=== block 1 ===
### Sequential cells grouped by signal name, block 1

Scale: 10 px per um. Other sequential cells in the stronger grey, the rest of the logic in the fainter grey.
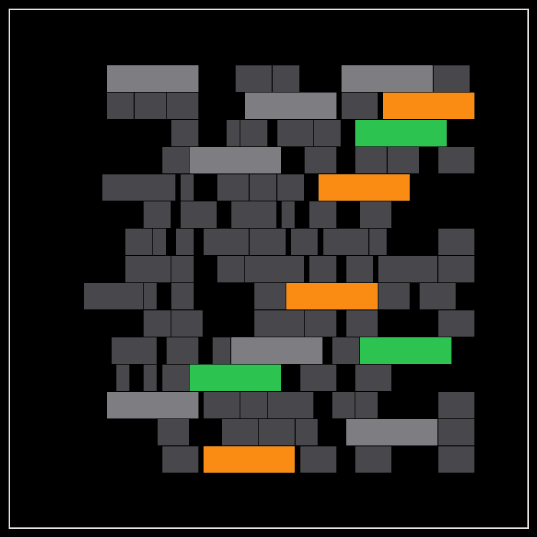

## config.mk

```make
export PLATFORM = sky130hd
export DESIGN_NAME = fifo_wr_ctrl
export DESIGN_NICKNAME = d
export VERILOG_FILES = /design/src/rtl/fifo_wr_ctrl_pkg.sv /design/src/rtl/fifo_gray_ptr.sv /design/src/rtl/fifo_wr_ctrl.sv
export SDC_FILE = /design/constraint.sdc
export NUM_CORES = 1
export LEC_CHECK = 0
export CAP_MARGIN = 20
export CORE_MARGIN = 5
export CORE_UTILIZATION = 41
export DETAILED_ROUTE_END_ITERATION = 7
export GPL_ROUTABILITY_DRIVEN = 1
export PLACE_DENSITY = 0.72
export SLEW_MARGIN = 30
export SYNTH_ARGS = -nofsm -noshare
export SYNTH_HDL_FRONTEND = slang
export SYNTH_SLANG_ARGS = --single-unit
```

## constraint.sdc

```tcl
create_clock -name clk -period 2.95 [get_ports clk]
set_clock_uncertainty 0.15 [all_clocks]
set_input_delay 0.59 -clock clk [delete_from_list [all_inputs] [get_ports clk]]
set_output_delay 0.59 -clock clk [all_outputs]
set_load 0.02 [all_outputs]
```

## src/rtl/fifo_wr_ctrl_pkg.sv

```systemverilog
// Shared definitions for the dual-clock FIFO pointer controllers.
// Gray/binary helpers work on a 32-bit container, so any pointer width up to 32 can use them.
package fifo_wr_ctrl_pkg;

    localparam int FN_W          = 32;
    localparam int ADDRWIDTH_DEF = 3;
    localparam int DEPTH_DEF     = 1 << ADDRWIDTH_DEF;

    function automatic logic [FN_W-1:0] bin2gray(input logic [FN_W-1:0] b);
        return b ^ (b >> 1);
    endfunction

    // Zero-extended inputs decode correctly because the leading zeros pass through unchanged
    function automatic logic [FN_W-1:0] gray2bin(input logic [FN_W-1:0] g);
        logic [FN_W-1:0] b;
        b[FN_W-1] = g[FN_W-1];
        for (int i = FN_W - 2; i >= 0; i--) begin
            b[i] = b[i+1] ^ g[i];
        end
        return b;
    endfunction

endpackage

```

## src/rtl/fifo_gray_ptr.sv

```systemverilog
// Registered binary/Gray pointer with increment enable, shared by both FIFO sides.
// The Gray output comes straight from a flop, so it is safe to hand to a synchronizer.
module fifo_gray_ptr
    import fifo_wr_ctrl_pkg::*;
#(
    parameter int W = 4
) (
    input  logic         clk,
    input  logic         rstn,
    input  logic         inc,
    output logic [W-2:0] addr,
    output logic [W-1:0] gray,
    output logic [W-1:0] bin_nxt,
    output logic [W-1:0] gray_nxt
);

    logic [W-1:0] bin;

    assign bin_nxt  = bin + {{(W-1){1'b0}}, inc};
    assign gray_nxt = W'(bin2gray(FN_W'(bin_nxt)));
    assign addr     = bin[W-2:0];

    always_ff @(posedge clk or negedge rstn) begin
        if (!rstn) begin
            bin  <= '0;
            gray <= '0;
        end else begin
            bin  <= bin_nxt;
            gray <= gray_nxt;
        end
    end

endmodule

```

## src/rtl/fifo_wr_ctrl.sv

```systemverilog
// Write-side pointer and flag controller for the dual-clock FIFO.
// Full, almost-full and count are computed against a lagging read pointer, so they err on the full side.
module fifo_wr_ctrl
    import fifo_wr_ctrl_pkg::*;
#(
    parameter int ADDRWIDTH    = 3,
    parameter int AFULL_THRESH = 6
) (
    input  logic                 clk,
    input  logic                 rstn,
    input  logic                 we,
    input  logic [ADDRWIDTH:0]   rd_ptr_gray_sync,
    output logic [ADDRWIDTH:0]   wr_ptr_gray,
    output logic [ADDRWIDTH-1:0] waddr,
    output logic                 mem_we,
    output logic                 full,
    output logic                 afull,
    output logic [ADDRWIDTH:0]   wr_cnt,
    output logic                 overflow
);

    localparam int PW = ADDRWIDTH + 1;
    localparam logic [PW-1:0] AFULL_T = PW'(AFULL_THRESH);

    logic          wr_acc;
    logic [PW-1:0] wr_bin_nxt;
    logic [PW-1:0] wr_gray_nxt;
    logic [PW-1:0] rd_bin;
    logic [PW-1:0] full_gray;
    logic [PW-1:0] cnt_nxt;

    // full is the registered flag, so a same-cycle read cannot unblock a write
    assign wr_acc = we & ~full;
    assign mem_we = wr_acc;

    fifo_gray_ptr #(.W(PW)) u_wr_ptr (
        .clk      (clk),
        .rstn     (rstn),
        .inc      (wr_acc),
        .addr     (waddr),
        .gray     (wr_ptr_gray),
        .bin_nxt  (wr_bin_nxt),
        .gray_nxt (wr_gray_nxt)
    );

    assign rd_bin = PW'(gray2bin(FN_W'(rd_ptr_gray_sync)));

    // Writer is one full lap ahead: top two Gray bits inverted, remainder equal
    assign full_gray = {~rd_ptr_gray_sync[ADDRWIDTH:ADDRWIDTH-1], rd_ptr_gray_sync[ADDRWIDTH-2:0]};
    assign cnt_nxt   = wr_bin_nxt - rd_bin;

    always_ff @(posedge clk or negedge rstn) begin
        if (!rstn) begin
            full     <= 1'b0;
            afull    <= 1'b0;
            wr_cnt   <= '0;
            overflow <= 1'b0;
        end else begin
            full     <= (wr_gray_nxt == full_gray);
            afull    <= (cnt_nxt >= AFULL_T);
            wr_cnt   <= cnt_nxt;
            overflow <= we & full;
        end
    end

endmodule

```

=== block 2 ===
**config.mk**
```make
export PLATFORM = sky130hd
export DESIGN_NAME = systolic_output_deskew
export DESIGN_NICKNAME = d
export VERILOG_FILES = /design/src/rtl/systolic_output_deskew.sv
export SDC_FILE = /design/constraint.sdc
export NUM_CORES = 1
export LEC_CHECK = 0
export CORE_AREA = 2 2 156 158
export CTS_BUF_LIST = sky130_fd_sc_hd__clkbuf_4 sky130_fd_sc_hd__clkbuf_8 sky130_fd_sc_hd__clkbuf_16
export CTS_CLUSTER_DIAMETER = 60
export DETAILED_ROUTE_END_ITERATION = 8
export DIE_AREA = 0 0 158 160
export PLACE_DENSITY = 0.61
export SLEW_MARGIN = 15
export SYNTH_ARGS = -nofsm -noshare
export SYNTH_HDL_FRONTEND = slang
export SYNTH_SLANG_ARGS = --single-unit
```
**constraint.sdc**
```tcl
create_clock -name clk -period 4.1 [get_ports clk]
set_clock_uncertainty 0.2 [all_clocks]
set_input_delay 0.41 -clock clk [delete_from_list [all_inputs] [get_ports clk]]
set_output_delay 0.41 -clock clk [all_outputs]
set_load 0.005 [all_outputs]
```
**src/rtl/systolic_output_deskew.sv**
```systemverilog
// systolic_output_deskew: receive-side de-skew for the staggered systolic datapath.
// Lane i arrives i cycles after lane 0. Each lane is delayed by LANES-1-i registers,
// the aligned lane-valids are checked for agreement, and the aligned word is pushed
// into a first-word-fall-through FIFO that is drained with a valid/ready handshake.
// Optional build macro SYSTOLIC_DESKEW_LEVEL_EN adds the fill_level output (FIFO count).
module systolic_output_deskew #(
  parameter int unsigned LANES = 4,
  parameter int unsigned WIDTH = 8,
  parameter int unsigned DEPTH = 4
) (
  input  logic                     clk,
  input  logic                     rst,
  input  logic [LANES-1:0]         in_valid,
  input  logic [LANES*WIDTH-1:0]   in_data,
  output logic                     out_valid,
  input  logic                     out_ready,
  output logic [LANES*WIDTH-1:0]   out_data,
  output logic                     err_skew,
  output logic                     err_overflow,
  input  logic                     clr_err
`ifdef SYSTOLIC_DESKEW_LEVEL_EN
  ,
  output logic [$clog2(DEPTH):0]   fill_level
`endif
);

  localparam int unsigned AW = $clog2(DEPTH);
  localparam int unsigned CW = AW + 1;
  localparam int unsigned DW = LANES * WIDTH;

  // Aligned lane-valids and data at the delay-line outputs
  logic [LANES-1:0] w_av;
  logic [DW-1:0]    w_ad;

  genvar gi;
  generate
    for (gi = 0; gi < LANES; gi++) begin : g_lane
      if (gi == LANES - 1) begin : g_pass
        // Last lane arrives latest and needs no delay
        assign w_av[gi]                = in_valid[gi];
        assign w_ad[gi*WIDTH +: WIDTH] = in_data[gi*WIDTH +: WIDTH];
      end else begin : g_dly
        localparam int unsigned D = LANES - 1 - gi;
        logic [D-1:0]     r_v;
        logic [WIDTH-1:0] r_d [D];

        // Shift register delaying this lane's valid and data by D cycles
        always_ff @(posedge clk or posedge rst) begin
          if (rst) begin
            r_v <= '0;
            for (int unsigned j = 0; j < D; j++) r_d[j] <= '0;
          end else begin
            r_v[0] <= in_valid[gi];
            r_d[0] <= in_data[gi*WIDTH +: WIDTH];
            for (int unsigned j = 1; j < D; j++) begin
              r_v[j] <= r_v[j-1];
              r_d[j] <= r_d[j-1];
            end
          end
        end

        assign w_av[gi]                = r_v[D-1];
        assign w_ad[gi*WIDTH +: WIDTH] = r_d[D-1];
      end
    end
  endgenerate

  // FIFO state
  logic [DW-1:0] r_mem [DEPTH];
  logic [AW-1:0] r_wptr;
  logic [AW-1:0] r_rptr;
  logic [CW-1:0] r_count;
  logic [DW-1:0] r_last;
  logic          r_err_skew;
  logic          r_err_overflow;

  logic w_push_req;
  logic w_skew;
  logic w_full;
  logic w_empty;
  logic w_pop;
  logic w_push;
  logic w_drop;

  // Beat classification and FIFO handshake decode
  always_comb begin
    w_push_req = &w_av;
    w_skew     = (|w_av) & ~(&w_av);
    w_full     = (r_count == CW'(DEPTH));
    w_empty    = (r_count == '0);
    w_pop      = ~w_empty & out_ready;
    // A full FIFO still accepts a push when the head leaves in the same cycle
    w_push     = w_push_req & (~w_full | w_pop);
    w_drop     = w_push_req & w_full & ~w_pop;
  end

  // FIFO storage write; contents are only observed through the count-qualified head
  always_ff @(posedge clk) begin
    if (w_push) r_mem[r_wptr] <= w_ad;
  end

  // FIFO pointers, count and last-popped word
  always_ff @(posedge clk or posedge rst) begin
    if (rst) begin
      r_wptr  <= '0;
      r_rptr  <= '0;
      r_count <= '0;
      r_last  <= '0;
    end else begin
      if (w_push) r_wptr <= r_wptr + AW'(1);
      if (w_pop) begin
        r_rptr <= r_rptr + AW'(1);
        r_last <= r_mem[r_rptr];
      end
      case ({w_push, w_pop})
        2'b10:   r_count <= r_count + CW'(1);
        2'b01:   r_count <= r_count - CW'(1);
        default: r_count <= r_count;
      endcase
    end
  end

  // Sticky error flags; a new error in the clearing cycle wins
  always_ff @(posedge clk or posedge rst) begin
    if (rst) begin
      r_err_skew     <= 1'b0;
      r_err_overflow <= 1'b0;
    end else begin
      if (w_skew)       r_err_skew <= 1'b1;
      else if (clr_err) r_err_skew <= 1'b0;
      if (w_drop)       r_err_overflow <= 1'b1;
      else if (clr_err) r_err_overflow <= 1'b0;
    end
  end

  // When empty the head slot is stale, so show the last popped word instead
  assign out_valid    = ~w_empty;
  assign out_data     = w_empty ? r_last : r_mem[r_rptr];
  assign err_skew     = r_err_skew;
  assign err_overflow = r_err_overflow;

`ifdef SYSTOLIC_DESKEW_LEVEL_EN
  assign fill_level = r_count;
`endif

endmodule

```
=== block 3 ===
**src/rtl/voice_scheduler.sv**
```systemverilog
// Voice scheduler: sweeps the per-sample ADSR pipeline over all voices and allocates
// voices to MIDI note events, pacing key-update strobes to one per pipeline key-update slot.
module voice_scheduler #(
    parameter int unsigned NUM_VOICES = 8
) (
    input  logic       i_clk,
    input  logic       i_reset,
    input  logic       i_sample_tick,
    input  logic       i_note_valid,
    output logic       o_note_ready,
    input  logic       i_note_on,
    input  logic [6:0] i_note_num,
    output logic [1:0] o_pipeline_state,
    output logic [7:0] o_voice_index,
    output logic       o_key_flag,
    output logic       o_key_status,
    output logic [7:0] o_key_voice,
    output logic       o_tick_overrun,
    output logic       o_steal
);

    localparam int unsigned IW = (NUM_VOICES > 1) ? $clog2(NUM_VOICES) : 1;
    localparam logic [IW-1:0] LastIdx = IW'(NUM_VOICES - 1);

    localparam logic [1:0] PsRead    = 2'd0;
    localparam logic [1:0] PsCompute = 2'd1;
    localparam logic [1:0] PsKey     = 2'd2;
    localparam logic [1:0] PsIdle    = 2'd3;

    typedef enum logic [1:0] {AlIdle, AlScan, AlIssue} al_state_e;

    // ---------------- pipeline sweep ----------------
    logic [1:0]    r_pstate;
    logic [IW-1:0] r_voice;
    logic          r_overrun;

    always_ff @(posedge i_clk) begin
        if (i_reset) begin
            r_pstate  <= PsIdle;
            r_voice   <= '0;
            r_overrun <= 1'b0;
        end else begin
            r_overrun <= i_sample_tick && (r_pstate != PsIdle);
            case (r_pstate)
                PsIdle: begin
                    if (i_sample_tick) begin
                        r_pstate <= PsRead;
                        r_voice  <= '0;
                    end
                end
                PsRead:    r_pstate <= PsCompute;
                PsCompute: r_pstate <= PsKey;
                default: begin
                    if (r_voice == LastIdx) begin
                        r_pstate <= PsIdle;
                    end else begin
                        r_pstate <= PsRead;
                        r_voice  <= r_voice + 1'b1;
                    end
                end
            endcase
        end
    end

    // ---------------- voice allocator ----------------
    al_state_e     r_al_state;
    al_state_e     w_al_next;
    logic          r_active [NUM_VOICES];
    logic [6:0]    r_note   [NUM_VOICES];
    logic          r_ev_on;
    logic [6:0]    r_ev_note;
    logic [IW-1:0] r_scan_idx;
    logic          r_match_found;
    logic [IW-1:0] r_match_idx;
    logic          r_free_found;
    logic [IW-1:0] r_free_idx;
    logic [IW-1:0] r_steal_ptr;
    logic          r_credit;
    logic          r_key_status;
    logic [IW-1:0] r_key_voice;

    logic          w_ready;
    logic          w_accept;
    logic          w_match_cur;
    logic          w_match_any;
    logic          w_fire;
    logic          w_steal_case;
    logic [IW-1:0] w_target;

    assign w_ready      = (r_al_state == AlIdle) && !i_reset;
    assign w_accept     = i_note_valid && w_ready;
    assign w_match_cur  = r_active[r_scan_idx] && (r_note[r_scan_idx] == r_ev_note);
    assign w_match_any  = r_match_found || w_match_cur;
    assign w_steal_case = r_ev_on && !r_match_found && !r_free_found;
    assign w_target     = r_match_found ? r_match_idx :
                          (r_ev_on && r_free_found) ? r_free_idx : r_steal_ptr;

    always_ff @(posedge i_clk) begin
        if (i_reset) begin
            r_al_state <= AlIdle;
        end else begin
            r_al_state <= w_al_next;
        end
    end

    always_comb begin
        w_al_next = r_al_state;
        w_fire    = 1'b0;
        case (r_al_state)
            AlIdle: begin
                if (w_accept) begin
                    w_al_next = AlScan;
                end
            end
            AlScan: begin
                if (r_scan_idx == LastIdx) begin
                    // An unmatched note-off has nothing to deliver.
                    w_al_next = (!r_ev_on && !w_match_any) ? AlIdle : AlIssue;
                end
            end
            AlIssue: begin
                if (r_credit && (r_pstate != PsKey) && !i_reset) begin
                    w_fire    = 1'b1;
                    w_al_next = AlIdle;
                end
            end
            default: w_al_next = AlIdle;
        endcase
    end

    always_ff @(posedge i_clk) begin
        if (i_reset) begin
            for (int i = 0; i < int'(NUM_VOICES); i++) begin
                r_active[i] <= 1'b0;
                r_note[i]   <= '0;
            end
            r_ev_on       <= 1'b0;
            r_ev_note     <= '0;
            r_scan_idx    <= '0;
            r_match_found <= 1'b0;
            r_match_idx   <= '0;
            r_free_found  <= 1'b0;
            r_free_idx    <= '0;
            r_steal_ptr   <= '0;
            r_credit      <= 1'b1;
            r_key_status  <= 1'b0;
            r_key_voice   <= '0;
        end else begin
            if (w_accept) begin
                r_ev_on       <= i_note_on;
                r_ev_note     <= i_note_num;
                r_scan_idx    <= '0;
                r_match_found <= 1'b0;
                r_free_found  <= 1'b0;
            end
            if (r_al_state == AlScan) begin
                if (!r_match_found && w_match_cur) begin
                    r_match_found <= 1'b1;
                    r_match_idx   <= r_scan_idx;
                end
                if (!r_free_found && !r_active[r_scan_idx]) begin
                    r_free_found <= 1'b1;
                    r_free_idx   <= r_scan_idx;
                end
                if (r_scan_idx != LastIdx) begin
                    r_scan_idx <= r_scan_idx + 1'b1;
                end
            end
            // Credit returns only on a key-update slot after the strobe, so the ADSR
            // pending entry has drained before the next strobe.
            if (w_fire) begin
                r_credit     <= 1'b0;
                r_key_status <= r_ev_on;
                r_key_voice  <= w_target;
                if (r_ev_on) begin
                    r_active[w_target] <= 1'b1;
                    r_note[w_target]   <= r_ev_note;
                end else begin
                    r_active[w_target] <= 1'b0;
                end
                if (w_steal_case) begin
                    r_steal_ptr <= (r_steal_ptr == LastIdx) ? '0 : r_steal_ptr + 1'b1;
                end
            end else if (r_pstate == PsKey) begin
                r_credit <= 1'b1;
            end
        end
    end

    assign o_note_ready     = w_ready;
    assign o_pipeline_state = r_pstate;
    assign o_voice_index    = 8'(r_voice);
    assign o_tick_overrun   = r_overrun;
    assign o_key_flag       = w_fire;
    assign o_key_status     = w_fire ? r_ev_on : r_key_status;
    assign o_key_voice      = 8'(w_fire ? w_target : r_key_voice);
    assign o_steal          = w_fire && w_steal_case;

endmodule

```
**config.mk**
```make
export PLATFORM = sky130hd
export DESIGN_NAME = voice_scheduler
export DESIGN_NICKNAME = d
export VERILOG_FILES = /design/src/rtl/voice_scheduler.sv
export SDC_FILE = /design/constraint.sdc
export NUM_CORES = 1
export LEC_CHECK = 0
export ABC_AREA = 1
export ABC_CLOCK_PERIOD_IN_PS = 2300
export CAP_MARGIN = 10
export CORE_UTILIZATION = 35
export CTS_BUF_LIST = sky130_fd_sc_hd__clkbuf_8
export CTS_CLUSTER_DIAMETER = 100
export DETAILED_ROUTE_END_ITERATION = 7
export SLEW_MARGIN = 25
export SYNTH_ARGS = -nofsm -noshare
export SYNTH_HDL_FRONTEND = slang
export SYNTH_SLANG_ARGS = --single-unit
export TNS_END_PERCENT = 10
```
**constraint.sdc**
```tcl
create_clock -name i_clk -period 2.3 [get_ports i_clk]
set_clock_uncertainty 0.2 [all_clocks]
set_input_delay 0.69 -clock i_clk [delete_from_list [all_inputs] [get_ports i_clk]]
set_output_delay 0.69 -clock i_clk [all_outputs]
set_load 0.01 [all_outputs]
```
### Metal layers overlaid, block 1

Scale: 8 px per um.
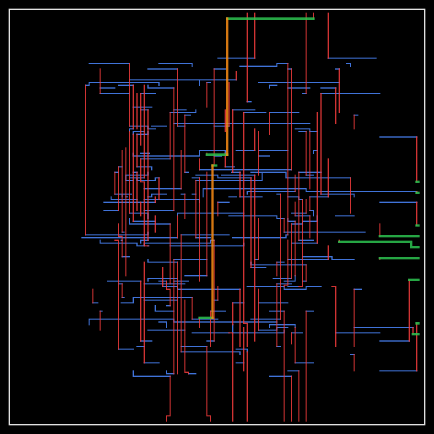
colour	layer	wire length
orange	M4	36.0 um
green	M3	38.2 um
blue	M1	672 um
red	M2	840 um
routed length per instance: 14.15 um
DRT Wirelength: 1585 um

About 'Sequential cells grouped by signal name' of block 1:
colour	signal	sequential cells
green	`u_wr_ptr.gray`	3
orange	`u_wr_ptr.bin`	4
not coloured	7
sequential cell area share: 32.22%
share of the core filled with cells in the final layout: 64.37%
power of the sequential group: 0.349 mW
area of all sequential standard cells: 350.3 um^2

==> out/qor.csv, block 1 <==
metric,value,unit
result of the run,completed,
RSZ-0062 raised after global routing,false,
worst hold path cell count,1,
Simple-Gate Area Share,4.904,%
type of the worst min-delay path,flip-flop to flip-flop,
Sw Share,41.26,%
post-place instance area,0.001036,mm^2
post-cts resize count,0,
clock group power,0.141,mW
via count normalized by instance count,4.893,
maximum clock frequency,353.7,MHz
Max VDD drop,666.6,uV
portion of synthesized cell area occupied by the leading cell type,49.04,%
internal power component,0.9374,mW
critical hold path startpoint,full,
number of different library cells in the post-synthesis netlist,21,
wl on met1,671,um
GRT Residual Overflow,0,
power consumed by combinational cells,1.11,mW
number of clock buffer instances in the layout,4,
startpoint of the most critical setup path,rd_ptr_gray_sync[3],
Setup crit start kind,input pin,
clock network power share,8.8,%
cell with the most instances after synthesis,dfrtp_1,
max cap viols,0,
relative contribution of sequential cells to total power,21.9,%
Post-DRT Antenna Nets,0,
Hold WS,0.3685,ns
antenna violations before repair,0,
Remaining DRCs,0,
Synth Net Count,71,
"area fraction in full adders, half adders and majority gates",11.56,%
area growth from synthesis to final layout,52.19,%
H-tree depth,1,
fraction of area in non-clock buffers,27.62,%
Critical Path End Type,flip-flop,
Pwr top,combinational cells,
count of standard-cell rows,15,
number of flip-flops and latches in the synthesized netlist,14,
largest area contributor in the netlist,dfrtp_1,
fin. max-slew vios,0,
number of tap instances,17,
Global Route met3 Usage,2.006,%
worst slew margin relative to its limit,58.03,%
Initial DRC Count,11,
dpl cells,108,
mean instance size in the synthesized netlist,12.32,um^2
Total Die Area,0.002678,mm^2
number of cells in the finished layout apart from fillers,112,
antenna diode count,0,
required time at the worst-slack endpoint,2.97,ns
Placeable Area,0.001689,mm^2
Pleak,0.5053,nW
share of async-settable or async-resettable flops after synthesis,100.0,%
multi-input gates,37,
final setup violation count,0,
Init Core Util,42.30,%
switching power summed over all nets,0.6583,mW
multi-input logic portion of the cell area,32.45,%
met1 GRT Util,15.58,%
CP arrival,2.84,ns
boundary pin count,22,
AO/OA Area Share,8.757,%
setup slack on the worst flop-to-flop path,0.58,ns
worst-case setup slack after placement,-0.2118,ns
maximum net fanout on the critical path,2,
"Clock buffers and inverters, area share",3.337,%
[block 1: sequential cells by signal, indices dropped and copies added (netlist names)]
register / count
u_wr_ptr.bin: 4
wr_cnt: 4
u_wr_ptr.gray: 3
afull: 1
full: 1
overflow: 1
[block 1: critical path, stage by stage]
cell,delay (ns)
clkdlybuf4s50_1,0.46
xnor2_2,0.26
xor2_2,0.19
xnor2_1,0.09
ha_1,0.21
fa_1,0.51
inv_1,0.07
and3_1,0.17
a31oi_1,0.17
o211ai_1,0.11
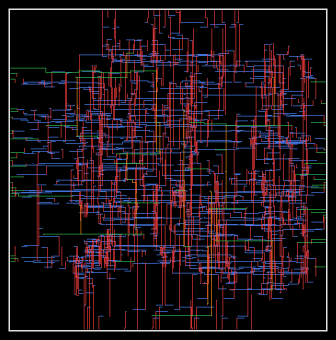
*Metal layers overlaid, block 2*
Scale: 2 px per um.
colour	layer	wire length
orange	M4	418 um
green	M3	634 um
blue	M1	5960 um
red	M2	7460 um
number of vias in the routed layout: 3668
routed length per instance: 17.91 um

==> out/qor.csv, block 2 <==
metric,value,unit
area growth from synthesis to final layout,22.13,%
number of warnings the tools reported,29,
sequential cell count,223,
Pwr top,sequential cells,
dpl cells,767,
number of tap instances,324,
multi-input logic portion of the cell area,17.80,%
post-cts resize count,0,
Post-DRT Antenna Nets,0,
Setup Buffers After CTS,0,
area of all sequential standard cells,0.006223,mm^2
largest net degree at the start of global routing,80,
fin. max-slew vios,0,
post-place instance area,0.009216,mm^2
antenna violations before repair,0,
Commonest flop,edfxtp_1,
clock buffers created by TritonCTS,23,
largest non-sequential cell family by area,multiplexers,
overall fraction of global-route tracks in use,11.85,%
Die Y-Extent,160,um
net count of the finished layout,513,
Final Critical Period,3.469,ns
highest-count logic cell in the final layout,edfxtp_1,
multi-input gates,133,
number of different library cells in the post-synthesis netlist,35,
Sw Share,25.78,%
number of cells in the finished layout apart from fillers,808,
Port Buf Inserts,74,
filler cell count,2151,
critical hold path startpoint,g_lane[0].g_dly.r_d[13],
Max VDD drop,274.7,uV
mean instance size in the synthesized netlist,21.35,um^2
width of the die,158,um
Largest register FFs,128,
Placer Congestion,0.6331,
switching power summed over all nets,1.703,mW
result of the run,completed,
half-perimeter wire length of the detailed placement result,8563,um
share of async-settable or async-resettable flops after synthesis,42.60,%
clock input transition at the sequential cells of the worst setup and hold paths,0.06,ns
Hold WS,0.1427,ns
number of flip-flops and latches in the synthesized netlist,223,
cell with the most instances after synthesis,edfxtp_1,
GRT Residual Overflow,0,
largest registers ranked by flip-flop count,"r_mem x128, g_lane.g_dly.r_d x48, r_last x32",
endpoint of the worst register-to-register path,r_mem[1][19],
most frequent cells in the layout,"edfxtp_1 (128), dfrtp_1 (93), clkdlybuf4s50_1 (74)",
sequential fraction of the synthesis area,76.67,%
Total Die Area,0.02528,mm^2
clock network power share,28.6,%
number of global-route vias before repair,4152,
"Cell Area, Synth",0.008114,mm^2
Placeable Area,0.02382,mm^2
DRT Wirelength,14470,um
r2r startpoint,r_count[0],
Simple-Gate Area Share,1.388,%
Clock Sink Count,223,
AO/OA Area Share,1.033,%
Plain + repair buffers,79,
boundary pin count,75,
power per cell area,666.5,mW/mm^2
-- block 2: worst max-delay path: stages, from the launching register on --
cell and delay (ns):
dfrtp_2 0.83, buf_12 0.26, mux4_2 0.54, mux2_2 0.27, clkdlybuf4s50_1 0.44
-- block 2: per-layer routing --
| metal | GRT usage (%) | vias to the layer above | part of all wire, % |
|---|---|---|---|
| met5 | 0 | - | 0 |
| li1 | - | 1641 | - |
| met1 | 14.55 | 1914 | 41 |
| met2 | 20.69 | 82 | 52 |
| met4 | 3.645 | 0 | 2.9 |
| met3 | 2.768 | 31 | 4.4 |
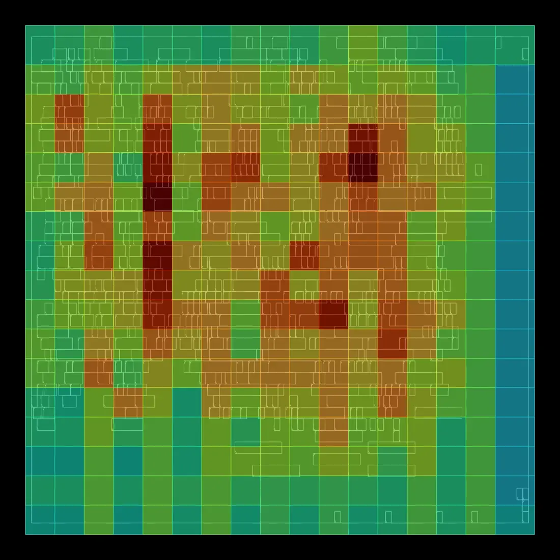
*Congestion heat map, block 3*
Global Route met3 Usage: 2.567%
routed length per instance: 13.85 um
share of the core filled with cells in the final layout: 44.91%
busiest metal layer after global routing: met2

==> out/qor.csv, block 3 <==
metric,value,unit
clock buffers created by TritonCTS,9,
Max VDD drop,380.2,uV
number of different library cells in the post-synthesis netlist,31,
violated checks,negative setup slack,
Critical Path End Type,output port,
largest registers ranked by flip-flop count,"r_note x56, r_active x8, r_ev_note x7",
setup TNS after final layout,-0.7508,ns
proportion of power drawn by combinational gates,16.4,%
Pwr top,sequential cells,
clock network power share,31.9,%
Hold WS,0.2633,ns
"area fraction in full adders, half adders and majority gates",1.550,%
antenna violations before repair,0,
"Cell Area, Synth",0.004842,mm^2
Sw Share,27.44,%
Placer Congestion,0.8342,
worst-case reg-to-reg path depth,11,
fraction of area in non-clock buffers,13.11,%
result of the run,finished with violations,
met1 GRT Util,19.98,%
power per cell area,644.2,mW/mm^2
clock group power,1.23,mW
type of the worst min-delay path,flip-flop to flip-flop,
post-cts resize count,50,
clock network latency to the later pin of the worst-skew pair,0.39,ns
highest-count logic cell in the final layout,nand2_1,
Root Buffer,clkbuf_8,
RSZ-0062 raised after global routing,true,
internal power component,2.802,mW
multi-input logic portion of the cell area,30.29,%
first-pass GRT wire length,18750,um
Plain + repair buffers,91,
Simple-Gate Area Share,25.99,%
post-layout worst setup margin,-0.1637,ns
fraction of met2 tracks used by global routing,31.43,%
worst path bufs/invs,6,
Die Y-Extent,119.6,um
register with the highest flop count,r_note,
sequential cell area share,43.87,%
number of warnings the tools reported,29,
final setup violation count,6,
CTS tree,done,
class of the most critical setup path,flip-flop to output port,
max incr delay on CP,0.36,ns
worst hold path cell count,2,
post-synthesis xor/xnor area fraction,0,%
number of clock buffer instances in the layout,9,
Final Power,3.862,mW
total cells reported by yosys after synthesis,584,
endpoint of the worst register-to-register path,r_note[0][0],
Final Critical Period,2.464,ns
power of the sequential group,2.00,mW
largest net degree at the start of global routing,26,
block 3: kinds of logic (layout without fill, tap and decap cells):
group | count (synthesis) | count (layout)
AND-OR/OR-AND | 67 | 67
adder cells (fa/ha/maj) | 6 | 6
buffers and inverters | 109 | 188
flip-flops | 99 | 99
other | 1 | 10
AND/OR/NAND/NOR | 302 | 302
block 3: synth_stat cells (all sizes together):
cell type	n
nand2	140
nor2	118
inv	74
edfxtp	64
nand3	39
dfxtp	35
o21ai	34
a21oi	25
buf	22
clkinv	7
clkbuf	6
ha	6
a211oi	4
nor3	4
o211ai	4
conb	1
or2	1

=== block 4 ===
### Close-up of the layout, block 4

Window x 39 to 59, y 6 to 26 um. Cells in grey, sequential cells in the stronger grey; small squares are vias.
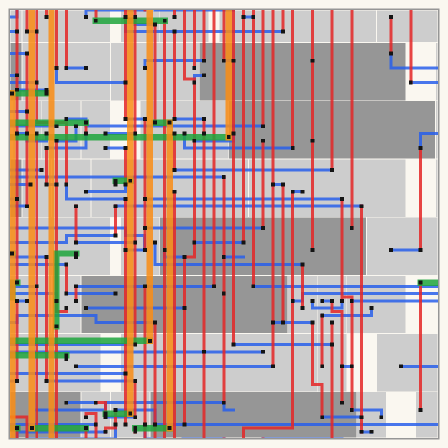

===== config.mk =====
export PLATFORM = sky130hd
export DESIGN_NAME = spi_shift_ctrl
export DESIGN_NICKNAME = d
export VERILOG_FILES = /design/src/rtl/spi_shift_ctrl.sv
export SDC_FILE = /design/constraint.sdc
export NUM_CORES = 1
export LEC_CHECK = 0
export ABC_AREA = 1
export CORE_MARGIN = 2
export CORE_UTILIZATION = 57
export CTS_BUF_LIST = sky130_fd_sc_hd__clkbuf_8
export DETAILED_ROUTE_END_ITERATION = 16
export MAX_ROUTING_LAYER = met4
export PLACE_DENSITY = 0.91
export SETUP_SLACK_MARGIN = 0.5
export SLEW_MARGIN = 30
export SYNTH_ARGS = -nofsm -noshare
export SYNTH_HDL_FRONTEND = slang
export SYNTH_SLANG_ARGS = --single-unit

===== constraint.sdc =====
create_clock -name clk -period 1.6 [get_ports clk]
set_input_delay 0.32 -clock clk [delete_from_list [all_inputs] [get_ports clk]]
set_output_delay 0.32 -clock clk [all_outputs]
set_load 0.1 [all_outputs]

===== src/rtl/spi_shift_ctrl.sv =====
// SPI master shift engine: drives cs/mosi and assembles rx_data from miso,
// following the serial clock supplied by the upstream clock generator.
module spi_shift_ctrl #(
  parameter int DATA_W = 8
) (
  input  logic              clk,
  input  logic              rst,
  input  logic              start,
  input  logic [DATA_W-1:0] tx_data,
  input  logic              cpol,
  input  logic              cpha,
  input  logic              lsb_first,
  input  logic              sclk,
  input  logic              miso,
  output logic              cs,
  output logic              mosi,
  output logic [DATA_W-1:0] rx_data,
  output logic              busy,
  output logic              done
);

  localparam int CNT_W = $clog2(DATA_W + 1);

  typedef enum logic [2:0] {
    S_IDLE,
    S_SETUP,
    S_XFER,
    S_FINISH,
    S_DONE
  } state_t;

  state_t            state_q;
  logic              sclk_q;     // sclk delayed one clk, used for edge detection
  logic              cpol_q;
  logic              cpha_q;
  logic              lsb_q;
  logic [CNT_W-1:0]  cnt_q;
  logic [DATA_W-1:0] tx_sr_q;
  logic [DATA_W-1:0] rx_sr_q;
  logic [DATA_W-1:0] rx_data_q;
  logic              cs_q;
  logic              mosi_q;
  logic              busy_q;
  logic              done_q;

  logic              sclk_chg;
  logic              lead;
  logic              trail;
  logic              last_bit;
  logic              go_done;
  logic [DATA_W-1:0] tx_shift;
  logic [DATA_W-1:0] rx_shift;
  logic [DATA_W-1:0] rx_word;

  function automatic logic head_bit(input logic [DATA_W-1:0] w, input logic lsb);
    return lsb ? w[0] : w[DATA_W-1];
  endfunction

  // Received bits always enter at bit 0; LSB-first frames need reversing.
  function automatic logic [DATA_W-1:0] bit_order(input logic [DATA_W-1:0] w, input logic lsb);
    logic [DATA_W-1:0] r;
    r = w;
    if (lsb) begin
      for (int i = 0; i < DATA_W; i++) r[i] = w[DATA_W-1-i];
    end
    return r;
  endfunction

  assign sclk_chg = (sclk != sclk_q);
  assign lead     = sclk_chg && (sclk_q == cpol_q);
  assign trail    = sclk_chg && (sclk == cpol_q);
  assign last_bit = (cnt_q == CNT_W'(DATA_W - 1));
  assign tx_shift = lsb_q ? {1'b0, tx_sr_q[DATA_W-1:1]} : {tx_sr_q[DATA_W-2:0], 1'b0};
  assign rx_shift = {rx_sr_q[DATA_W-2:0], miso};
  // With cpha=1 the final sample and the frame end coincide, so use the live word.
  assign rx_word  = cpha_q ? rx_shift : rx_sr_q;
  assign go_done  = ((state_q == S_XFER) && cpha_q && trail && last_bit) ||
                    ((state_q == S_FINISH) && trail);

  // NOTE: every register, shift registers included, is cleared asynchronously so an
  // aborted frame leaves no partial word behind; state uses <= so all updates see pre-edge values.
  always_ff @(posedge clk or posedge rst) begin
    if (rst) begin
      state_q   <= S_IDLE;
      sclk_q    <= 1'b0;
      cpol_q    <= 1'b0;
      cpha_q    <= 1'b0;
      lsb_q     <= 1'b0;
      cnt_q     <= '0;
      tx_sr_q   <= '0;
      rx_sr_q   <= '0;
      rx_data_q <= '0;
      cs_q      <= 1'b1;
      mosi_q    <= 1'b0;
      busy_q    <= 1'b0;
      done_q    <= 1'b0;
    end else begin
      sclk_q <= sclk;
      case (state_q)
        S_IDLE: begin
          cs_q   <= 1'b1;
          mosi_q <= 1'b0;
          busy_q <= 1'b0;
          if (start) begin
            tx_sr_q <= tx_data;
            cpol_q  <= cpol;
            cpha_q  <= cpha;
            lsb_q   <= lsb_first;
            cnt_q   <= '0;
            busy_q  <= 1'b1;
            state_q <= S_SETUP;
          end
        end
        S_SETUP: begin
          if (sclk == cpol_q && sclk_q == cpol_q) begin
            cs_q <= 1'b0;
            if (!cpha_q) mosi_q <= head_bit(tx_sr_q, lsb_q);
            state_q <= S_XFER;
          end
        end
        S_XFER: begin
          if (!cpha_q) begin
            if (lead) begin
              rx_sr_q <= rx_shift;
              cnt_q   <= cnt_q + CNT_W'(1);
              if (last_bit) state_q <= S_FINISH;
            end else if (trail) begin
              tx_sr_q <= tx_shift;
              mosi_q  <= head_bit(tx_shift, lsb_q);
            end
          end else begin
            if (lead) begin
              mosi_q  <= head_bit(tx_sr_q, lsb_q);
              tx_sr_q <= tx_shift;
            end else if (trail) begin
              rx_sr_q <= rx_shift;
              cnt_q   <= cnt_q + CNT_W'(1);
            end
          end
        end
        S_FINISH: ;
        S_DONE: begin
          done_q  <= 1'b0;
          busy_q  <= 1'b0;
          state_q <= S_IDLE;
        end
        default: state_q <= S_IDLE;
      endcase

      if (go_done) begin
        cs_q      <= 1'b1;
        mosi_q    <= 1'b0;
        rx_data_q <= bit_order(rx_word, lsb_q);
        done_q    <= 1'b1;
        state_q   <= S_DONE;
      end
    end
  end

  assign cs      = cs_q;
  assign mosi    = mosi_q;
  assign rx_data = rx_data_q;
  assign busy    = busy_q;
  assign done    = done_q;

endmodule


=== block 5 ===
`src/rtl/alu_issue_if.sv`:
```
// Issue handshake, ALU operand/result bus and result handshake for alu_issue.
// slave = the issue block, master = the environment (issuer, ALU and consumer).
interface alu_issue_if;
   localparam int unsigned DW = 32;
   localparam int unsigned CW = 2;

   logic          in_valid;
   logic          in_ready;
   logic [DW-1:0] instr;
   logic [DW-1:0] rs_val;
   logic [DW-1:0] rt_val;
   logic [DW-1:0] alu_A;
   logic [DW-1:0] alu_B;
   logic [CW-1:0] alu_ctrl;
   logic [DW-1:0] alu_R;
   logic          alu_zero;
   logic          out_valid;
   logic          out_ready;
   logic [DW-1:0] out_result;
   logic          out_zero;
   logic          out_illegal;
   logic          out_ovf;

   modport slave (
      input  in_valid, instr, rs_val, rt_val, alu_R, alu_zero, out_ready,
      output in_ready, alu_A, alu_B, alu_ctrl,
             out_valid, out_result, out_zero, out_illegal, out_ovf
   );

   modport master (
      output in_valid, instr, rs_val, rt_val, alu_R, alu_zero, out_ready,
      input  in_ready, alu_A, alu_B, alu_ctrl,
             out_valid, out_result, out_zero, out_illegal, out_ovf
   );
endinterface

```
`src/rtl/alu_issue.sv`:
```
// Decodes one instruction, issues operands to an external registered ALU and holds the result.
// Optional feature macro ALU_ISSUE_OVF_EN adds signed-overflow reporting on out_ovf.
module alu_issue (
   input  logic       clk,
   input  logic       reset,
   alu_issue_if.slave bus
);
   localparam int unsigned DW    = 32;
   localparam int unsigned CW    = 2;
   localparam int unsigned IMM_W = 16;

   localparam logic [5:0] OP_RTYPE = 6'h00;
   localparam logic [5:0] OP_ADDI  = 6'h08;
   localparam logic [5:0] OP_XORI  = 6'h0E;
   localparam logic [5:0] FN_ADD   = 6'h20;
   localparam logic [5:0] FN_SUB   = 6'h22;
   localparam logic [5:0] FN_XOR   = 6'h26;

   localparam logic [CW-1:0] CTRL_ADD  = 2'b00;
   localparam logic [CW-1:0] CTRL_SUB  = 2'b01;
   localparam logic [CW-1:0] CTRL_XOR  = 2'b10;
   localparam logic [CW-1:0] CTRL_NONE = 2'b11;

   typedef enum logic [1:0] {IDLE, EXEC, CAPT, DONE} state_e;

   state_e        state_q, state_d;
   logic          in_ready_q, in_ready_d;
   logic          out_valid_q, out_valid_d;
   logic [DW-1:0] alu_a_q, alu_a_d;
   logic [DW-1:0] alu_b_q, alu_b_d;
   logic [CW-1:0] alu_ctrl_q, alu_ctrl_d;
   logic [DW-1:0] out_result_q, out_result_d;
   logic          out_zero_q, out_zero_d;
   logic          out_illegal_q, out_illegal_d;

   logic             dec_legal;
   logic [CW-1:0]    dec_ctrl;
   logic [DW-1:0]    dec_b;
   logic [IMM_W-1:0] imm;
   logic             unused_instr;

   assign imm          = bus.instr[IMM_W-1:0];
   assign unused_instr = ^bus.instr[25:16];

   // Instruction decode: legality, ALU op and operand B source
   always_comb begin
      dec_legal = 1'b1;
      dec_ctrl  = CTRL_NONE;
      dec_b     = bus.rt_val;
      case (bus.instr[31:26])
         OP_RTYPE: begin
            case (bus.instr[5:0])
               FN_ADD:  dec_ctrl  = CTRL_ADD;
               FN_SUB:  dec_ctrl  = CTRL_SUB;
               FN_XOR:  dec_ctrl  = CTRL_XOR;
               default: dec_legal = 1'b0;
            endcase
         end
         OP_ADDI: begin
            dec_ctrl = CTRL_ADD;
            dec_b    = {{(DW-IMM_W){imm[IMM_W-1]}}, imm};
         end
         OP_XORI: begin
            dec_ctrl = CTRL_XOR;
            dec_b    = {{(DW-IMM_W){1'b0}}, imm};
         end
         default: dec_legal = 1'b0;
      endcase
   end

`ifdef ALU_ISSUE_OVF_EN
   logic out_ovf_q, out_ovf_d;
   logic ovf;

   // Signed overflow of the operation the ALU just completed
   always_comb begin
      ovf = 1'b0;
      case (alu_ctrl_q)
         CTRL_ADD: ovf = (alu_a_q[DW-1] == alu_b_q[DW-1]) && (bus.alu_R[DW-1] != alu_a_q[DW-1]);
         CTRL_SUB: ovf = (alu_a_q[DW-1] != alu_b_q[DW-1]) && (bus.alu_R[DW-1] != alu_a_q[DW-1]);
         default:  ovf = 1'b0;
      endcase
   end
`endif

   always_comb begin
      state_d       = state_q;
      alu_a_d       = alu_a_q;
      alu_b_d       = alu_b_q;
      alu_ctrl_d    = alu_ctrl_q;
      out_result_d  = out_result_q;
      out_zero_d    = out_zero_q;
      out_illegal_d = out_illegal_q;
`ifdef ALU_ISSUE_OVF_EN
      out_ovf_d     = out_ovf_q;
`endif
      case (state_q)
         IDLE: begin
            if (bus.in_valid) begin
               if (dec_legal) begin
                  alu_a_d    = bus.rs_val;
                  alu_b_d    = dec_b;
                  alu_ctrl_d = dec_ctrl;
                  state_d    = EXEC;
               end else begin
                  // Undecodable: skip the ALU and report immediately
                  alu_ctrl_d    = CTRL_NONE;
                  out_result_d  = '0;
                  out_zero_d    = 1'b0;
                  out_illegal_d = 1'b1;
`ifdef ALU_ISSUE_OVF_EN
                  out_ovf_d     = 1'b0;
`endif
                  state_d       = DONE;
               end
            end
         end
         EXEC: state_d = CAPT;
         CAPT: begin
            out_result_d  = bus.alu_R;
            out_zero_d    = bus.alu_zero;
            out_illegal_d = 1'b0;
`ifdef ALU_ISSUE_OVF_EN
            out_ovf_d     = ovf;
`endif
            state_d       = DONE;
         end
         DONE: begin
            if (bus.out_ready) state_d = IDLE;
         end
         default: state_d = IDLE;
      endcase
      in_ready_d  = (state_d == IDLE);
      out_valid_d = (state_d == DONE);
   end

   always_ff @(posedge clk or posedge reset) begin
      if (reset) begin
         state_q       <= IDLE;
         in_ready_q    <= 1'b1;
         out_valid_q   <= 1'b0;
         alu_a_q       <= '0;
         alu_b_q       <= '0;
         alu_ctrl_q    <= CTRL_NONE;
         out_result_q  <= '0;
         out_zero_q    <= 1'b0;
         out_illegal_q <= 1'b0;
`ifdef ALU_ISSUE_OVF_EN
         out_ovf_q     <= 1'b0;
`endif
      end else begin
         state_q       <= state_d;
         in_ready_q    <= in_ready_d;
         out_valid_q   <= out_valid_d;
         alu_a_q       <= alu_a_d;
         alu_b_q       <= alu_b_d;
         alu_ctrl_q    <= alu_ctrl_d;
         out_result_q  <= out_result_d;
         out_zero_q    <= out_zero_d;
         out_illegal_q <= out_illegal_d;
`ifdef ALU_ISSUE_OVF_EN
         out_ovf_q     <= out_ovf_d;
`endif
      end
   end

   assign bus.in_ready    = in_ready_q;
   assign bus.out_valid   = out_valid_q;
   assign bus.alu_A       = alu_a_q;
   assign bus.alu_B       = alu_b_q;
   assign bus.alu_ctrl    = alu_ctrl_q;
   assign bus.out_result  = out_result_q;
   assign bus.out_zero    = out_zero_q;
   assign bus.out_illegal = out_illegal_q;
`ifdef ALU_ISSUE_OVF_EN
   assign bus.out_ovf     = out_ovf_q;
`else
   assign bus.out_ovf     = 1'b0;
`endif
endmodule

```
`src/flat_wrapper.sv`:
```
// flat-port wrapper written by rule: the top's interface ports become plain ports
module alu_issue_flat 
  (clk, reset, bus_in_valid, bus_instr, bus_rs_val, bus_rt_val, bus_alu_R, bus_alu_zero, bus_out_ready, bus_in_ready, bus_alu_A, bus_alu_B, bus_alu_ctrl, bus_out_valid, bus_out_result, bus_out_zero, bus_out_illegal, bus_out_ovf);
  alu_issue_if bus_i ();
  input  logic clk;
  input  logic reset;
  input wire logic [$bits(bus_i.in_valid)-1:0] bus_in_valid;
  input wire logic [$bits(bus_i.instr)-1:0] bus_instr;
  input wire logic [$bits(bus_i.rs_val)-1:0] bus_rs_val;
  input wire logic [$bits(bus_i.rt_val)-1:0] bus_rt_val;
  input wire logic [$bits(bus_i.alu_R)-1:0] bus_alu_R;
  input wire logic [$bits(bus_i.alu_zero)-1:0] bus_alu_zero;
  input wire logic [$bits(bus_i.out_ready)-1:0] bus_out_ready;
  output wire logic [$bits(bus_i.in_ready)-1:0] bus_in_ready;
  output wire logic [$bits(bus_i.alu_A)-1:0] bus_alu_A;
  output wire logic [$bits(bus_i.alu_B)-1:0] bus_alu_B;
  output wire logic [$bits(bus_i.alu_ctrl)-1:0] bus_alu_ctrl;
  output wire logic [$bits(bus_i.out_valid)-1:0] bus_out_valid;
  output wire logic [$bits(bus_i.out_result)-1:0] bus_out_result;
  output wire logic [$bits(bus_i.out_zero)-1:0] bus_out_zero;
  output wire logic [$bits(bus_i.out_illegal)-1:0] bus_out_illegal;
  output wire logic [$bits(bus_i.out_ovf)-1:0] bus_out_ovf;
  assign bus_i.in_valid = bus_in_valid;
  assign bus_i.instr = bus_instr;
  assign bus_i.rs_val = bus_rs_val;
  assign bus_i.rt_val = bus_rt_val;
  assign bus_i.alu_R = bus_alu_R;
  assign bus_i.alu_zero = bus_alu_zero;
  assign bus_i.out_ready = bus_out_ready;
  assign bus_in_ready = bus_i.in_ready;
  assign bus_alu_A = bus_i.alu_A;
  assign bus_alu_B = bus_i.alu_B;
  assign bus_alu_ctrl = bus_i.alu_ctrl;
  assign bus_out_valid = bus_i.out_valid;
  assign bus_out_result = bus_i.out_result;
  assign bus_out_zero = bus_i.out_zero;
  assign bus_out_illegal = bus_i.out_illegal;
  assign bus_out_ovf = bus_i.out_ovf;
  alu_issue u_core (.clk(clk), .reset(reset), .bus(bus_i));
endmodule
```
`config.mk`:
```
export PLATFORM = sky130hd
export DESIGN_NAME = alu_issue_flat
export DESIGN_NICKNAME = d
export VERILOG_FILES = /design/src/rtl/alu_issue_if.sv /design/src/rtl/alu_issue.sv /design/src/flat_wrapper.sv
export SDC_FILE = /design/constraint.sdc
export NUM_CORES = 1
export LEC_CHECK = 0
export CAP_MARGIN = 40
export CELL_PAD_IN_SITES_DETAIL_PLACEMENT = 0
export CELL_PAD_IN_SITES_GLOBAL_PLACEMENT = 1
export CORE_MARGIN = 1
export CORE_UTILIZATION = 30
export DETAILED_ROUTE_END_ITERATION = 16
export PLACE_DENSITY = 0.87
export SKIP_CTS_REPAIR_TIMING = 1
export SLEW_MARGIN = 20
export SYNTH_ARGS = -nofsm -noshare
export SYNTH_HDL_FRONTEND = slang
export SYNTH_SLANG_ARGS = --single-unit
```
`constraint.sdc`:
```
create_clock -name clk -period 5.7 [get_ports clk]
set_input_delay 0.855 -clock clk [delete_from_list [all_inputs] [get_ports clk]]
set_output_delay 0.855 -clock clk [all_outputs]
set_load 0.03 [all_outputs]
```
=== block 6 ===
--- config.mk ---
export PLATFORM = sky130hd
export DESIGN_NAME = mdu_ctrl
export DESIGN_NICKNAME = d
export VERILOG_FILES = /design/src/rtl/mdu_ctrl_pkg.sv /design/src/rtl/div_step.sv /design/src/rtl/mdu_ctrl.sv
export SDC_FILE = /design/constraint.sdc
export NUM_CORES = 2
export LEC_CHECK = 0
export CORE_MARGIN = 4
export CORE_UTILIZATION = 66
export CTS_CLUSTER_SIZE = 10
export DETAILED_ROUTE_END_ITERATION = 7
export GPL_ROUTABILITY_DRIVEN = 0
export HOLD_SLACK_MARGIN = 0.05
export PLACE_DENSITY = 0.91
export SLEW_MARGIN = 25
export SYNTH_ARGS = -nofsm -noshare
export SYNTH_HDL_FRONTEND = slang
export SYNTH_SLANG_ARGS = --single-unit
--- constraint.sdc ---
create_clock -name clk -period 10.75 [get_ports clk]
set_clock_uncertainty 0.2 [all_clocks]
set_input_delay 1.075 -clock clk [delete_from_list [all_inputs] [get_ports clk]]
set_output_delay 1.075 -clock clk [all_outputs]
set_load 0.05 [all_outputs]
--- src/rtl/mdu_ctrl_pkg.sv ---
// Shared M-extension definitions: operand width and funct3 encodings.
// Latency: none (constants and a pure helper function).
// Backpressure: not applicable.
package mdu_ctrl_pkg;

  localparam int XLEN = 32;

  localparam logic [2:0] F3_MUL    = 3'd0;
  localparam logic [2:0] F3_MULH   = 3'd1;
  localparam logic [2:0] F3_MULHSU = 3'd2;
  localparam logic [2:0] F3_MULHU  = 3'd3;
  localparam logic [2:0] F3_DIV    = 3'd4;
  localparam logic [2:0] F3_DIVU   = 3'd5;
  localparam logic [2:0] F3_REM    = 3'd6;
  localparam logic [2:0] F3_REMU   = 3'd7;

  // Magnitude of v when treated as signed; raw value otherwise.
  // The most negative value maps onto itself, which is the correct
  // unsigned magnitude for the divider.
  function automatic logic [XLEN-1:0] abs_val(input logic [XLEN-1:0] v,
                                              input logic            is_signed);
    return (is_signed && v[XLEN-1]) ? (~v + 1'b1) : v;
  endfunction

endpackage

--- src/rtl/div_step.sv ---
// One restoring radix-2 divide iteration: shift, trial subtract, restore, quotient bit.
// Latency: purely combinational.
// Backpressure: none; the caller decides when to register the outputs.
//   rem_i/quo_i : partial remainder and dividend/quotient shift register in
//   dvsr_i      : divisor magnitude
//   rem_o/quo_o : updated partial remainder and quotient shift register
module div_step
  import mdu_ctrl_pkg::*;
(
  input  logic [XLEN-1:0] rem_i,
  input  logic [XLEN-1:0] quo_i,
  input  logic [XLEN-1:0] dvsr_i,
  output logic [XLEN-1:0] rem_o,
  output logic [XLEN-1:0] quo_o
);

  logic [XLEN:0] shifted;
  logic [XLEN:0] trial;

  always_comb begin
    // Next dividend bit enters the remainder from the top of quo_i; the
    // freed low bit of quo_i receives the new quotient bit.
    shifted = {rem_i, quo_i[XLEN-1]};
    trial   = shifted - {1'b0, dvsr_i};
    // shifted < 2*divisor, so the extra top bit is a clean borrow flag.
    if (trial[XLEN]) begin
      rem_o = shifted[XLEN-1:0];
      quo_o = {quo_i[XLEN-2:0], 1'b0};
    end else begin
      rem_o = trial[XLEN-1:0];
      quo_o = {quo_i[XLEN-2:0], 1'b1};
    end
  end

endmodule

--- src/rtl/mdu_ctrl.sv ---
// RISC-V M-extension multiply/divide unit sitting in the EXE stage.
// Latency: MUL* 2 cycles, DIV/REM 34 cycles, divide-by-zero/overflow 1 cycle.
// Backpressure: stall_o holds the pipeline until the cycle done_o is high.
//   clk, rst_n      : clock, async active-low reset
//   start_i         : M-type instruction valid in EXE (held while stalled)
//   funct3_i        : operation select
//   rs1_i, rs2_i    : operands
//   stall_o         : to the pipeline controller's mtype_stall
//   done_o          : result_o valid this cycle
//   result_o        : registered result, held until the next completion
module mdu_ctrl
  import mdu_ctrl_pkg::*;
(
  input  logic            clk,
  input  logic            rst_n,
  input  logic            start_i,
  input  logic [2:0]      funct3_i,
  input  logic [XLEN-1:0] rs1_i,
  input  logic [XLEN-1:0] rs2_i,
  output logic            stall_o,
  output logic            done_o,
  output logic [XLEN-1:0] result_o
);

  typedef enum logic [2:0] {
    S_IDLE,
    S_MUL,
    S_DIV,
    S_FIX,
    S_DONE
  } state_e;

  state_e          state_q, state_d;
  logic [5:0]      cnt_q, cnt_d;
  logic [2:0]      f3_q, f3_d;
  logic [XLEN-1:0] rs1_q, rs1_d;
  logic [XLEN-1:0] rs2_q, rs2_d;
  logic [XLEN-1:0] quo_q, quo_d;
  logic [XLEN-1:0] rem_q, rem_d;
  logic [XLEN-1:0] result_q, result_d;
  logic            done_q, done_d;

  // Multiplier datapath
  logic              a_sgn, b_sgn;
  logic [2*XLEN-1:0] a_w, b_w, prod;

  // Divider datapath
  logic            div_signed;
  logic [XLEN-1:0] dvsr;
  logic [XLEN-1:0] step_rem, step_quo;
  logic            neg_quo, neg_rem;

  // Special-divide detection on the live inputs (taken straight from IDLE)
  logic in_div_zero, in_div_ovf;

  div_step u_div_step (
    .rem_i  (rem_q),
    .quo_i  (quo_q),
    .dvsr_i (dvsr),
    .rem_o  (step_rem),
    .quo_o  (step_quo)
  );

  always_comb begin
    // Equivalent to a 33x33 signed product: each operand is extended by
    // its sign bit (or zero), then widened to 2*XLEN so both halves of
    // the truncated product are exact.
    a_sgn = (f3_q != F3_MULHU) & rs1_q[XLEN-1];
    b_sgn = ~f3_q[1] & rs2_q[XLEN-1];
    a_w   = {{XLEN{a_sgn}}, rs1_q};
    b_w   = {{XLEN{b_sgn}}, rs2_q};
    prod  = a_w * b_w;

    // funct3[0] clear means a signed divide (DIV, REM).
    div_signed = ~f3_q[0];
    dvsr       = abs_val(rs2_q, div_signed);
    neg_quo    = div_signed & (rs1_q[XLEN-1] ^ rs2_q[XLEN-1]);
    neg_rem    = div_signed & rs1_q[XLEN-1];

    in_div_zero = (rs2_i == '0);
    in_div_ovf  = ~funct3_i[0] & (rs1_i == {1'b1, {(XLEN-1){1'b0}}}) &
                  (rs2_i == '1);
  end

  always_comb begin
    state_d  = state_q;
    cnt_d    = cnt_q;
    f3_d     = f3_q;
    rs1_d    = rs1_q;
    rs2_d    = rs2_q;
    quo_d    = quo_q;
    rem_d    = rem_q;
    result_d = result_q;
    done_d   = 1'b0;

    case (state_q)
      S_IDLE: begin
        if (start_i) begin
          f3_d  = funct3_i;
          rs1_d = rs1_i;
          rs2_d = rs2_i;
          if (!funct3_i[2]) begin
            state_d = S_MUL;
          end else if (in_div_zero) begin
            // Quotient all ones, remainder is the dividend.
            result_d = funct3_i[1] ? rs1_i : '1;
            done_d   = 1'b1;
            state_d  = S_DONE;
          end else if (in_div_ovf) begin
            // Quotient is the dividend (most negative value), remainder 0.
            result_d = funct3_i[1] ? '0 : rs1_i;
            done_d   = 1'b1;
            state_d  = S_DONE;
          end else begin
            quo_d   = abs_val(rs1_i, ~funct3_i[0]);
            rem_d   = '0;
            cnt_d   = '0;
            state_d = S_DIV;
          end
        end
      end

      S_MUL: begin
        result_d = (f3_q == F3_MUL) ? prod[XLEN-1:0] : prod[2*XLEN-1:XLEN];
        done_d   = 1'b1;
        state_d  = S_DONE;
      end

      S_DIV: begin
        rem_d = step_rem;
        quo_d = step_quo;
        if (cnt_q == 6'd31) begin
          cnt_d   = '0;
          state_d = S_FIX;
        end else begin
          cnt_d = cnt_q + 6'd1;
        end
      end

      S_FIX: begin
        if (f3_q[1]) begin
          result_d = neg_rem ? (~rem_q + 1'b1) : rem_q;
        end else begin
          result_d = neg_quo ? (~quo_q + 1'b1) : quo_q;
        end
        done_d  = 1'b1;
        state_d = S_DONE;
      end

      // start_i is deliberately ignored here: the instruction that just
      // completed is still presented while it leaves EXE.
      S_DONE: begin
        state_d = S_IDLE;
      end

      default: begin
        state_d = S_IDLE;
      end
    endcase
  end

  always_ff @(posedge clk or negedge rst_n) begin
    if (!rst_n) begin
      state_q  <= S_IDLE;
      cnt_q    <= '0;
      f3_q     <= '0;
      rs1_q    <= '0;
      rs2_q    <= '0;
      quo_q    <= '0;
      rem_q    <= '0;
      result_q <= '0;
      done_q   <= 1'b0;
    end else begin
      state_q  <= state_d;
      cnt_q    <= cnt_d;
      f3_q     <= f3_d;
      rs1_q    <= rs1_d;
      rs2_q    <= rs2_d;
      quo_q    <= quo_d;
      rem_q    <= rem_d;
      result_q <= result_d;
      done_q   <= done_d;
    end
  end

  // Combinational so the pipeline freezes in the same cycle start_i appears.
  assign stall_o  = ((state_q == S_IDLE) && start_i) ||
                    (state_q == S_MUL) || (state_q == S_DIV) ||
                    (state_q == S_FIX);
  assign done_o   = done_q;
  assign result_o = result_q;

endmodule


==> gallery <==
Clock distribution.
picture 1
Scale: 2 px per um.
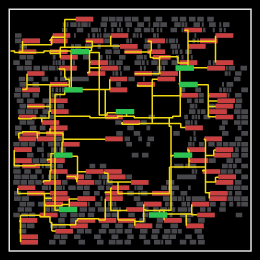
picture 2
Scale: 1 px per um.
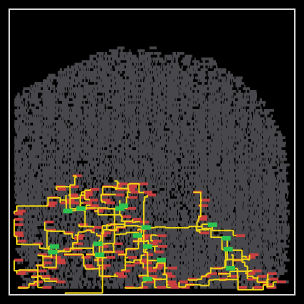
picture 3
Scale: 4 px per um.
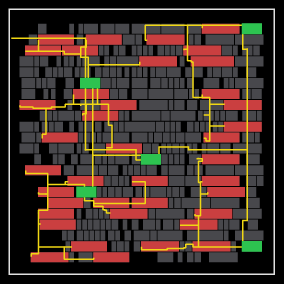
Of these, largest die: picture 2
- picture 2 = block 6
- picture 3 = block 4
- picture 1 = block 5

Key to picture 1:
[red] flip-flops | count: 104
[yellow] clock wires | length: 1360 um
[green] clock-net drivers | count: 9
routed clock nets	10

### Close-up of the layout, block 6

Window x 203 to 223, y 61 to 81 um. Cells in grey, sequential cells in the stronger grey; small squares are vias.
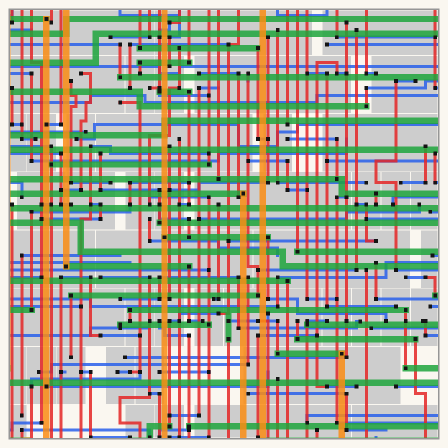
colour	layer
orange	M4
blue	M1
green	M3
red	M2
cells with their middle in the window	42
most frequent	nand2_1 (14), fa_1 (14), inv_1 (10)
sequential cells in the window	0

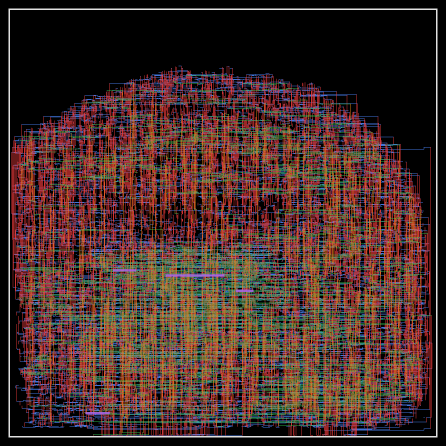
*Metal layers overlaid, block 6*
Scale: 1.5 px per um.
colour	layer	wire length
orange	M4	15900 um
purple	M5	76.4 um
green	M3	22.9 mm
blue	M1	48.8 mm
red	M2	70.0 mm
number of vias in the routed layout: 42710
routed length per instance: 24.15 um
DRT Wirelength: 157700 um

==> out/qor.csv, block 6 <==
metric,value,unit
Port Buf Inserts,103,
max incr delay on CP,0.71,ns
Initial DRC Count,5448,
Final Critical Period,10.03,ns
share of async-settable or async-resettable flops after synthesis,100.0,%
endpoint of the worst register-to-register path,result_o[29],
width of the die,284.1,um
Die Y-Extent,284.1,um
RSZ-0062 raised after global routing,false,
Clock Sink Count,173,
H-tree depth,4,
Simple-Gate Area Share,15.53,%
dpl cells,6492,
ranking of synthesized cells by instance count,"inv_1 (1141), fa_1 (1126), nand2_1 (888), and2_1 (361), clkbuf_1 (301)",
clock network latency to the later pin of the worst-skew pair,0.47,ns
Post-synth EDFFs,0,
Global Route met3 Usage,15.36,%
number of warnings the tools reported,29,
"Cell Area, Synth",0.05030,mm^2
portion of synthesized cell area occupied by the leading cell type,44.81,%
clock buffers created by TritonCTS,17,
share of the core filled with cells in the final layout,70.25,%
post-place instance area,0.05200,mm^2
critical hold path startpoint,cnt_q[5],
startpoint of the most critical setup path,f3_q[0],
required time at the worst-slack endpoint,10.83,ns
stages on the worst setup path,27,
CTS tree,done,
most frequent cells in the layout,"inv_1 (1141), fa_1 (1125), nand2_1 (888)",
largest area contributor in the netlist,fa_1,
met1 GRT Util,45.34,%
Hold WS,0.2892,ns
largest non-sequential cell family by area,adder cells,
clock input transition at the sequential cells of the worst setup and hold paths,0.08,ns
Placeable Area,0.07495,mm^2
wl on met1,48770,um
Post-DRT Antenna Nets,0,
number of flip-flops and latches in the synthesized netlist,173,
CP endpoint,result_o[29],
r2r startpoint,f3_q[0],
Root Buffer,clkbuf_16,
area growth from synthesis to final layout,4.674,%
Remaining DRCs,113,
biggest area contributors in the synthesized netlist,"fa_1 (45%), dfrtp_1 (8.6%), inv_1 (8.5%)",
antenna violations before repair,4,
CP top delay family,adder cells,
maximum net fanout on the critical path,22,
CP arrival,10.11,ns
mux contribution to synthesized area,2.157,%
via count normalized by instance count,6.541,
worst-case setup slack after placement,0.9773,ns
largest net degree at the start of global routing,103,
fin area,0.05265,mm^2
slew at the pin closest to its max-slew limit,1.224,ns
length of routed met3 wiring,22900,um
result of the run,finished with violations,
half-perimeter wire length of the detailed placement result,120600,um
violated checks,design-rule violations,
worst slew margin relative to its limit,17.66,%
gate count after technology mapping,5660,
==> block 6: registers in the layout, indices dropped and copies added (netlist names) <==
name and cells:
quo_q 32, rem_q 32, f3_q 3, rs2_q 32
result_o 32, done_o 1, rs1_q 32, cnt_q 6
state_q 3
==> block 6: layout make-up <==
cell class,instances,area (um^2)
fill,4844,22290
sequential,173,4342
inverter,1142,4287
tap,969,1212
timing repair buffer,194,1722
multi-input combinational,4014,40460
antenna,6,15.01
clock buffer,17,425.4
clock inverter,15,192.7
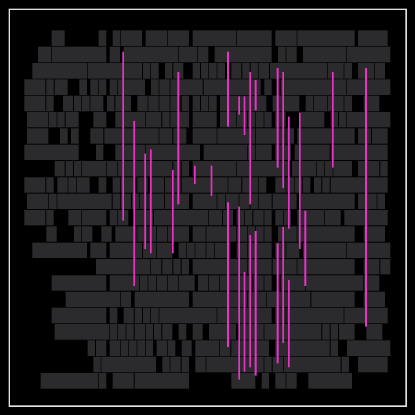
*M4 wires, block 4*
Scale: 6 px per um.
main direction	vertical
longest straight run	42.8 um
wire length on this layer	492 um
share of all routed wire	6.8%
number of vias in the routed layout: 2493
DRT Wirelength: 7232 um

About 'Close-up of the layout' of block 4:
colour	layer
red	M2
orange	M4
green	M3
blue	M1
most frequent	nand2_1 (8), o21ai_0 (5), dfrtp_2 (5)
sequential cells in the window	5
cells with their middle in the window	32
netlist names of flops here include	`rx_data` (5)

==> out/qor.csv, block 4 <==
metric,value,unit
result of the run,finished with violations,
violated checks,negative setup slack,
Simple-Gate Area Share,31.58,%
type of the worst min-delay path,input pin to async pin,
half-perimeter wire length of the detailed placement result,3615,um
sequential fraction of the synthesis area,44.76,%
gate count after technology mapping,295,
part of the cycle the worst path needs,100.4,%
share of async-settable or async-resettable flops after synthesis,100.0,%
Multi-input gate area,0.001234,mm^2
maximum clock frequency,622.5,MHz
mux contribution to synthesized area,0.4585,%
post-cts resize count,24,
Plain + repair buffers,53,
H-tree depth,2,
multi-input gates,218,
setup slack on the worst flop-to-flop path,-0.006,ns
largest area contributor in the netlist,dfrtp_1,
Clock Sink Count,39,
sequential cell count,39,
"area fraction in full adders, half adders and majority gates",0.5731,%
post-synth area from yosys stat,0.002183,mm^2
most frequent cells in the layout,"nand2_1 (89), o21ai_0 (27), dfrtp_1 (22)",
net count of the finished layout,363,
post-synthesis xor/xnor area fraction,0.4011,%
filler cell count,162,
CP top delay family,simple AND/OR/NAND/NOR gates,
total cells reported by yosys after synthesis,295,
Post-synth EDFFs,0,
required time at the worst-slack endpoint,1.80,ns
max incr delay on CP,0.45,ns
clock buffers created by TritonCTS,5,
Final Critical Period,1.606,ns
width of the die,65.89,um
GRT Residual Overflow,0,
clock skew after layout,0.01030,ns
multi-input logic portion of the cell area,38.99,%
Hold WS,0.3309,ns
setup TNS after final layout,-0.006373,ns
Root Buffer,clkbuf_8,
CP arrival,1.81,ns
startpoint of the most critical setup path,state_q[2],
antenna diode count,0,
r2r startpoint,state_q[2],
Placer Congestion,0.8332,
dominant class by area,combinational gates,
final setup violation count,1,
number of hold-repair buffers added at the cts stage,0,
class of the most critical setup path,flip-flop to flip-flop,
AO/OA Area Share,13.52,%
stages on the worst setup path,8,
number of warnings the tools reported,29,
post-layout worst setup margin,-0.006373,ns
cell with the most instances after synthesis,nand2_1,
largest net degree at the start of global routing,27,
clock input transition at the sequential cells of the worst setup and hold paths,0.09,ns
Init Core Util,59.64,%
boundary pin count,28,
Critical Path End Type,flip-flop,
Synth Net Count,312,
==> block 4: registers in the layout (all words and copies together), names as in the netlist <==
signal	count
cpha_q	1
cnt_q	4
mosi	1
lsb_q	1
tx_sr_q	8
done	1
cs	1
busy	1
state_q	3
cpol_q	1
rx_data	8
rx_sr_q	8
sclk_q	1
==> block 4: routing by layer <==
layer  vias up  wire length (um)  global-route usage [%]
li1       1059                 -                       -
met1      1183              2680                   37.04
met2       190              3419                   47.98
met3        61               639                   7.155
met4         0               492                   13.28
met5         -                 0                       -
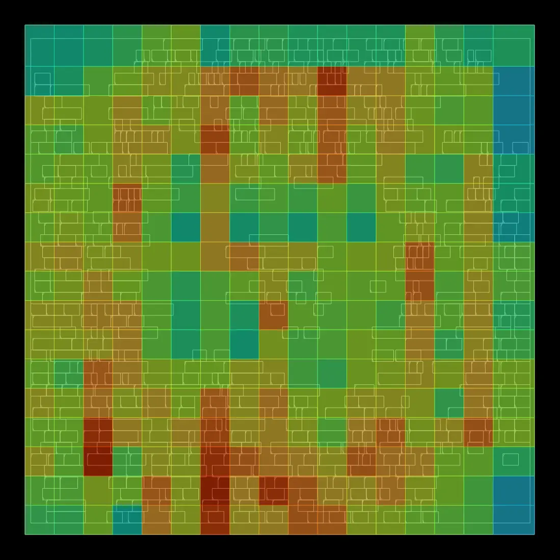
*Congestion heat map, block 5*
Global Route met3 Usage: 5.989%
fraction of met2 tracks used by global routing: 30.21%
share of the core filled with cells in the final layout: 51.60%
met1 GRT Util: 20.72%
overall fraction of global-route tracks in use: 17.96%

==> out/qor.csv, block 5 <==
metric,value,unit
worst slew margin relative to its limit,54.31,%
slowest stage cell on the critical path,or4b_4,
largest area contributor in the netlist,dfrtp_1,
DRT Wirelength,12610,um
largest buffer count on any clock path,2,
class of the most critical setup path,input pin to flip-flop,
Port Buf Inserts,224,
result of the run,completed,
CTS tree,done,
via count normalized by instance count,4.832,
number of different library cells in the post-synthesis netlist,33,
Placer Congestion,0.7663,
Init Core Util,31.14,%
sequential fraction of the synthesis area,62.22,%
stages on the worst setup path,6,
number of detailed-route iterations in the first pass,4,
Die Y-Extent,120.2,um
Critical Path End Type,flip-flop,
H-tree depth,3,
Initial DRC Count,159,
area growth from synthesis to final layout,65.71,%
Clock Sink Count,104,
Remaining DRCs,0,
type of the worst min-delay path,flip-flop to flip-flop,
GRT Residual Overflow,0,
count of standard-cell rows,42,
antenna violations before repair,0,
CP top delay family,simple AND/OR/NAND/NOR gates,
r2r startpoint,u_core.state_q[0],
ranking of synthesized cells by instance count,"dfrtp_1 (101), nand2_1 (87), a21oi_1 (34), a2bb2oi_1 (32), mux2_1 (28)",
number of warnings the tools reported,36,
-- block 5: cell families after synthesis --
logic type      synth area share, %
flops                         62.22
compound gates                15.29
mux                           8.602
other cells                 0.08952
buf+inv                       3.256
simple gates                  10.54
-- block 5: metrics by stage --
| step | cells | hold WS (ns) | worst slack [ns] |
|---|---|---|---|
| after floorplan | 367 | 0.4952 | 2.118 |
| after global placement | 745 | 0.4614 | 1.895 |
| after detailed placement | 747 | 0.4699 | 1.958 |
| after CTS | 762 | 0.4858 | 2.293 |
| after global routing | 763 | 0.5042 | 2.253 |
| final | 763 | 0.4781 | 2.366 |

=== block 7 ===
### M4 wires, block 7

Scale: 4 px per um.
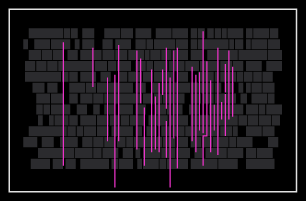

[src/rtl/cpu_pkg.sv]
// Shared definitions for the 16-bit CPU control path: FSM states, opcode/opext maps,
// ALU codes, branch condition codes, datapath mux selects and the instruction decoder.
package cpu_pkg;

    localparam logic [3:0] S_INIT      = 4'd0;
    localparam logic [3:0] S_FETCH     = 4'd1;
    localparam logic [3:0] S_DECODE    = 4'd2;
    localparam logic [3:0] S_EXEC      = 4'd3;
    localparam logic [3:0] S_LOAD_ADDR = 4'd4;
    localparam logic [3:0] S_LOAD_WB   = 4'd5;
    localparam logic [3:0] S_STORE     = 4'd6;
    localparam logic [3:0] S_BRANCH    = 4'd7;
    localparam logic [3:0] S_JUMP      = 4'd8;
    localparam logic [3:0] S_HALT      = 4'd9;

    // Primary opcodes, instr[15:12]
    localparam logic [3:0] OP_RTYPE = 4'b0000;
    localparam logic [3:0] OP_ANDI  = 4'b0001;
    localparam logic [3:0] OP_ORI   = 4'b0010;
    localparam logic [3:0] OP_XORI  = 4'b0011;
    localparam logic [3:0] OP_MEMJ  = 4'b0100;
    localparam logic [3:0] OP_ADDI  = 4'b0101;
    localparam logic [3:0] OP_ADDCI = 4'b0111;
    localparam logic [3:0] OP_SHIFT = 4'b1000;
    localparam logic [3:0] OP_SUBI  = 4'b1001;
    localparam logic [3:0] OP_SUBCI = 4'b1010;
    localparam logic [3:0] OP_CMPI  = 4'b1011;
    localparam logic [3:0] OP_BCOND = 4'b1100;
    localparam logic [3:0] OP_MOVI  = 4'b1101;
    localparam logic [3:0] OP_LUI   = 4'b1110;

    // Register-register extensions (op 0000), instr[7:4]
    localparam logic [3:0] X_ADD  = 4'b0001;
    localparam logic [3:0] X_ADDC = 4'b0010;
    localparam logic [3:0] X_SUB  = 4'b0011;
    localparam logic [3:0] X_SUBC = 4'b0100;
    localparam logic [3:0] X_CMP  = 4'b0101;
    localparam logic [3:0] X_AND  = 4'b0110;
    localparam logic [3:0] X_OR   = 4'b0111;
    localparam logic [3:0] X_XOR  = 4'b1000;
    localparam logic [3:0] X_MOV  = 4'b1001;

    // Shift extensions (op 1000)
    localparam logic [3:0] SX_LSHI  = 4'b0000;
    localparam logic [3:0] SX_ASHUI = 4'b0010;
    localparam logic [3:0] SX_LSH   = 4'b0100;
    localparam logic [3:0] SX_ASHU  = 4'b0110;

    // Memory / jump extensions (op 0100)
    localparam logic [3:0] MX_LOAD  = 4'b0000;
    localparam logic [3:0] MX_STOR  = 4'b0100;
    localparam logic [3:0] MX_JAL   = 4'b1000;
    localparam logic [3:0] MX_JCOND = 4'b1100;

    localparam logic [3:0] ALU_ADD  = 4'd0;
    localparam logic [3:0] ALU_ADDC = 4'd1;
    localparam logic [3:0] ALU_SUB  = 4'd2;
    localparam logic [3:0] ALU_SUBC = 4'd3;
    localparam logic [3:0] ALU_CMP  = 4'd4;
    localparam logic [3:0] ALU_AND  = 4'd5;
    localparam logic [3:0] ALU_OR   = 4'd6;
    localparam logic [3:0] ALU_XOR  = 4'd7;
    localparam logic [3:0] ALU_LSH  = 4'd8;
    localparam logic [3:0] ALU_ASHU = 4'd9;

    localparam logic [3:0] C_EQ = 4'b0000;
    localparam logic [3:0] C_NE = 4'b0001;
    localparam logic [3:0] C_CS = 4'b0010;
    localparam logic [3:0] C_CC = 4'b0011;
    localparam logic [3:0] C_HI = 4'b0100;
    localparam logic [3:0] C_LS = 4'b0101;
    localparam logic [3:0] C_GT = 4'b0110;
    localparam logic [3:0] C_LE = 4'b0111;
    localparam logic [3:0] C_FS = 4'b1000;
    localparam logic [3:0] C_FC = 4'b1001;
    localparam logic [3:0] C_LO = 4'b1010;
    localparam logic [3:0] C_HS = 4'b1011;
    localparam logic [3:0] C_LT = 4'b1100;
    localparam logic [3:0] C_GE = 4'b1101;
    localparam logic [3:0] C_UC = 4'b1110;
    localparam logic [3:0] C_NV = 4'b1111;

    localparam logic [1:0] PCM_INC   = 2'd0;
    localparam logic [1:0] PCM_RF    = 2'd1;
    localparam logic [1:0] PCM_ALU   = 2'd2;
    localparam logic [1:0] RWM_MEM   = 2'd0;
    localparam logic [1:0] RWM_LINK  = 2'd1;
    localparam logic [1:0] RWM_MOV   = 2'd2;
    localparam logic [1:0] RWM_LUI   = 2'd3;
    localparam logic [1:0] A2M_RF    = 2'd0;
    localparam logic [1:0] A2M_ZEXT  = 2'd1;
    localparam logic [1:0] A2M_SEXT  = 2'd2;
    localparam logic       LUIM_RF   = 1'b0;
    localparam logic       LUIM_PC   = 1'b1;
    localparam logic       MOVM_A2   = 1'b0;
    localparam logic       MOVM_ALU  = 1'b1;

    typedef struct packed {
        logic       valid;
        logic       rf_wr;
        logic       psr_wr;
        logic       lui;
        logic [1:0] a2m;
        logic       mov_sel;
        logic [3:0] alu_op;
    } exec_ctrl_t;

    // Controls for single-state ALU/move instructions; valid=0 marks an undefined encoding.
    function automatic exec_ctrl_t exec_decode(input logic [3:0] op, input logic [3:0] opext);
        exec_ctrl_t c;
        c.valid   = 1'b1;
        c.rf_wr   = 1'b1;
        c.psr_wr  = 1'b0;
        c.lui     = 1'b0;
        c.a2m     = A2M_RF;
        c.mov_sel = MOVM_ALU;
        c.alu_op  = ALU_ADD;
        case (op)
            OP_RTYPE: begin
                case (opext)
                    X_ADD:  begin c.alu_op = ALU_ADD;  c.psr_wr = 1'b1; end
                    X_ADDC: begin c.alu_op = ALU_ADDC; c.psr_wr = 1'b1; end
                    X_SUB:  begin c.alu_op = ALU_SUB;  c.psr_wr = 1'b1; end
                    X_SUBC: begin c.alu_op = ALU_SUBC; c.psr_wr = 1'b1; end
                    X_CMP:  begin c.alu_op = ALU_CMP;  c.psr_wr = 1'b1; c.rf_wr = 1'b0; end
                    X_AND:  c.alu_op = ALU_AND;
                    X_OR:   c.alu_op = ALU_OR;
                    X_XOR:  c.alu_op = ALU_XOR;
                    X_MOV:  c.mov_sel = MOVM_A2;
                    default: c.valid = 1'b0;
                endcase
            end
            OP_ANDI:  begin c.alu_op = ALU_AND;  c.a2m = A2M_ZEXT; end
            OP_ORI:   begin c.alu_op = ALU_OR;   c.a2m = A2M_ZEXT; end
            OP_XORI:  begin c.alu_op = ALU_XOR;  c.a2m = A2M_ZEXT; end
            OP_ADDI:  begin c.alu_op = ALU_ADD;  c.a2m = A2M_SEXT; c.psr_wr = 1'b1; end
            OP_ADDCI: begin c.alu_op = ALU_ADDC; c.a2m = A2M_SEXT; c.psr_wr = 1'b1; end
            OP_SUBI:  begin c.alu_op = ALU_SUB;  c.a2m = A2M_SEXT; c.psr_wr = 1'b1; end
            OP_SUBCI: begin c.alu_op = ALU_SUBC; c.a2m = A2M_SEXT; c.psr_wr = 1'b1; end
            OP_CMPI:  begin c.alu_op = ALU_CMP;  c.a2m = A2M_SEXT; c.psr_wr = 1'b1; c.rf_wr = 1'b0; end
            OP_MOVI:  begin c.a2m = A2M_ZEXT; c.mov_sel = MOVM_A2; end
            OP_LUI:   c.lui = 1'b1;
            OP_SHIFT: begin
                // Shift amounts are signed (negative = right), hence sign extension.
                case (opext)
                    SX_LSHI:  begin c.alu_op = ALU_LSH;  c.a2m = A2M_SEXT; end
                    SX_ASHUI: begin c.alu_op = ALU_ASHU; c.a2m = A2M_SEXT; end
                    SX_LSH:   c.alu_op = ALU_LSH;
                    SX_ASHU:  c.alu_op = ALU_ASHU;
                    default:  c.valid = 1'b0;
                endcase
            end
            default: c.valid = 1'b0;
        endcase
        return c;
    endfunction

    function automatic logic [3:0] decode_next(input logic [3:0] op, input logic [3:0] opext);
        logic [3:0] nxt;
        case (op)
            OP_MEMJ: begin
                case (opext)
                    MX_LOAD:  nxt = S_LOAD_ADDR;
                    MX_STOR:  nxt = S_STORE;
                    MX_JAL:   nxt = S_JUMP;
                    MX_JCOND: nxt = S_JUMP;
                    default:  nxt = S_HALT;
                endcase
            end
            OP_BCOND: nxt = S_BRANCH;
            default: begin
                if (exec_decode(op, opext).valid) begin
                    nxt = S_EXEC;
                end else begin
                    nxt = S_HALT;
                end
            end
        endcase
        return nxt;
    endfunction

endpackage

[src/rtl/cpu_controller_cond_eval.sv]
// Branch/jump condition evaluator: maps a 4-bit condition code and PSR flags to taken.
module cond_eval
    import cpu_pkg::*;
(
    input  logic [3:0] cond,
    input  logic [1:0] flags1,
    input  logic [2:0] flags2,
    output logic       taken
);

    logic c_flag, f_flag, l_flag, z_flag, n_flag;

    assign c_flag = flags1[1];
    assign f_flag = flags1[0];
    assign l_flag = flags2[2];
    assign z_flag = flags2[1];
    assign n_flag = flags2[0];

    // Condition table lookup
    always_comb begin
        taken = 1'b0;
        case (cond)
            C_EQ:    taken = z_flag;
            C_NE:    taken = ~z_flag;
            C_CS:    taken = c_flag;
            C_CC:    taken = ~c_flag;
            C_HI:    taken = l_flag;
            C_LS:    taken = ~l_flag;
            C_GT:    taken = n_flag;
            C_LE:    taken = ~n_flag;
            C_FS:    taken = f_flag;
            C_FC:    taken = ~f_flag;
            C_LO:    taken = ~l_flag & ~z_flag;
            C_HS:    taken = l_flag | z_flag;
            C_LT:    taken = ~n_flag & ~z_flag;
            C_GE:    taken = n_flag | z_flag;
            C_UC:    taken = 1'b1;
            C_NV:    taken = 1'b0;
            default: taken = 1'b0;
        endcase
    end

endmodule

[src/rtl/cpu_controller.sv]
// Multi-cycle control FSM for the 16-bit CPU; outputs decode from the state register and instr.
// Optional CTRL_SINGLE_STEP_EN adds a step input that gates each instruction fetch.
module cpu_controller
    import cpu_pkg::*;
#(
    parameter int SIZE = 16
) (
    input  logic            clk,
    input  logic            reset,
`ifdef CTRL_SINGLE_STEP_EN
    input  logic            step,
`endif
    input  logic [SIZE-1:0] instr,
    input  logic [1:0]      flags1,
    input  logic [2:0]      flags2,
    output logic            IRen,
    output logic            pcNexten,
    output logic            MemW1en,
    output logic            MemW2en,
    output logic            RFen,
    output logic            PSRen,
    output logic [1:0]      PCm,
    output logic [1:0]      RWm,
    output logic [1:0]      A2m,
    output logic            LUIm,
    output logic            Movm,
    output logic [3:0]      AluOp,
    output logic            halted
);

    logic [3:0] state_r;
    logic [3:0] state_next_s;
    logic [3:0] op_s;
    logic [3:0] opext_s;
    logic       taken_s;
    logic       fetch_go_s;
    exec_ctrl_t exec_s;
    logic       unused_lo_s;

    assign op_s        = instr[15:12];
    assign opext_s     = instr[7:4];
    assign exec_s      = exec_decode(op_s, opext_s);
    assign unused_lo_s = ^instr[3:0];

`ifdef CTRL_SINGLE_STEP_EN
    assign fetch_go_s = step;
`else
    assign fetch_go_s = 1'b1;
`endif

    cond_eval u_cond_eval (
        .cond   (instr[11:8]),
        .flags1 (flags1),
        .flags2 (flags2),
        .taken  (taken_s)
    );

    // State register; reset aborts any instruction in flight
    always_ff @(posedge clk or posedge reset) begin
        if (reset) begin
            state_r <= S_INIT;
        end else begin
            state_r <= state_next_s;
        end
    end

    // Next-state logic
    always_comb begin
        state_next_s = S_INIT;
        case (state_r)
            S_INIT:      state_next_s = S_FETCH;
            S_FETCH: begin
                if (fetch_go_s) begin
                    state_next_s = S_DECODE;
                end else begin
                    state_next_s = S_FETCH;
                end
            end
            S_DECODE:    state_next_s = decode_next(op_s, opext_s);
            S_EXEC:      state_next_s = S_FETCH;
            S_LOAD_ADDR: state_next_s = S_LOAD_WB;
            S_LOAD_WB:   state_next_s = S_FETCH;
            S_STORE:     state_next_s = S_FETCH;
            S_BRANCH:    state_next_s = S_FETCH;
            S_JUMP:      state_next_s = S_FETCH;
            S_HALT:      state_next_s = S_HALT;
            default:     state_next_s = S_INIT;
        endcase
    end

    // Datapath control decode
    always_comb begin
        IRen     = 1'b0;
        pcNexten = 1'b0;
        MemW1en  = 1'b0;
        MemW2en  = 1'b0;
        RFen     = 1'b0;
        PSRen    = 1'b0;
        PCm      = PCM_INC;
        RWm      = RWM_MOV;
        A2m      = A2M_RF;
        LUIm     = LUIM_RF;
        Movm     = MOVM_ALU;
        AluOp    = ALU_ADD;
        halted   = 1'b0;
        case (state_r)
            S_FETCH: IRen = fetch_go_s;
            S_EXEC: begin
                pcNexten = 1'b1;
                RFen     = exec_s.valid & exec_s.rf_wr;
                PSRen    = exec_s.valid & exec_s.psr_wr;
                A2m      = exec_s.a2m;
                Movm     = exec_s.mov_sel;
                AluOp    = exec_s.alu_op;
                if (exec_s.lui) begin
                    RWm = RWM_LUI;
                end else begin
                    RWm = RWM_MOV;
                end
            end
            S_LOAD_WB: begin
                RWm      = RWM_MEM;
                RFen     = 1'b1;
                pcNexten = 1'b1;
            end
            S_STORE: begin
                MemW2en  = 1'b1;
                pcNexten = 1'b1;
            end
            S_BRANCH: begin
                pcNexten = 1'b1;
                // Taken target is PC + sext(disp8) computed by the ALU
                if (taken_s) begin
                    LUIm  = LUIM_PC;
                    A2m   = A2M_SEXT;
                    AluOp = ALU_ADD;
                    PCm   = PCM_ALU;
                end else begin
                    PCm = PCM_INC;
                end
            end
            S_JUMP: begin
                pcNexten = 1'b1;
                if (opext_s == MX_JAL) begin
                    RWm  = RWM_LINK;
                    RFen = 1'b1;
                    PCm  = PCM_RF;
                end else if (taken_s) begin
                    PCm = PCM_RF;
                end else begin
                    PCm = PCM_INC;
                end
            end
            S_HALT:  halted = 1'b1;
            default: halted = 1'b0;
        endcase
    end

endmodule

[config.mk]
export PLATFORM = sky130hd
export DESIGN_NAME = cpu_controller
export DESIGN_NICKNAME = d
export VERILOG_FILES = /design/src/rtl/cpu_pkg.sv /design/src/rtl/cpu_controller_cond_eval.sv /design/src/rtl/cpu_controller.sv
export SDC_FILE = /design/constraint.sdc
export NUM_CORES = 1
export LEC_CHECK = 0
export ABC_CLOCK_PERIOD_IN_PS = 1900
export CORE_ASPECT_RATIO = 0.6
export CORE_MARGIN = 3
export CORE_UTILIZATION = 39
export DETAILED_ROUTE_END_ITERATION = 6
export PLACE_DENSITY = 0.87
export SLEW_MARGIN = 0
export SYNTH_ARGS = -nofsm -noshare
export SYNTH_HDL_FRONTEND = slang
export SYNTH_HIERARCHICAL = 1
export SYNTH_SLANG_ARGS = --single-unit
[constraint.sdc]
create_clock -name clk -period 1.9 [get_ports clk]
set_input_delay 0.38 -clock clk [delete_from_list [all_inputs] [get_ports clk]]
set_output_delay 0.38 -clock clk [all_outputs]
set_load 0.01 [all_outputs]
=== block 8 ===
===== src/rtl/regfile_wb_arbiter.sv =====
// Writeback arbiter: two requester FIFOs (ALU, load path) round-robin into the 8x16 register file.
// Optional macro WB_ARB_R0_DISCARD_EN makes register 0 hardwired zero (its writes are dropped).
module regfile_wb_arbiter #(
    parameter int DEPTH  = 2,
    parameter int DATA_W = 16,
    parameter int ADDR_W = 3
) (
    input  logic              clock,
    input  logic              reset_n,
    input  logic              wb0_valid,
    output logic              wb0_ready,
    input  logic [ADDR_W-1:0] wb0_rw,
    input  logic [DATA_W-1:0] wb0_data,
    input  logic              wb1_valid,
    output logic              wb1_ready,
    input  logic [ADDR_W-1:0] wb1_rw,
    input  logic [DATA_W-1:0] wb1_data,
    output logic [ADDR_W-1:0] rw_out,
    output logic [DATA_W-1:0] bus_w1,
    output logic [DATA_W-1:0] bus_w2,
    output logic              sig_enable_write1,
    output logic              sig_enable_write2,
    input  logic [ADDR_W-1:0] ra,
    input  logic [ADDR_W-1:0] rb,
    output logic              hit_a,
    output logic              hit_b,
    output logic              busy
);
    localparam int PTR_W = $clog2(DEPTH);
    localparam int CNT_W = $clog2(DEPTH + 1);
`ifdef WB_ARB_R0_DISCARD_EN
    localparam bit R0_DISCARD = 1'b1;
`else
    localparam bit R0_DISCARD = 1'b0;
`endif

    typedef enum logic [1:0] {IDLE, GRANT0, GRANT1} state_e;

    state_e            state_q, state_d;
    logic              rr_q, rr_d;
    logic              drop_q, drop_d;
    logic [ADDR_W-1:0] rw_q;
    logic [DATA_W-1:0] bus_w1_q, bus_w2_q;

    logic [ADDR_W-1:0] mem_rw_q   [2][DEPTH];
    logic [DATA_W-1:0] mem_data_q [2][DEPTH];
    logic [DEPTH-1:0]  slot_vld_q [2];
    logic [PTR_W-1:0]  rptr_q     [2];
    logic [PTR_W-1:0]  wptr_q     [2];
    logic [CNT_W-1:0]  cnt_q      [2];

    logic [1:0]        in_valid, full, empty, push, pop;
    logic [ADDR_W-1:0] in_rw   [2];
    logic [DATA_W-1:0] in_data [2];
    logic              gnt_sel;
    logic [ADDR_W-1:0] gnt_rw;
    logic [DATA_W-1:0] gnt_data;

    assign in_valid   = {wb1_valid, wb0_valid};
    assign in_rw[0]   = wb0_rw;
    assign in_rw[1]   = wb1_rw;
    assign in_data[0] = wb0_data;
    assign in_data[1] = wb1_data;

    // Ready depends on occupancy only, so a full FIFO refuses even while it is being popped.
    assign full  = {cnt_q[1] == CNT_W'(DEPTH), cnt_q[0] == CNT_W'(DEPTH)};
    assign empty = {cnt_q[1] == '0, cnt_q[0] == '0};
    assign push  = in_valid & ~full;
    assign pop   = {state_d == GRANT1, state_d == GRANT0};

    assign wb0_ready = ~full[0];
    assign wb1_ready = ~full[1];

    always_ff @(posedge clock or negedge reset_n) begin
        if (!reset_n) begin
            for (int r = 0; r < 2; r++) begin
                rptr_q[r]     <= '0;
                wptr_q[r]     <= '0;
                cnt_q[r]      <= '0;
                slot_vld_q[r] <= '0;
            end
        end else begin
            for (int r = 0; r < 2; r++) begin
                if (pop[r]) begin
                    slot_vld_q[r][rptr_q[r]] <= 1'b0;
                    rptr_q[r]                <= rptr_q[r] + 1'b1;
                end
                if (push[r]) begin
                    slot_vld_q[r][wptr_q[r]] <= 1'b1;
                    wptr_q[r]                <= wptr_q[r] + 1'b1;
                end
                if (push[r] != pop[r]) begin
                    cnt_q[r] <= push[r] ? cnt_q[r] + 1'b1 : cnt_q[r] - 1'b1;
                end
            end
        end
    end

    // NOTE: payload storage is deliberately not reset; slot_vld_q alone says which entries are live.
    always_ff @(posedge clock) begin
        for (int r = 0; r < 2; r++) begin
            if (push[r]) begin
                mem_rw_q[r][wptr_q[r]]   <= in_rw[r];
                mem_data_q[r][wptr_q[r]] <= in_data[r];
            end
        end
    end

    // NOTE: every output of a combinational block gets a default first, so no path infers a latch.
    always_comb begin
        state_d = IDLE;
        rr_d    = rr_q;
        if (!empty[0] && !empty[1]) begin
            state_d = rr_q ? GRANT1 : GRANT0;
            rr_d    = ~rr_q;
        end else if (!empty[0]) begin
            state_d = GRANT0;
            rr_d    = 1'b1;
        end else if (!empty[1]) begin
            state_d = GRANT1;
            rr_d    = 1'b0;
        end
    end

    assign gnt_sel  = (state_d == GRANT1);
    assign gnt_rw   = mem_rw_q[gnt_sel][rptr_q[gnt_sel]];
    assign gnt_data = mem_data_q[gnt_sel][rptr_q[gnt_sel]];
    assign drop_d   = R0_DISCARD && (state_d != IDLE) && (gnt_rw == '0);

    always_ff @(posedge clock or negedge reset_n) begin
        if (!reset_n) begin
            state_q  <= IDLE;
            rr_q     <= 1'b0;
            drop_q   <= 1'b0;
            rw_q     <= '0;
            bus_w1_q <= '0;
            bus_w2_q <= '0;
        end else begin
            state_q <= state_d;
            rr_q    <= rr_d;
            drop_q  <= drop_d;
            if (state_d != IDLE && !drop_d) rw_q <= gnt_rw;
            if (state_d == GRANT0 && !drop_d) bus_w1_q <= gnt_data;
            if (state_d == GRANT1 && !drop_d) bus_w2_q <= gnt_data;
        end
    end

    assign rw_out            = rw_q;
    assign bus_w1            = bus_w1_q;
    assign bus_w2            = bus_w2_q;
    assign sig_enable_write1 = (state_q == GRANT0) && !drop_q;
    assign sig_enable_write2 = (state_q == GRANT1) && !drop_q;
    assign busy              = !empty[0] || !empty[1] || sig_enable_write1 || sig_enable_write2;

    always_comb begin
        hit_a = 1'b0;
        hit_b = 1'b0;
        for (int r = 0; r < 2; r++) begin
            for (int i = 0; i < DEPTH; i++) begin
                if (slot_vld_q[r][i] && !(R0_DISCARD && mem_rw_q[r][i] == '0)) begin
                    if (mem_rw_q[r][i] == ra) hit_a = 1'b1;
                    if (mem_rw_q[r][i] == rb) hit_b = 1'b1;
                end
            end
        end
        if (sig_enable_write1 || sig_enable_write2) begin
            if (rw_q == ra) hit_a = 1'b1;
            if (rw_q == rb) hit_b = 1'b1;
        end
    end
endmodule


===== config.mk =====
export PLATFORM = sky130hd
export DESIGN_NAME = regfile_wb_arbiter
export DESIGN_NICKNAME = d
export VERILOG_FILES = /design/src/rtl/regfile_wb_arbiter.sv
export SDC_FILE = /design/constraint.sdc
export NUM_CORES = 1
export LEC_CHECK = 0
export CAP_MARGIN = 20
export CORE_ASPECT_RATIO = 0.6
export CORE_MARGIN = 2
export CORE_UTILIZATION = 50
export CTS_BUF_LIST = sky130_fd_sc_hd__clkbuf_8
export CTS_CLUSTER_DIAMETER = 200
export CTS_CLUSTER_SIZE = 14
export DETAILED_ROUTE_END_ITERATION = 10
export PLACE_DENSITY = 0.76
export SLEW_MARGIN = 5
export SYNTH_ARGS = -nofsm -noshare
export SYNTH_HDL_FRONTEND = slang
export SYNTH_SLANG_ARGS = --single-unit

===== constraint.sdc =====
create_clock -name clock -period 6.4 [get_ports clock]
set_clock_uncertainty 0.2 [all_clocks]
set_input_delay 1.28 -clock clock [delete_from_list [all_inputs] [get_ports clock]]
set_output_delay 1.28 -clock clock [all_outputs]
set_load 0.01 [all_outputs]

=== block 9 ===
$ cat config.mk
export PLATFORM = sky130hd
export DESIGN_NAME = sc_mul_sched
export DESIGN_NICKNAME = d
export VERILOG_FILES = /design/src/rtl/sc_mul_sched.sv
export SDC_FILE = /design/constraint.sdc
export NUM_CORES = 1
export LEC_CHECK = 0
export CORE_MARGIN = 2
export CORE_UTILIZATION = 60
export DETAILED_ROUTE_END_ITERATION = 16
export PLACE_DENSITY = 0.9
export RECOVER_POWER = 100
export SKIP_CTS_REPAIR_TIMING = 1
export SYNTH_ARGS = -nofsm -noshare
export SYNTH_HDL_FRONTEND = slang
export SYNTH_SLANG_ARGS = --single-unit
$ cat constraint.sdc
create_clock -name clk -period 5.9 [get_ports clk]
set_clock_uncertainty 0.05 [all_clocks]
set_input_delay 1.18 -clock clk [delete_from_list [all_inputs] [get_ports clk]]
set_output_delay 1.18 -clock clk [all_outputs]
set_load 0.01 [all_outputs]
$ cat src/rtl/sc_mul_sched.sv
`default_nettype none
// ============================================================================
// Module   : sc_mul_sched
// Brief    : Job scheduler for a stochastic-computing multiplier with
//            bypass-based early termination.
// Revision : 1.0
// ============================================================================
module sc_mul_sched #(
    parameter int WIDTH      = 4,
    parameter int NUM_INPUTS = 2
) (
    input  logic                          clk,
    input  logic                          rst_n,
    input  logic                          in_valid,
    output logic                          in_ready,
    input  logic [WIDTH*NUM_INPUTS-1:0]   in_bxs,
    input  logic [WIDTH-1:0]              in_trunc,
    input  logic                          abort,
    output logic                          out_valid,
    input  logic                          out_ready,
    output logic [WIDTH*NUM_INPUTS:0]     out_count,
    output logic [WIDTH*NUM_INPUTS:0]     out_cycles,
    output logic                          busy
);

    localparam int CW = WIDTH * NUM_INPUTS;
    localparam logic [CW:0] C_ONE = {{CW{1'b0}}, 1'b1};

    typedef enum logic [1:0] {
        ST_IDLE = 2'd0,
        ST_RUN  = 2'd1,
        ST_DONE = 2'd2
    } state_e;

    state_e          state_q, state_d;
    logic [CW-1:0]   cnt_q, cnt_d;
    logic [CW-1:0]   bt_q, bt_d;
    logic [CW-1:0]   bp_q, bp_d;
    logic [CW:0]     acc_q, acc_d;
    logic [CW:0]     len_q, len_d;
    logic [CW:0]     count_q, count_d;
    logic [CW:0]     cycles_q, cycles_d;

    logic [CW-1:0]         w_bt_new;
    logic [CW-1:0]         w_bp_new;
    logic [CW-1:0]         w_lanes;
    logic [NUM_INPUTS-1:0] w_x;
    logic                  w_hit;
    logic [CW:0]           w_sum;
    logic                  w_carry;
    logic [CW-1:0]         w_cnt_next;

    // Bit j of operand i is bypassed when bits 0..j of its truncated value are
    // all zero, i.e. j lies below its trailing-zero count.
    for (genvar i = 0; i < NUM_INPUTS; i++) begin : g_lane
        assign w_bt_new[i*WIDTH +: WIDTH] = in_bxs[i*WIDTH +: WIDTH] & ~in_trunc;
        for (genvar j = 0; j < WIDTH; j++) begin : g_bit
            assign w_bp_new[j*NUM_INPUTS + i] = ~|w_bt_new[i*WIDTH +: j+1];
            assign w_lanes[i*WIDTH + j]       = cnt_q[j*NUM_INPUTS + i];
        end
        assign w_x[i] = (w_lanes[i*WIDTH +: WIDTH] < bt_q[i*WIDTH +: WIDTH]);
    end

    assign w_hit      = &w_x;
    // Forcing bypassed bits to one lets the increment ripple straight past them.
    assign w_sum      = {1'b0, cnt_q | bp_q} + C_ONE;
    assign w_carry    = w_sum[CW];
    assign w_cnt_next = w_sum[CW-1:0] & ~bp_q;

    always_ff @(posedge clk or negedge rst_n) begin
        if (!rst_n) begin
            state_q  <= ST_IDLE;
            cnt_q    <= '0;
            bt_q     <= '0;
            bp_q     <= '0;
            acc_q    <= '0;
            len_q    <= '0;
            count_q  <= '0;
            cycles_q <= '0;
        end else begin
            state_q  <= state_d;
            cnt_q    <= cnt_d;
            bt_q     <= bt_d;
            bp_q     <= bp_d;
            acc_q    <= acc_d;
            len_q    <= len_d;
            count_q  <= count_d;
            cycles_q <= cycles_d;
        end
    end

    always_comb begin
        state_d  = state_q;
        cnt_d    = cnt_q;
        bt_d     = bt_q;
        bp_d     = bp_q;
        acc_d    = acc_q;
        len_d    = len_q;
        count_d  = count_q;
        cycles_d = cycles_q;
        case (state_q)
            ST_IDLE: begin
                if (in_valid && !abort) begin
                    bt_d    = w_bt_new;
                    bp_d    = w_bp_new;
                    cnt_d   = '0;
                    acc_d   = '0;
                    len_d   = '0;
                    state_d = ST_RUN;
                end
            end
            ST_RUN: begin
                if (abort) begin
                    state_d = ST_IDLE;
                end else begin
                    acc_d = acc_q + {{CW{1'b0}}, w_hit};
                    len_d = len_q + C_ONE;
                    cnt_d = w_cnt_next;
                    if (w_carry) begin
                        state_d  = ST_DONE;
                        count_d  = acc_q + {{CW{1'b0}}, w_hit};
                        cycles_d = len_q + C_ONE;
                    end
                end
            end
            ST_DONE: begin
                if (abort || out_ready) begin
                    state_d = ST_IDLE;
                end
            end
            default: state_d = ST_IDLE;
        endcase
    end

    assign in_ready   = (state_q == ST_IDLE);
    assign out_valid  = (state_q == ST_DONE);
    assign busy       = (state_q == ST_RUN);
    assign out_count  = count_q;
    assign out_cycles = cycles_q;

endmodule
`default_nettype wire

=== block 10 ===
===== src/rtl/reg_writeback_stage.sv =====
// reg_writeback_stage
//   MEM/WB pipeline register feeding the single write port of the 16x16
//   register file. It selects the writeback value (ALU result, load data or
//   PC+2), never writes R0, latches halt retirement and counts retired
//   instructions.
//
//   Build option: define WB_RF_BYPASS_EN to forward the in-flight write onto
//   both register-file read ports. When it is not defined the read ports pass
//   straight through and rf_src1_id/rf_src2_id are ignored.
//
// Ports
//   clk, rst        clock (rising edge), asynchronous active-high reset
//   stall, flush    hold the stage / load a bubble (flush wins)
//   mem_*           MEM-stage instruction: valid, reg_write, dst_reg, wb_sel,
//                   alu_result, load_data, pc_plus2, halt
//   wb_dst_reg      register file DstReg
//   wb_write_reg    register file WriteReg
//   wb_dst_data     register file DstData
//   wb_valid        WB stage holds a real instruction
//   halted          sticky, set once a HLT has retired
//   retired_count   retired-instruction counter (wraps)
//   rf_srcN_id      read port register ids (bypass compare)
//   rf_srcN_raw     register file bitline data
//   rf_srcN_data    read port data delivered to decode
module reg_writeback_stage #(
  parameter int DATA_W   = 16,
  parameter int REG_ID_W = 4,
  parameter int CNT_W    = 16
) (
  input  logic                clk,
  input  logic                rst,
  input  logic                stall,
  input  logic                flush,
  input  logic                mem_valid,
  input  logic                mem_reg_write,
  input  logic [REG_ID_W-1:0] mem_dst_reg,
  input  logic [1:0]          mem_wb_sel,
  input  logic [DATA_W-1:0]   mem_alu_result,
  input  logic [DATA_W-1:0]   mem_load_data,
  input  logic [DATA_W-1:0]   mem_pc_plus2,
  input  logic                mem_halt,
  output logic [REG_ID_W-1:0] wb_dst_reg,
  output logic                wb_write_reg,
  output logic [DATA_W-1:0]   wb_dst_data,
  output logic                wb_valid,
  output logic                halted,
  output logic [CNT_W-1:0]    retired_count,
  input  logic [REG_ID_W-1:0] rf_src1_id,
  input  logic [REG_ID_W-1:0] rf_src2_id,
  input  logic [DATA_W-1:0]   rf_src1_raw,
  input  logic [DATA_W-1:0]   rf_src2_raw,
  output logic [DATA_W-1:0]   rf_src1_data,
  output logic [DATA_W-1:0]   rf_src2_data
);

  localparam logic [1:0] SEL_ALU  = 2'd0;
  localparam logic [1:0] SEL_LOAD = 2'd1;
  localparam logic [1:0] SEL_PC2  = 2'd2;

  logic [DATA_W-1:0] sel_data;
  logic              write_en;

  // NOTE: every signal assigned in a combinational block gets a default first,
  // so no path through the block leaves it unassigned and no latch is inferred.
  always_comb begin
    sel_data = mem_alu_result;
    case (mem_wb_sel)
      SEL_LOAD: sel_data = mem_load_data;
      SEL_PC2:  sel_data = mem_pc_plus2;
      default:  sel_data = mem_alu_result;  // 0 and 3 both select the ALU
    endcase
  end

  // R0 is hard-wired zero in the register file, so a write is never issued;
  // a HLT retires without writing anything.
  assign write_en = mem_valid & mem_reg_write & (mem_dst_reg != '0) & ~mem_halt;

  // NOTE: sequential state uses non-blocking assignments so every register
  // samples the pre-edge values regardless of statement order.
  always_ff @(posedge clk or posedge rst) begin
    if (rst) begin
      wb_valid      <= 1'b0;
      wb_write_reg  <= 1'b0;
      wb_dst_reg    <= '0;
      wb_dst_data   <= '0;
      halted        <= 1'b0;
      retired_count <= '0;
    end else if (halted || flush) begin
      // Bubble: only the qualifiers are cleared; id/data are don't-care.
      wb_valid     <= 1'b0;
      wb_write_reg <= 1'b0;
    end else if (!stall) begin
      wb_valid     <= mem_valid;
      wb_dst_reg   <= mem_dst_reg;
      wb_dst_data  <= sel_data;
      wb_write_reg <= write_en;
      if (mem_valid) begin
        retired_count <= retired_count + CNT_W'(1);
      end
      if (mem_valid && mem_halt) begin
        halted <= 1'b1;
      end
    end
    // stall with no flush: every stage register holds, including write enable.
  end

`ifdef WB_RF_BYPASS_EN
  // Forward the value being written this cycle so decode never reads a stale
  // register. wb_write_reg is never set for R0, so R0 cannot bypass.
  assign rf_src1_data = (wb_write_reg && (rf_src1_id == wb_dst_reg)) ? wb_dst_data : rf_src1_raw;
  assign rf_src2_data = (wb_write_reg && (rf_src2_id == wb_dst_reg)) ? wb_dst_data : rf_src2_raw;
`else
  logic unused_src_ids;

  assign rf_src1_data   = rf_src1_raw;
  assign rf_src2_data   = rf_src2_raw;
  assign unused_src_ids = ^{rf_src1_id, rf_src2_id};
`endif

endmodule


===== config.mk =====
export PLATFORM = sky130hd
export DESIGN_NAME = reg_writeback_stage
export DESIGN_NICKNAME = d
export VERILOG_FILES = /design/src/rtl/reg_writeback_stage.sv
export SDC_FILE = /design/constraint.sdc
export NUM_CORES = 1
export LEC_CHECK = 0
export CELL_PAD_IN_SITES_DETAIL_PLACEMENT = 0
export CELL_PAD_IN_SITES_GLOBAL_PLACEMENT = 1
export CORE_ASPECT_RATIO = 1.75
export CORE_MARGIN = 3
export CORE_UTILIZATION = 22
export DETAILED_ROUTE_END_ITERATION = 10
export PLACE_DENSITY = 0.84
export SLEW_MARGIN = 20
export SYNTH_ARGS = -nofsm -noshare
export SYNTH_HDL_FRONTEND = slang
export SYNTH_SLANG_ARGS = --single-unit
export TNS_END_PERCENT = 50

===== constraint.sdc =====
create_clock -name clk -period 2.4 [get_ports clk]
set_input_delay 0.48 -clock clk [delete_from_list [all_inputs] [get_ports clk]]
set_output_delay 0.48 -clock clk [all_outputs]
set_load 0.1 [all_outputs]

### Clock distribution, block 10

Scale: 3 px per um.
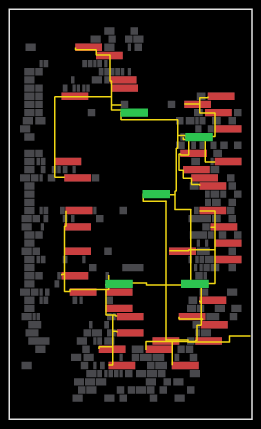
[red] flip-flops | count: 39
[yellow] clock wires | length: 569 um
[green] clock-net drivers | count: 5
flops lie	widely spread
routed clock nets	6
clock skew after layout: 0.004641 ns
clock network latency to the later pin of the worst-skew pair: 0.28 ns

==> out/qor.csv, block 10 <==
metric,value,unit
Pleak,1.402,nW
Init Core Util,22.99,%
via count normalized by instance count,4.302,
mux contribution to synthesized area,2.584,%
startpoint of the most critical setup path,mem_valid,
Remaining DRCs,0,
portion of synthesized cell area occupied by the leading cell type,45.80,%
mean instance size in the synthesized netlist,9.555,um^2
Post-synth EDFFs,0,
Hold WS,0.4698,ns
number of hold-repair buffers added at the cts stage,0,
dominant class by area,non-clock buffers,
Multi-input gate area,847.1,um^2
max cap viols,0,
post-layout worst setup margin,0.2604,ns
Max VDD drop,470.7,uV
relative contribution of sequential cells to total power,28.5,%
Setup Buffers After CTS,0,
length of routed met3 wiring,648,um
switching power summed over all nets,1.644,mW
critical hold path startpoint,retired_count[15],
GRT Residual Overflow,0,
"area fraction in full adders, half adders and majority gates",1.762,%
multi-input gates,136,
part of the cycle the worst path needs,89.15,%
Synth Net Count,327,
result of the run,completed,
CTS tree,done,
number of cells in the finished layout apart from fillers,414,
number of different library cells in the post-synthesis netlist,28,
ranking of synthesized cells by instance count,"dfrtp_1 (39), buf_4 (32), nand2_1 (23), a22oi_1 (17), nor2_1 (17)",
number of warnings the tools reported,35,
CP endpoint,retired_count[14],
RSZ-0062 raised after global routing,false,
proportion of power drawn by combinational gates,51.7,%
most frequent cells in the layout,"clkdlybuf4s50_1 (60), buf_4 (45), dfrtp_1 (39)",
net count of the finished layout,397,
type of the worst min-delay path,flip-flop to flip-flop,
Placeable Area,0.009266,mm^2
Port Buf Inserts,99,
Simple-Gate Area Share,15.38,%
largest area contributor in the netlist,dfrtp_1,
Setup crit start kind,input pin,
half-perimeter wire length of the detailed placement result,4660,um
post-place instance area,0.002967,mm^2
multi-input logic portion of the cell area,27.25,%
final setup violation count,0,
worst slew margin relative to its limit,63.49,%
Final Power,3.202,mW
number of global-route vias before repair,1804,
cell with the most instances after synthesis,dfrtp_1,
worst path bufs/invs,1,
worst hold path cell count,1,
clock network power share,19.8,%
antenna diode count,0,
share of the core filled with cells in the final layout,33.54,%
total cells reported by yosys after synthesis,223,
Final Hold Viols,0,
required time at the worst-slack endpoint,2.56,ns
filler cell count,977,
worst-case reg-to-reg path depth,4,
H-tree depth,2,
"Clock buffers and inverters, area share",4.549,%
max incr delay on CP,0.62,ns
maximum net fanout on the critical path,4,
CP arrival,2.30,ns
dpl cells,406,
number of clock buffer instances in the layout,6,
Clock Sink Count,39,
Sw Share,51.35,%
block 10: power by group through the flow:
stage,logic (mW),registers (mW),clock network [mW]
2_1_floorplan,0.458,1.94,0
3_3_place_gp,1.66,0.918,0
3_5_place_dp,1.68,0.926,0
4_1_cts,1.68,0.915,0.659
5_1_grt,1.74,0.933,0.680
6_report,1.66,0.911,0.634
block 10: metal layers:
metal,up-vias,track usage [%]
met5,-,0
met4,0,6.391
met3,24,4.244
met2,79,19.14
met1,795,9.905
li1,883,-
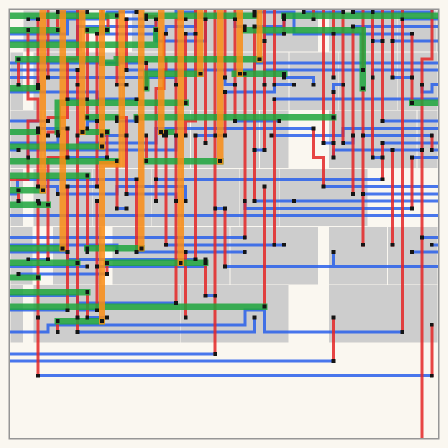
*Close-up of the layout, block 7*
Window x 44 to 64, y 1 to 21 um. Cells in grey, sequential cells in the stronger grey; small squares are vias.
colour	layer
green	M3
red	M2
orange	M4
blue	M1
cells with their middle in the window	30
most frequent	buf_4 (6)
sequential cells in the window	0

Notes on 'M4 wires' of block 7 above:
longest straight run	30.6 um
nets with wire on the layer	30
share of all routed wire	8.0%
wire length on this layer	520 um
number of vias in the routed layout: 1782
DRT Wirelength: 6522 um

==> out/qor.csv, block 7 <==
metric,value,unit
result of the run,finished with violations,
violated checks,negative setup slack,
RSZ-0062 raised after global routing,true,
power of the sequential group,0.160,mW
number of flip-flops and latches in the synthesized netlist,4,
Largest register FFs,4,
power per cell area,710.6,mW/mm^2
Root Buffer,clkbuf_8,
Placer Congestion,0.9080,
type of the worst min-delay path,input pin to async pin,
cell with the most instances after synthesis,nand2_1,
maximum clock frequency,422.3,MHz
final setup violation count,13,
busiest metal layer after global routing,met2,
boundary pin count,42,
Synth Net Count,164,
area growth from synthesis to final layout,102.2,%
number of different library cells in the post-synthesis netlist,63,
largest area contributor in the netlist,dfrtp_1,
largest buffer count on any clock path,2,
slew at the pin closest to its max-slew limit,0.5794,ns
Sw Share,43.87,%
Critical Path End Type,output port,
filler cell count,103,
Post-DRT Antenna Nets,0,
stages on the worst setup path,9,
overall fraction of global-route tracks in use,33.48,%
highest-count logic cell in the final layout,buf_4,
met2 WL post-DR,2675,um
power consumed by combinational cells,1.10,mW
post-layout worst setup margin,-0.4677,ns
CP endpoint,PCm[0],
CTS tree,done,
biggest area contributors in the synthesized netlist,"dfrtp_1 (10%), nand2b_1 (5.6%), nand2_1 (4.1%)",
number of hold-repair buffers added at the cts stage,0,
antenna violations before repair,0,
CP top delay family,AND-OR/OR-AND gates,
clock skew after layout,0.001833,ns
block 7: kinds of logic (layout without fill, tap and decap cells):
logic type	count (synthesis)	count (layout)	share of synthesized area, %
and+or+nand+nor	69	69	44.32
AOI/OAI and AO/OA	43	43	31.34
buffers and inverters	19	102	9.362
DFF	4	4	9.988
xor gates and xnor gates	3	3	2.622
muxes	2	2	1.998
other	1	1	0.3742
block 7: layout make-up:
type	instances	area (um^2)	area share (%)
clock buffers	3	41.29	2.037
inverters	4	15.01	0.7407
multi-input cells	118	999.7	49.32
flip-flops and latches	4	101.3	5.000
well taps	30	37.54	1.852
repair buffers	95	832.0	41.05
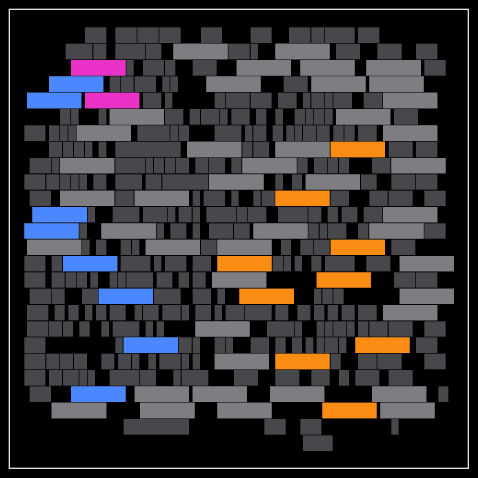
*Sequential cells grouped by signal name, block 9*
Scale: 6 px per um. Other sequential cells in the stronger grey, the rest of the logic in the fainter grey.
colour	signal	sequential cells
orange	`acc_q`	9
blue	`bt_q`	8
magenta	`state_q`	2
area of all sequential standard cells: 0.001551 mm^2
sequential cell area share: 42.11%
power of the sequential group: 0.496 mW
share of the core filled with cells in the final layout: 72.61%

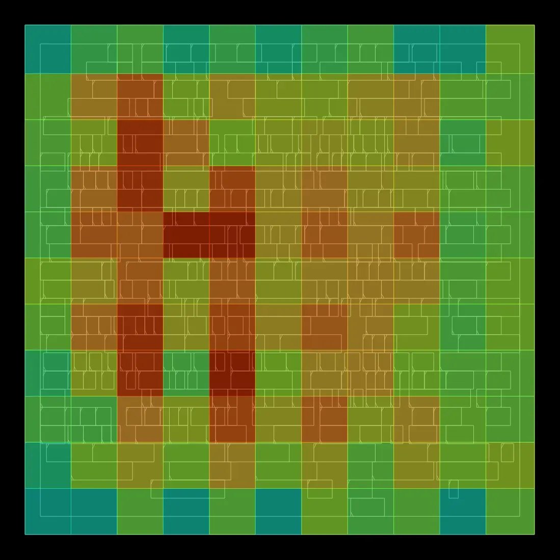
*Congestion heat map, block 9*
Global Route met3 Usage: 3.673%
fraction of met2 tracks used by global routing: 35.13%
routed length per instance: 14.61 um
busiest metal layer after global routing: met2
met1 GRT Util: 29.38%

==> out/qor.csv, block 9 <==
metric,value,unit
"Cell Area, Synth",0.003134,mm^2
RSZ-0062 raised after global routing,false,
required time at the worst-slack endpoint,6.08,ns
Port Buf Inserts,37,
largest area contributor in the netlist,dfrtp_1,
count of standard-cell rows,26,
Initial DRC Count,209,
half-perimeter wire length of the detailed placement result,4096,um
share of async-settable or async-resettable flops after synthesis,100.0,%
worst slew margin relative to its limit,-111.8,%
first-pass GRT wire length,10410,um
type of the worst min-delay path,flip-flop to flip-flop,
Clock Sink Count,62,
Hold WS,0.4302,ns
Init Core Util,61.76,%
number of global-route vias before repair,2254,
mux contribution to synthesized area,7.864,%
highest-count logic cell in the final layout,dfrtp_1,
post-synth area from yosys stat,0.003134,mm^2
Max VDD drop,167.3,uV
gate count after technology mapping,303,
Post-DRT Antenna Nets,0,
mean instance size in the synthesized netlist,10.34,um^2
Post-synth EDFFs,0,
worst-case reg-to-reg path depth,10,
wl on met1,2720,um
Pwr top,sequential cells,
max incr delay on CP,0.76,ns
slowest stage cell on the critical path,clkbuf_1,
Syn. warnings,0,
Critical Path End Type,flip-flop,
number of cells in the finished layout apart from fillers,413,
Total Die Area,0.005818,mm^2
most frequent cells in the layout,"dfrtp_1 (62), nand2_1 (35), o21ai_0 (28)",
max cap viols,1,
result of the run,finished with violations,
worst min-delay path endpoint,bt_q[4],
width of the die,76.28,um
post-place instance area,0.003538,mm^2
CP cell instances,"dlygate4sd3_1, nor3b_1, clkbuf_1, nand2_1, mux2_1",
post-layout worst setup margin,2.016,ns
number of flip-flops and latches in the synthesized netlist,62,
clock group power,0.393,mW
AO/OA Area Share,14.21,%
overall fraction of global-route tracks in use,22.42,%
setup TNS after final layout,0,ns
violated checks,"max-capacitance violations, max-slew violations",
Placer Congestion,0.8004,
Die Y-Extent,76.28,um
"area fraction in full adders, half adders and majority gates",3.992,%
fin. max-slew vios,63,
cell with the most instances after synthesis,dfrtp_1,
layout cells sized above 1,7.872,%
setup slack on the worst flop-to-flop path,2.91,ns
Final Critical Period,3.884,ns
block 9: area by class of cell:
| cell class | instances | area (um^2) |
|---|---|---|
| clock buffers | 10 | 127.6 |
| repair buffers | 39 | 372.9 |
| well taps | 70 | 87.58 |
| multi-input cells | 212 | 1414 |
| clock inverters | 5 | 75.07 |
| flip-flops and latches | 62 | 1551 |
| fillers | 388 | 1390 |
| inverters | 15 | 56.30 |
block 9: flip-flops by register name (all words and copies together) (netlist names):
register / cells
len_q: 9
acc_q: 9
state_q: 2
out_count: 9
bp_q: 8
out_cycles: 9
cnt_q: 8
bt_q: 8
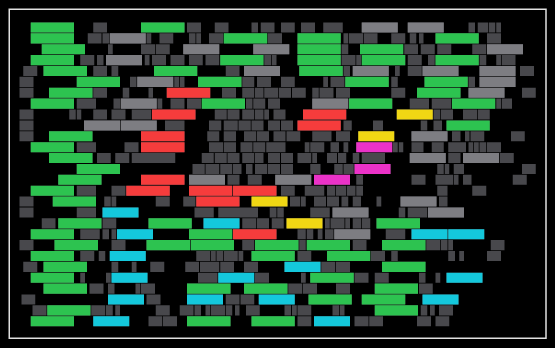
*Sequential cells grouped by signal name, block 8*
Scale: 4 px per um. Other sequential cells in the stronger grey, the rest of the logic in the fainter grey.
colour	signal	sequential cells
red	`mem_rw_q`	12
yellow	`slot_vld_q`	4
magenta	`rw_out`	3
cyan	`bus_w1`	16
green	`mem_data_q`	64
area of all sequential standard cells: 0.003533 mm^2
power of the sequential group: 1.34 mW
share of the core filled with cells in the final layout: 64.83%
sequential cell area share: 55.36%

==> out/qor.csv, block 8 <==
metric,value,unit
sequential fraction of the synthesis area,69.88,%
highest-count logic cell in the final layout,clkdlybuf4s50_1,
part of the cycle the worst path needs,70.69,%
maximum clock frequency,221.0,MHz
Total Die Area,0.01096,mm^2
portion of synthesized cell area occupied by the leading cell type,45.14,%
post-layout worst setup margin,1.876,ns
largest net degree at the start of global routing,51,
worst hold path cell count,2,
class of the most critical setup path,input pin to output port,
AO/OA Area Share,6.162,%
biggest area contributors in the synthesized netlist,"edfxtp_1 (45%), dfrtp_1 (25%), mux2i_1 (7.5%)",
type of the worst min-delay path,flip-flop to flip-flop,
setup TNS after final layout,0,ns
number of cells in the finished layout apart from fillers,590,
CP top delay family,buffers and inverters,
fraction of area in non-clock buffers,14.55,%
Pleak,2.481,nW
post-synthesis xor/xnor area fraction,6.583,%
result of the run,completed,
area growth from synthesis to final layout,26.23,%
share of async-settable or async-resettable flops after synthesis,39.68,%
Port Buf Inserts,89,
RSZ-0062 raised after global routing,false,
length of routed met3 wiring,489,um
critical hold path startpoint,bus_w2[12],
max incr delay on CP,0.56,ns
worst-case setup slack after placement,1.890,ns
post-synth area from yosys stat,0.005056,mm^2
via count normalized by instance count,4.963,
width of the die,133.8,um
cell occurring most often along the worst timing path,clkdlybuf4s50_1,
Post-synth EDFFs,76,
CP cell instances,"clkdlybuf4s50_1, xnor2_1, and4_1, a41oi_1, nand3_1, clkdlybuf4s50_1",
final setup violation count,0,
==> block 8: power groups by stage <==
stage / combinational [mW] / clock, mW / sequential, mW
2_1_floorplan: 0.671 / 0 / 1.35
3_5_place_dp: 1.10 / 0 / 1.38
5_1_grt: 1.25 / 0.656 / 1.37
4_1_cts: 1.11 / 0.616 / 1.36
3_3_place_gp: 1.07 / 0 / 1.36
6_report: 1.13 / 0.601 / 1.34
==> block 8: per-layer routing <==
metal,GRT usage [%],up-vias
li1,-,1443
met5,0,-
met1,24.51,1417
met3,6.358,10
met4,8.617,0
met2,29.74,58

=== block 11 ===
[config.mk]
export PLATFORM = sky130hd
export DESIGN_NAME = morse_keyer_ctrl
export DESIGN_NICKNAME = d
export VERILOG_FILES = /design/src/rtl/morse_keyer_ctrl.sv
export SDC_FILE = /design/constraint.sdc
export NUM_CORES = 1
export LEC_CHECK = 0
export ABC_AREA = 1
export CELL_PAD_IN_SITES_DETAIL_PLACEMENT = 1
export CELL_PAD_IN_SITES_GLOBAL_PLACEMENT = 1
export CORE_ASPECT_RATIO = 0.6
export CORE_UTILIZATION = 40
export CTS_CLUSTER_SIZE = 14
export DETAILED_ROUTE_END_ITERATION = 10
export GPL_TIMING_DRIVEN = 0
export MAX_ROUTING_LAYER = met4
export PLACE_DENSITY_LB_ADDON = 0.1
export SLEW_MARGIN = 20
export SYNTH_ARGS = -nofsm -noshare
export SYNTH_HDL_FRONTEND = slang
export SYNTH_SLANG_ARGS = --single-unit
[constraint.sdc]
create_clock -name clk -period 2.9 [get_ports clk]
set_input_delay 0.58 -clock clk [delete_from_list [all_inputs] [get_ports clk]]
set_output_delay 0.58 -clock clk [all_outputs]
set_load 0.01 [all_outputs]
[src/rtl/morse_keyer_ctrl.sv]
// morse_keyer_ctrl: front-end sequencer for the Morse-to-ASCII decoder.
// Times key presses and gaps in dot units from an external tick and packs
// dot/dash symbols MSB-first into a 10-bit word. It hands over one word per
// letter and one space word per word gap through a valid/ready handshake.
module morse_keyer_ctrl #(
    parameter int DASH_UNITS = 2,
    parameter int LETTER_GAP = 3,
    parameter int WORD_GAP   = 7,
    parameter int CNT_W      = 4
) (
    input  logic       clk,
    input  logic       rst,
    input  logic       tick,
    input  logic       key_in,
    output logic [9:0] code_out,
    output logic       code_valid,
    input  logic       code_ready,
    output logic [2:0] sym_count,
    output logic       overflow,
    output logic       drop,
    output logic       busy
);

    typedef enum logic [2:0] {
        IDLE,
        MARK,
        SPACE,
        EMIT,
        WORD_WAIT,
        WORD_EMIT
    } state_t;

    localparam logic [CNT_W-1:0] CNT_MAX = '1;
    localparam logic [CNT_W-1:0] DASH_C  = CNT_W'(DASH_UNITS);
    localparam logic [CNT_W-1:0] LGAP_C  = CNT_W'(LETTER_GAP);
    localparam logic [CNT_W-1:0] WGAP_C  = CNT_W'(WORD_GAP);
    localparam logic [2:0]       MAX_SYM = 3'd5;

    localparam logic [1:0] SYM_DOT  = 2'b10;
    localparam logic [1:0] SYM_DASH = 2'b11;

    state_t           state;
    logic             key_m;
    logic             key_s;
    logic             key_d;
    logic             rise;
    logic             fall;
    logic [CNT_W-1:0] press_cnt;
    logic [CNT_W-1:0] gap_cnt;
    logic [9:0]       code_reg;
    logic [1:0]       sym;

    // Two-flop synchroniser on the raw key plus one delay flop for edge detect
    always_ff @(posedge clk) begin
        if (rst) begin
            key_m <= 1'b0;
            key_s <= 1'b0;
            key_d <= 1'b0;
        end else begin
            key_m <= key_in;
            key_s <= key_m;
            key_d <= key_s;
        end
    end

    assign rise = key_s & ~key_d;
    assign fall = ~key_s & key_d;

    // The symbol is classified from the press length held at the moment of release
    assign sym = (press_cnt < DASH_C) ? SYM_DOT : SYM_DASH;

    // Press and gap timers; an edge clear beats a coincident tick
    always_ff @(posedge clk) begin
        if (rst) begin
            press_cnt <= '0;
            gap_cnt   <= '0;
        end else begin
            if (rise)
                press_cnt <= '0;
            else if (tick && key_s && press_cnt != CNT_MAX)
                press_cnt <= press_cnt + 1'b1;

            if (fall)
                gap_cnt <= '0;
            else if (tick && !key_s && gap_cnt != CNT_MAX)
                gap_cnt <= gap_cnt + 1'b1;
        end
    end

    // Sequencer: symbol assembly, letter/word hand-off and drop reporting
    always_ff @(posedge clk) begin
        if (rst) begin
            state      <= IDLE;
            code_reg   <= '0;
            code_out   <= '0;
            code_valid <= 1'b0;
            sym_count  <= '0;
            overflow   <= 1'b0;
            drop       <= 1'b0;
        end else begin
            drop <= 1'b0;
            unique case (state)
                IDLE: begin
                    if (rise)
                        state <= MARK;
                end

                MARK: begin
                    if (fall) begin
                        // A sixth symbol cannot be encoded; flag it and leave the word alone
                        if (sym_count == MAX_SYM) begin
                            overflow <= 1'b1;
                        end else begin
                            for (int i = 0; i < 5; i++)
                                if (sym_count == 3'(i))
                                    code_reg[9-2*i -: 2] <= sym;
                            sym_count <= sym_count + 3'd1;
                        end
                        state <= SPACE;
                    end
                end

                SPACE: begin
                    if (rise) begin
                        state <= MARK;
                    end else if (gap_cnt >= LGAP_C) begin
                        if (overflow) begin
                            // Corrupt letter is discarded silently; no word space follows it
                            code_reg  <= '0;
                            sym_count <= '0;
                            overflow  <= 1'b0;
                            state     <= IDLE;
                        end else begin
                            code_out   <= code_reg;
                            code_valid <= 1'b1;
                            state      <= EMIT;
                        end
                    end
                end

                EMIT: begin
                    // A release while the letter is still pending has nowhere to go
                    if (fall)
                        drop <= 1'b1;
                    if (code_ready) begin
                        code_valid <= 1'b0;
                        code_out   <= '0;
                        code_reg   <= '0;
                        sym_count  <= '0;
                        overflow   <= 1'b0;
                        state      <= key_s ? MARK : WORD_WAIT;
                    end
                end

                WORD_WAIT: begin
                    if (rise) begin
                        state <= MARK;
                    end else if (gap_cnt >= WGAP_C) begin
                        code_out   <= '0;
                        code_valid <= 1'b1;
                        state      <= WORD_EMIT;
                    end
                end

                WORD_EMIT: begin
                    if (fall)
                        drop <= 1'b1;
                    if (code_ready) begin
                        code_valid <= 1'b0;
                        code_out   <= '0;
                        state      <= key_s ? MARK : IDLE;
                    end
                end

                default: begin
                    state <= IDLE;
                end
            endcase
        end
    end

    assign busy = (state != IDLE);

endmodule

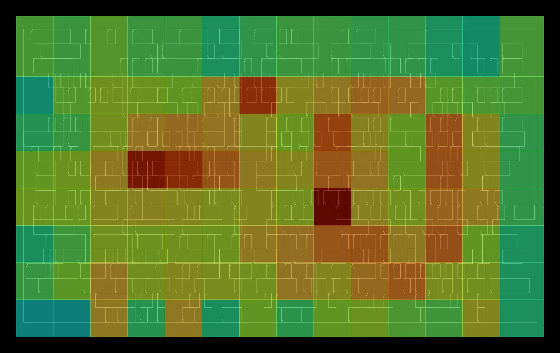
*Congestion heat map, block 11*
overall fraction of global-route tracks in use: 23.91%
Global Route met3 Usage: 4.245%
fraction of met2 tracks used by global routing: 35.51%

==> out/qor.csv <==
metric,value,unit
Remaining DRCs,1,
"area fraction in full adders, half adders and majority gates",5.669,%
class of the most critical setup path,flip-flop to output port,
Commonest flop,dfxtp_1,
routed length per instance,14.39,um
violated checks,design-rule violations,
CP arrival,1.69,ns
worst slew margin relative to its limit,49.63,%
boundary pin count,22,
number of global-route vias before repair,2117,
busiest metal layer after global routing,met2,
"Clock buffers and inverters, area share",3.571,%
Die Y-Extent,59.54,um
GRT Residual Overflow,0,
clock buffers created by TritonCTS,5,
result of the run,finished with violations,
half-perimeter wire length of the detailed placement result,4793,um
Setup Buffers After CTS,0,
Simple-Gate Area Share,42.57,%
portion of synthesized cell area occupied by the leading cell type,36.28,%
==> power by group <==
part           leakage, nW  switching, mW  internal (mW)
Sequential           0.327          0.110          0.672
Combinational        0.815          0.681          0.440
Clock               0.0510          0.206          0.190
==> cells by family (layout without fill, tap and decap cells) <==
logic type      Yosys count  in the layout
fa+ha+maj                10             10
flops                    40             40
compound gates           25             25
xor+xnor                  3              3
simple gates            214            214
buf+inv                  43             72
==> worst max-delay path, cell delays in order (launching register included) <==
cell	delay (ns)
dfxtp_1	0.53
inv_2	0.16
nand2_1	0.15
clkdlybuf4s50_1	0.55


==> screenshots <==
M4 wires.
Plate I
Scale: 2 px per um.
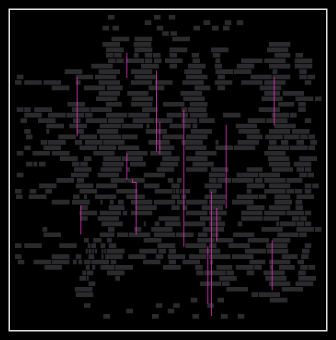
Plate II
Scale: 3 px per um.
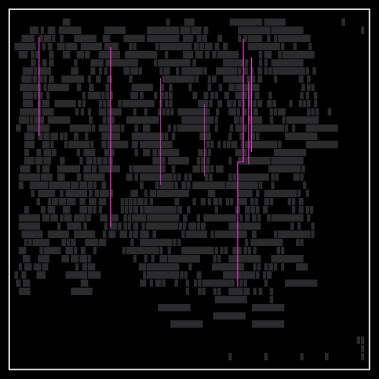
Plate III
Scale: 1.5 px per um.
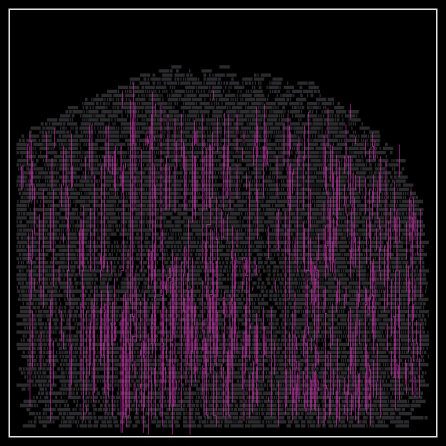
Plate IV
Scale: 3 px per um.
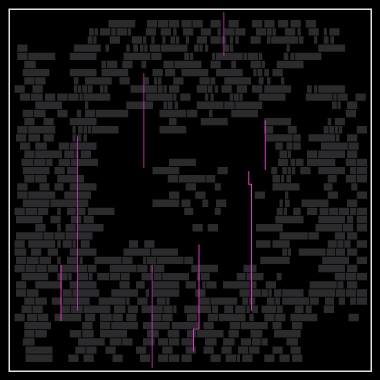
Plate V
Scale: 4 px per um.
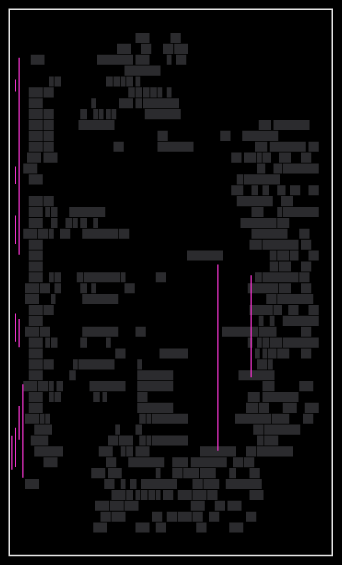
Block 6 is Plate III.
Block 3 is Plate II.
Block 10 is Plate V.
Block 5 is Plate IV.
Block 2 is Plate I.
The one with the smallest die is Plate V.
The one with the largest die is Plate III.

Key to Plate II:
wire length on this layer	294 um
main direction	vertical


## Gallery

Clock distribution.
shot_01.png
Scale: 6 px per um.
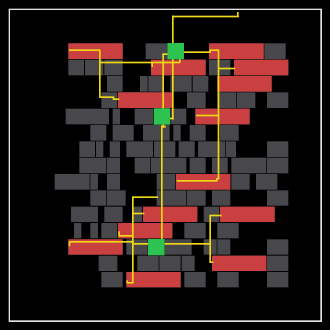
shot_02.png
Scale: 4 px per um.
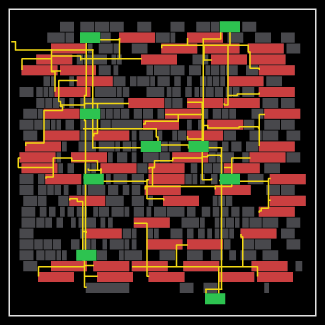
shot_03.png
Scale: 2 px per um.
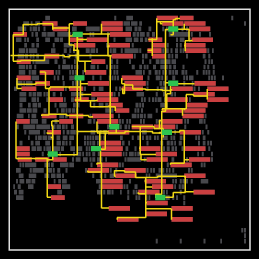
shot_04.png
Scale: 3 px per um.
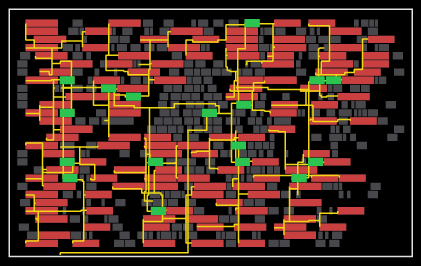
shot_05.png
Scale: 1.5 px per um.
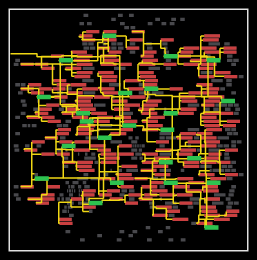
shot_06.png
Scale: 4 px per um.
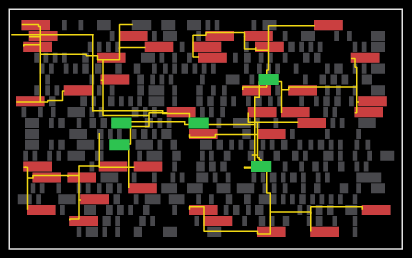
block 9: shot_02.png
block 3: shot_03.png
block 1: shot_01.png
block 8: shot_04.png
block 2: shot_05.png
block 11: shot_06.png
- smallest die: shot_01.png
- largest die: shot_05.png

Key to shot_04.png:
[red] flip-flops | count: 126
[yellow] clock wires | length: 1400 um
[green] clock-net drivers | count: 17
routed clock nets	18
flops lie	widely spread

Power figures rest on the tool's default switching activity, not on a simulated workload.
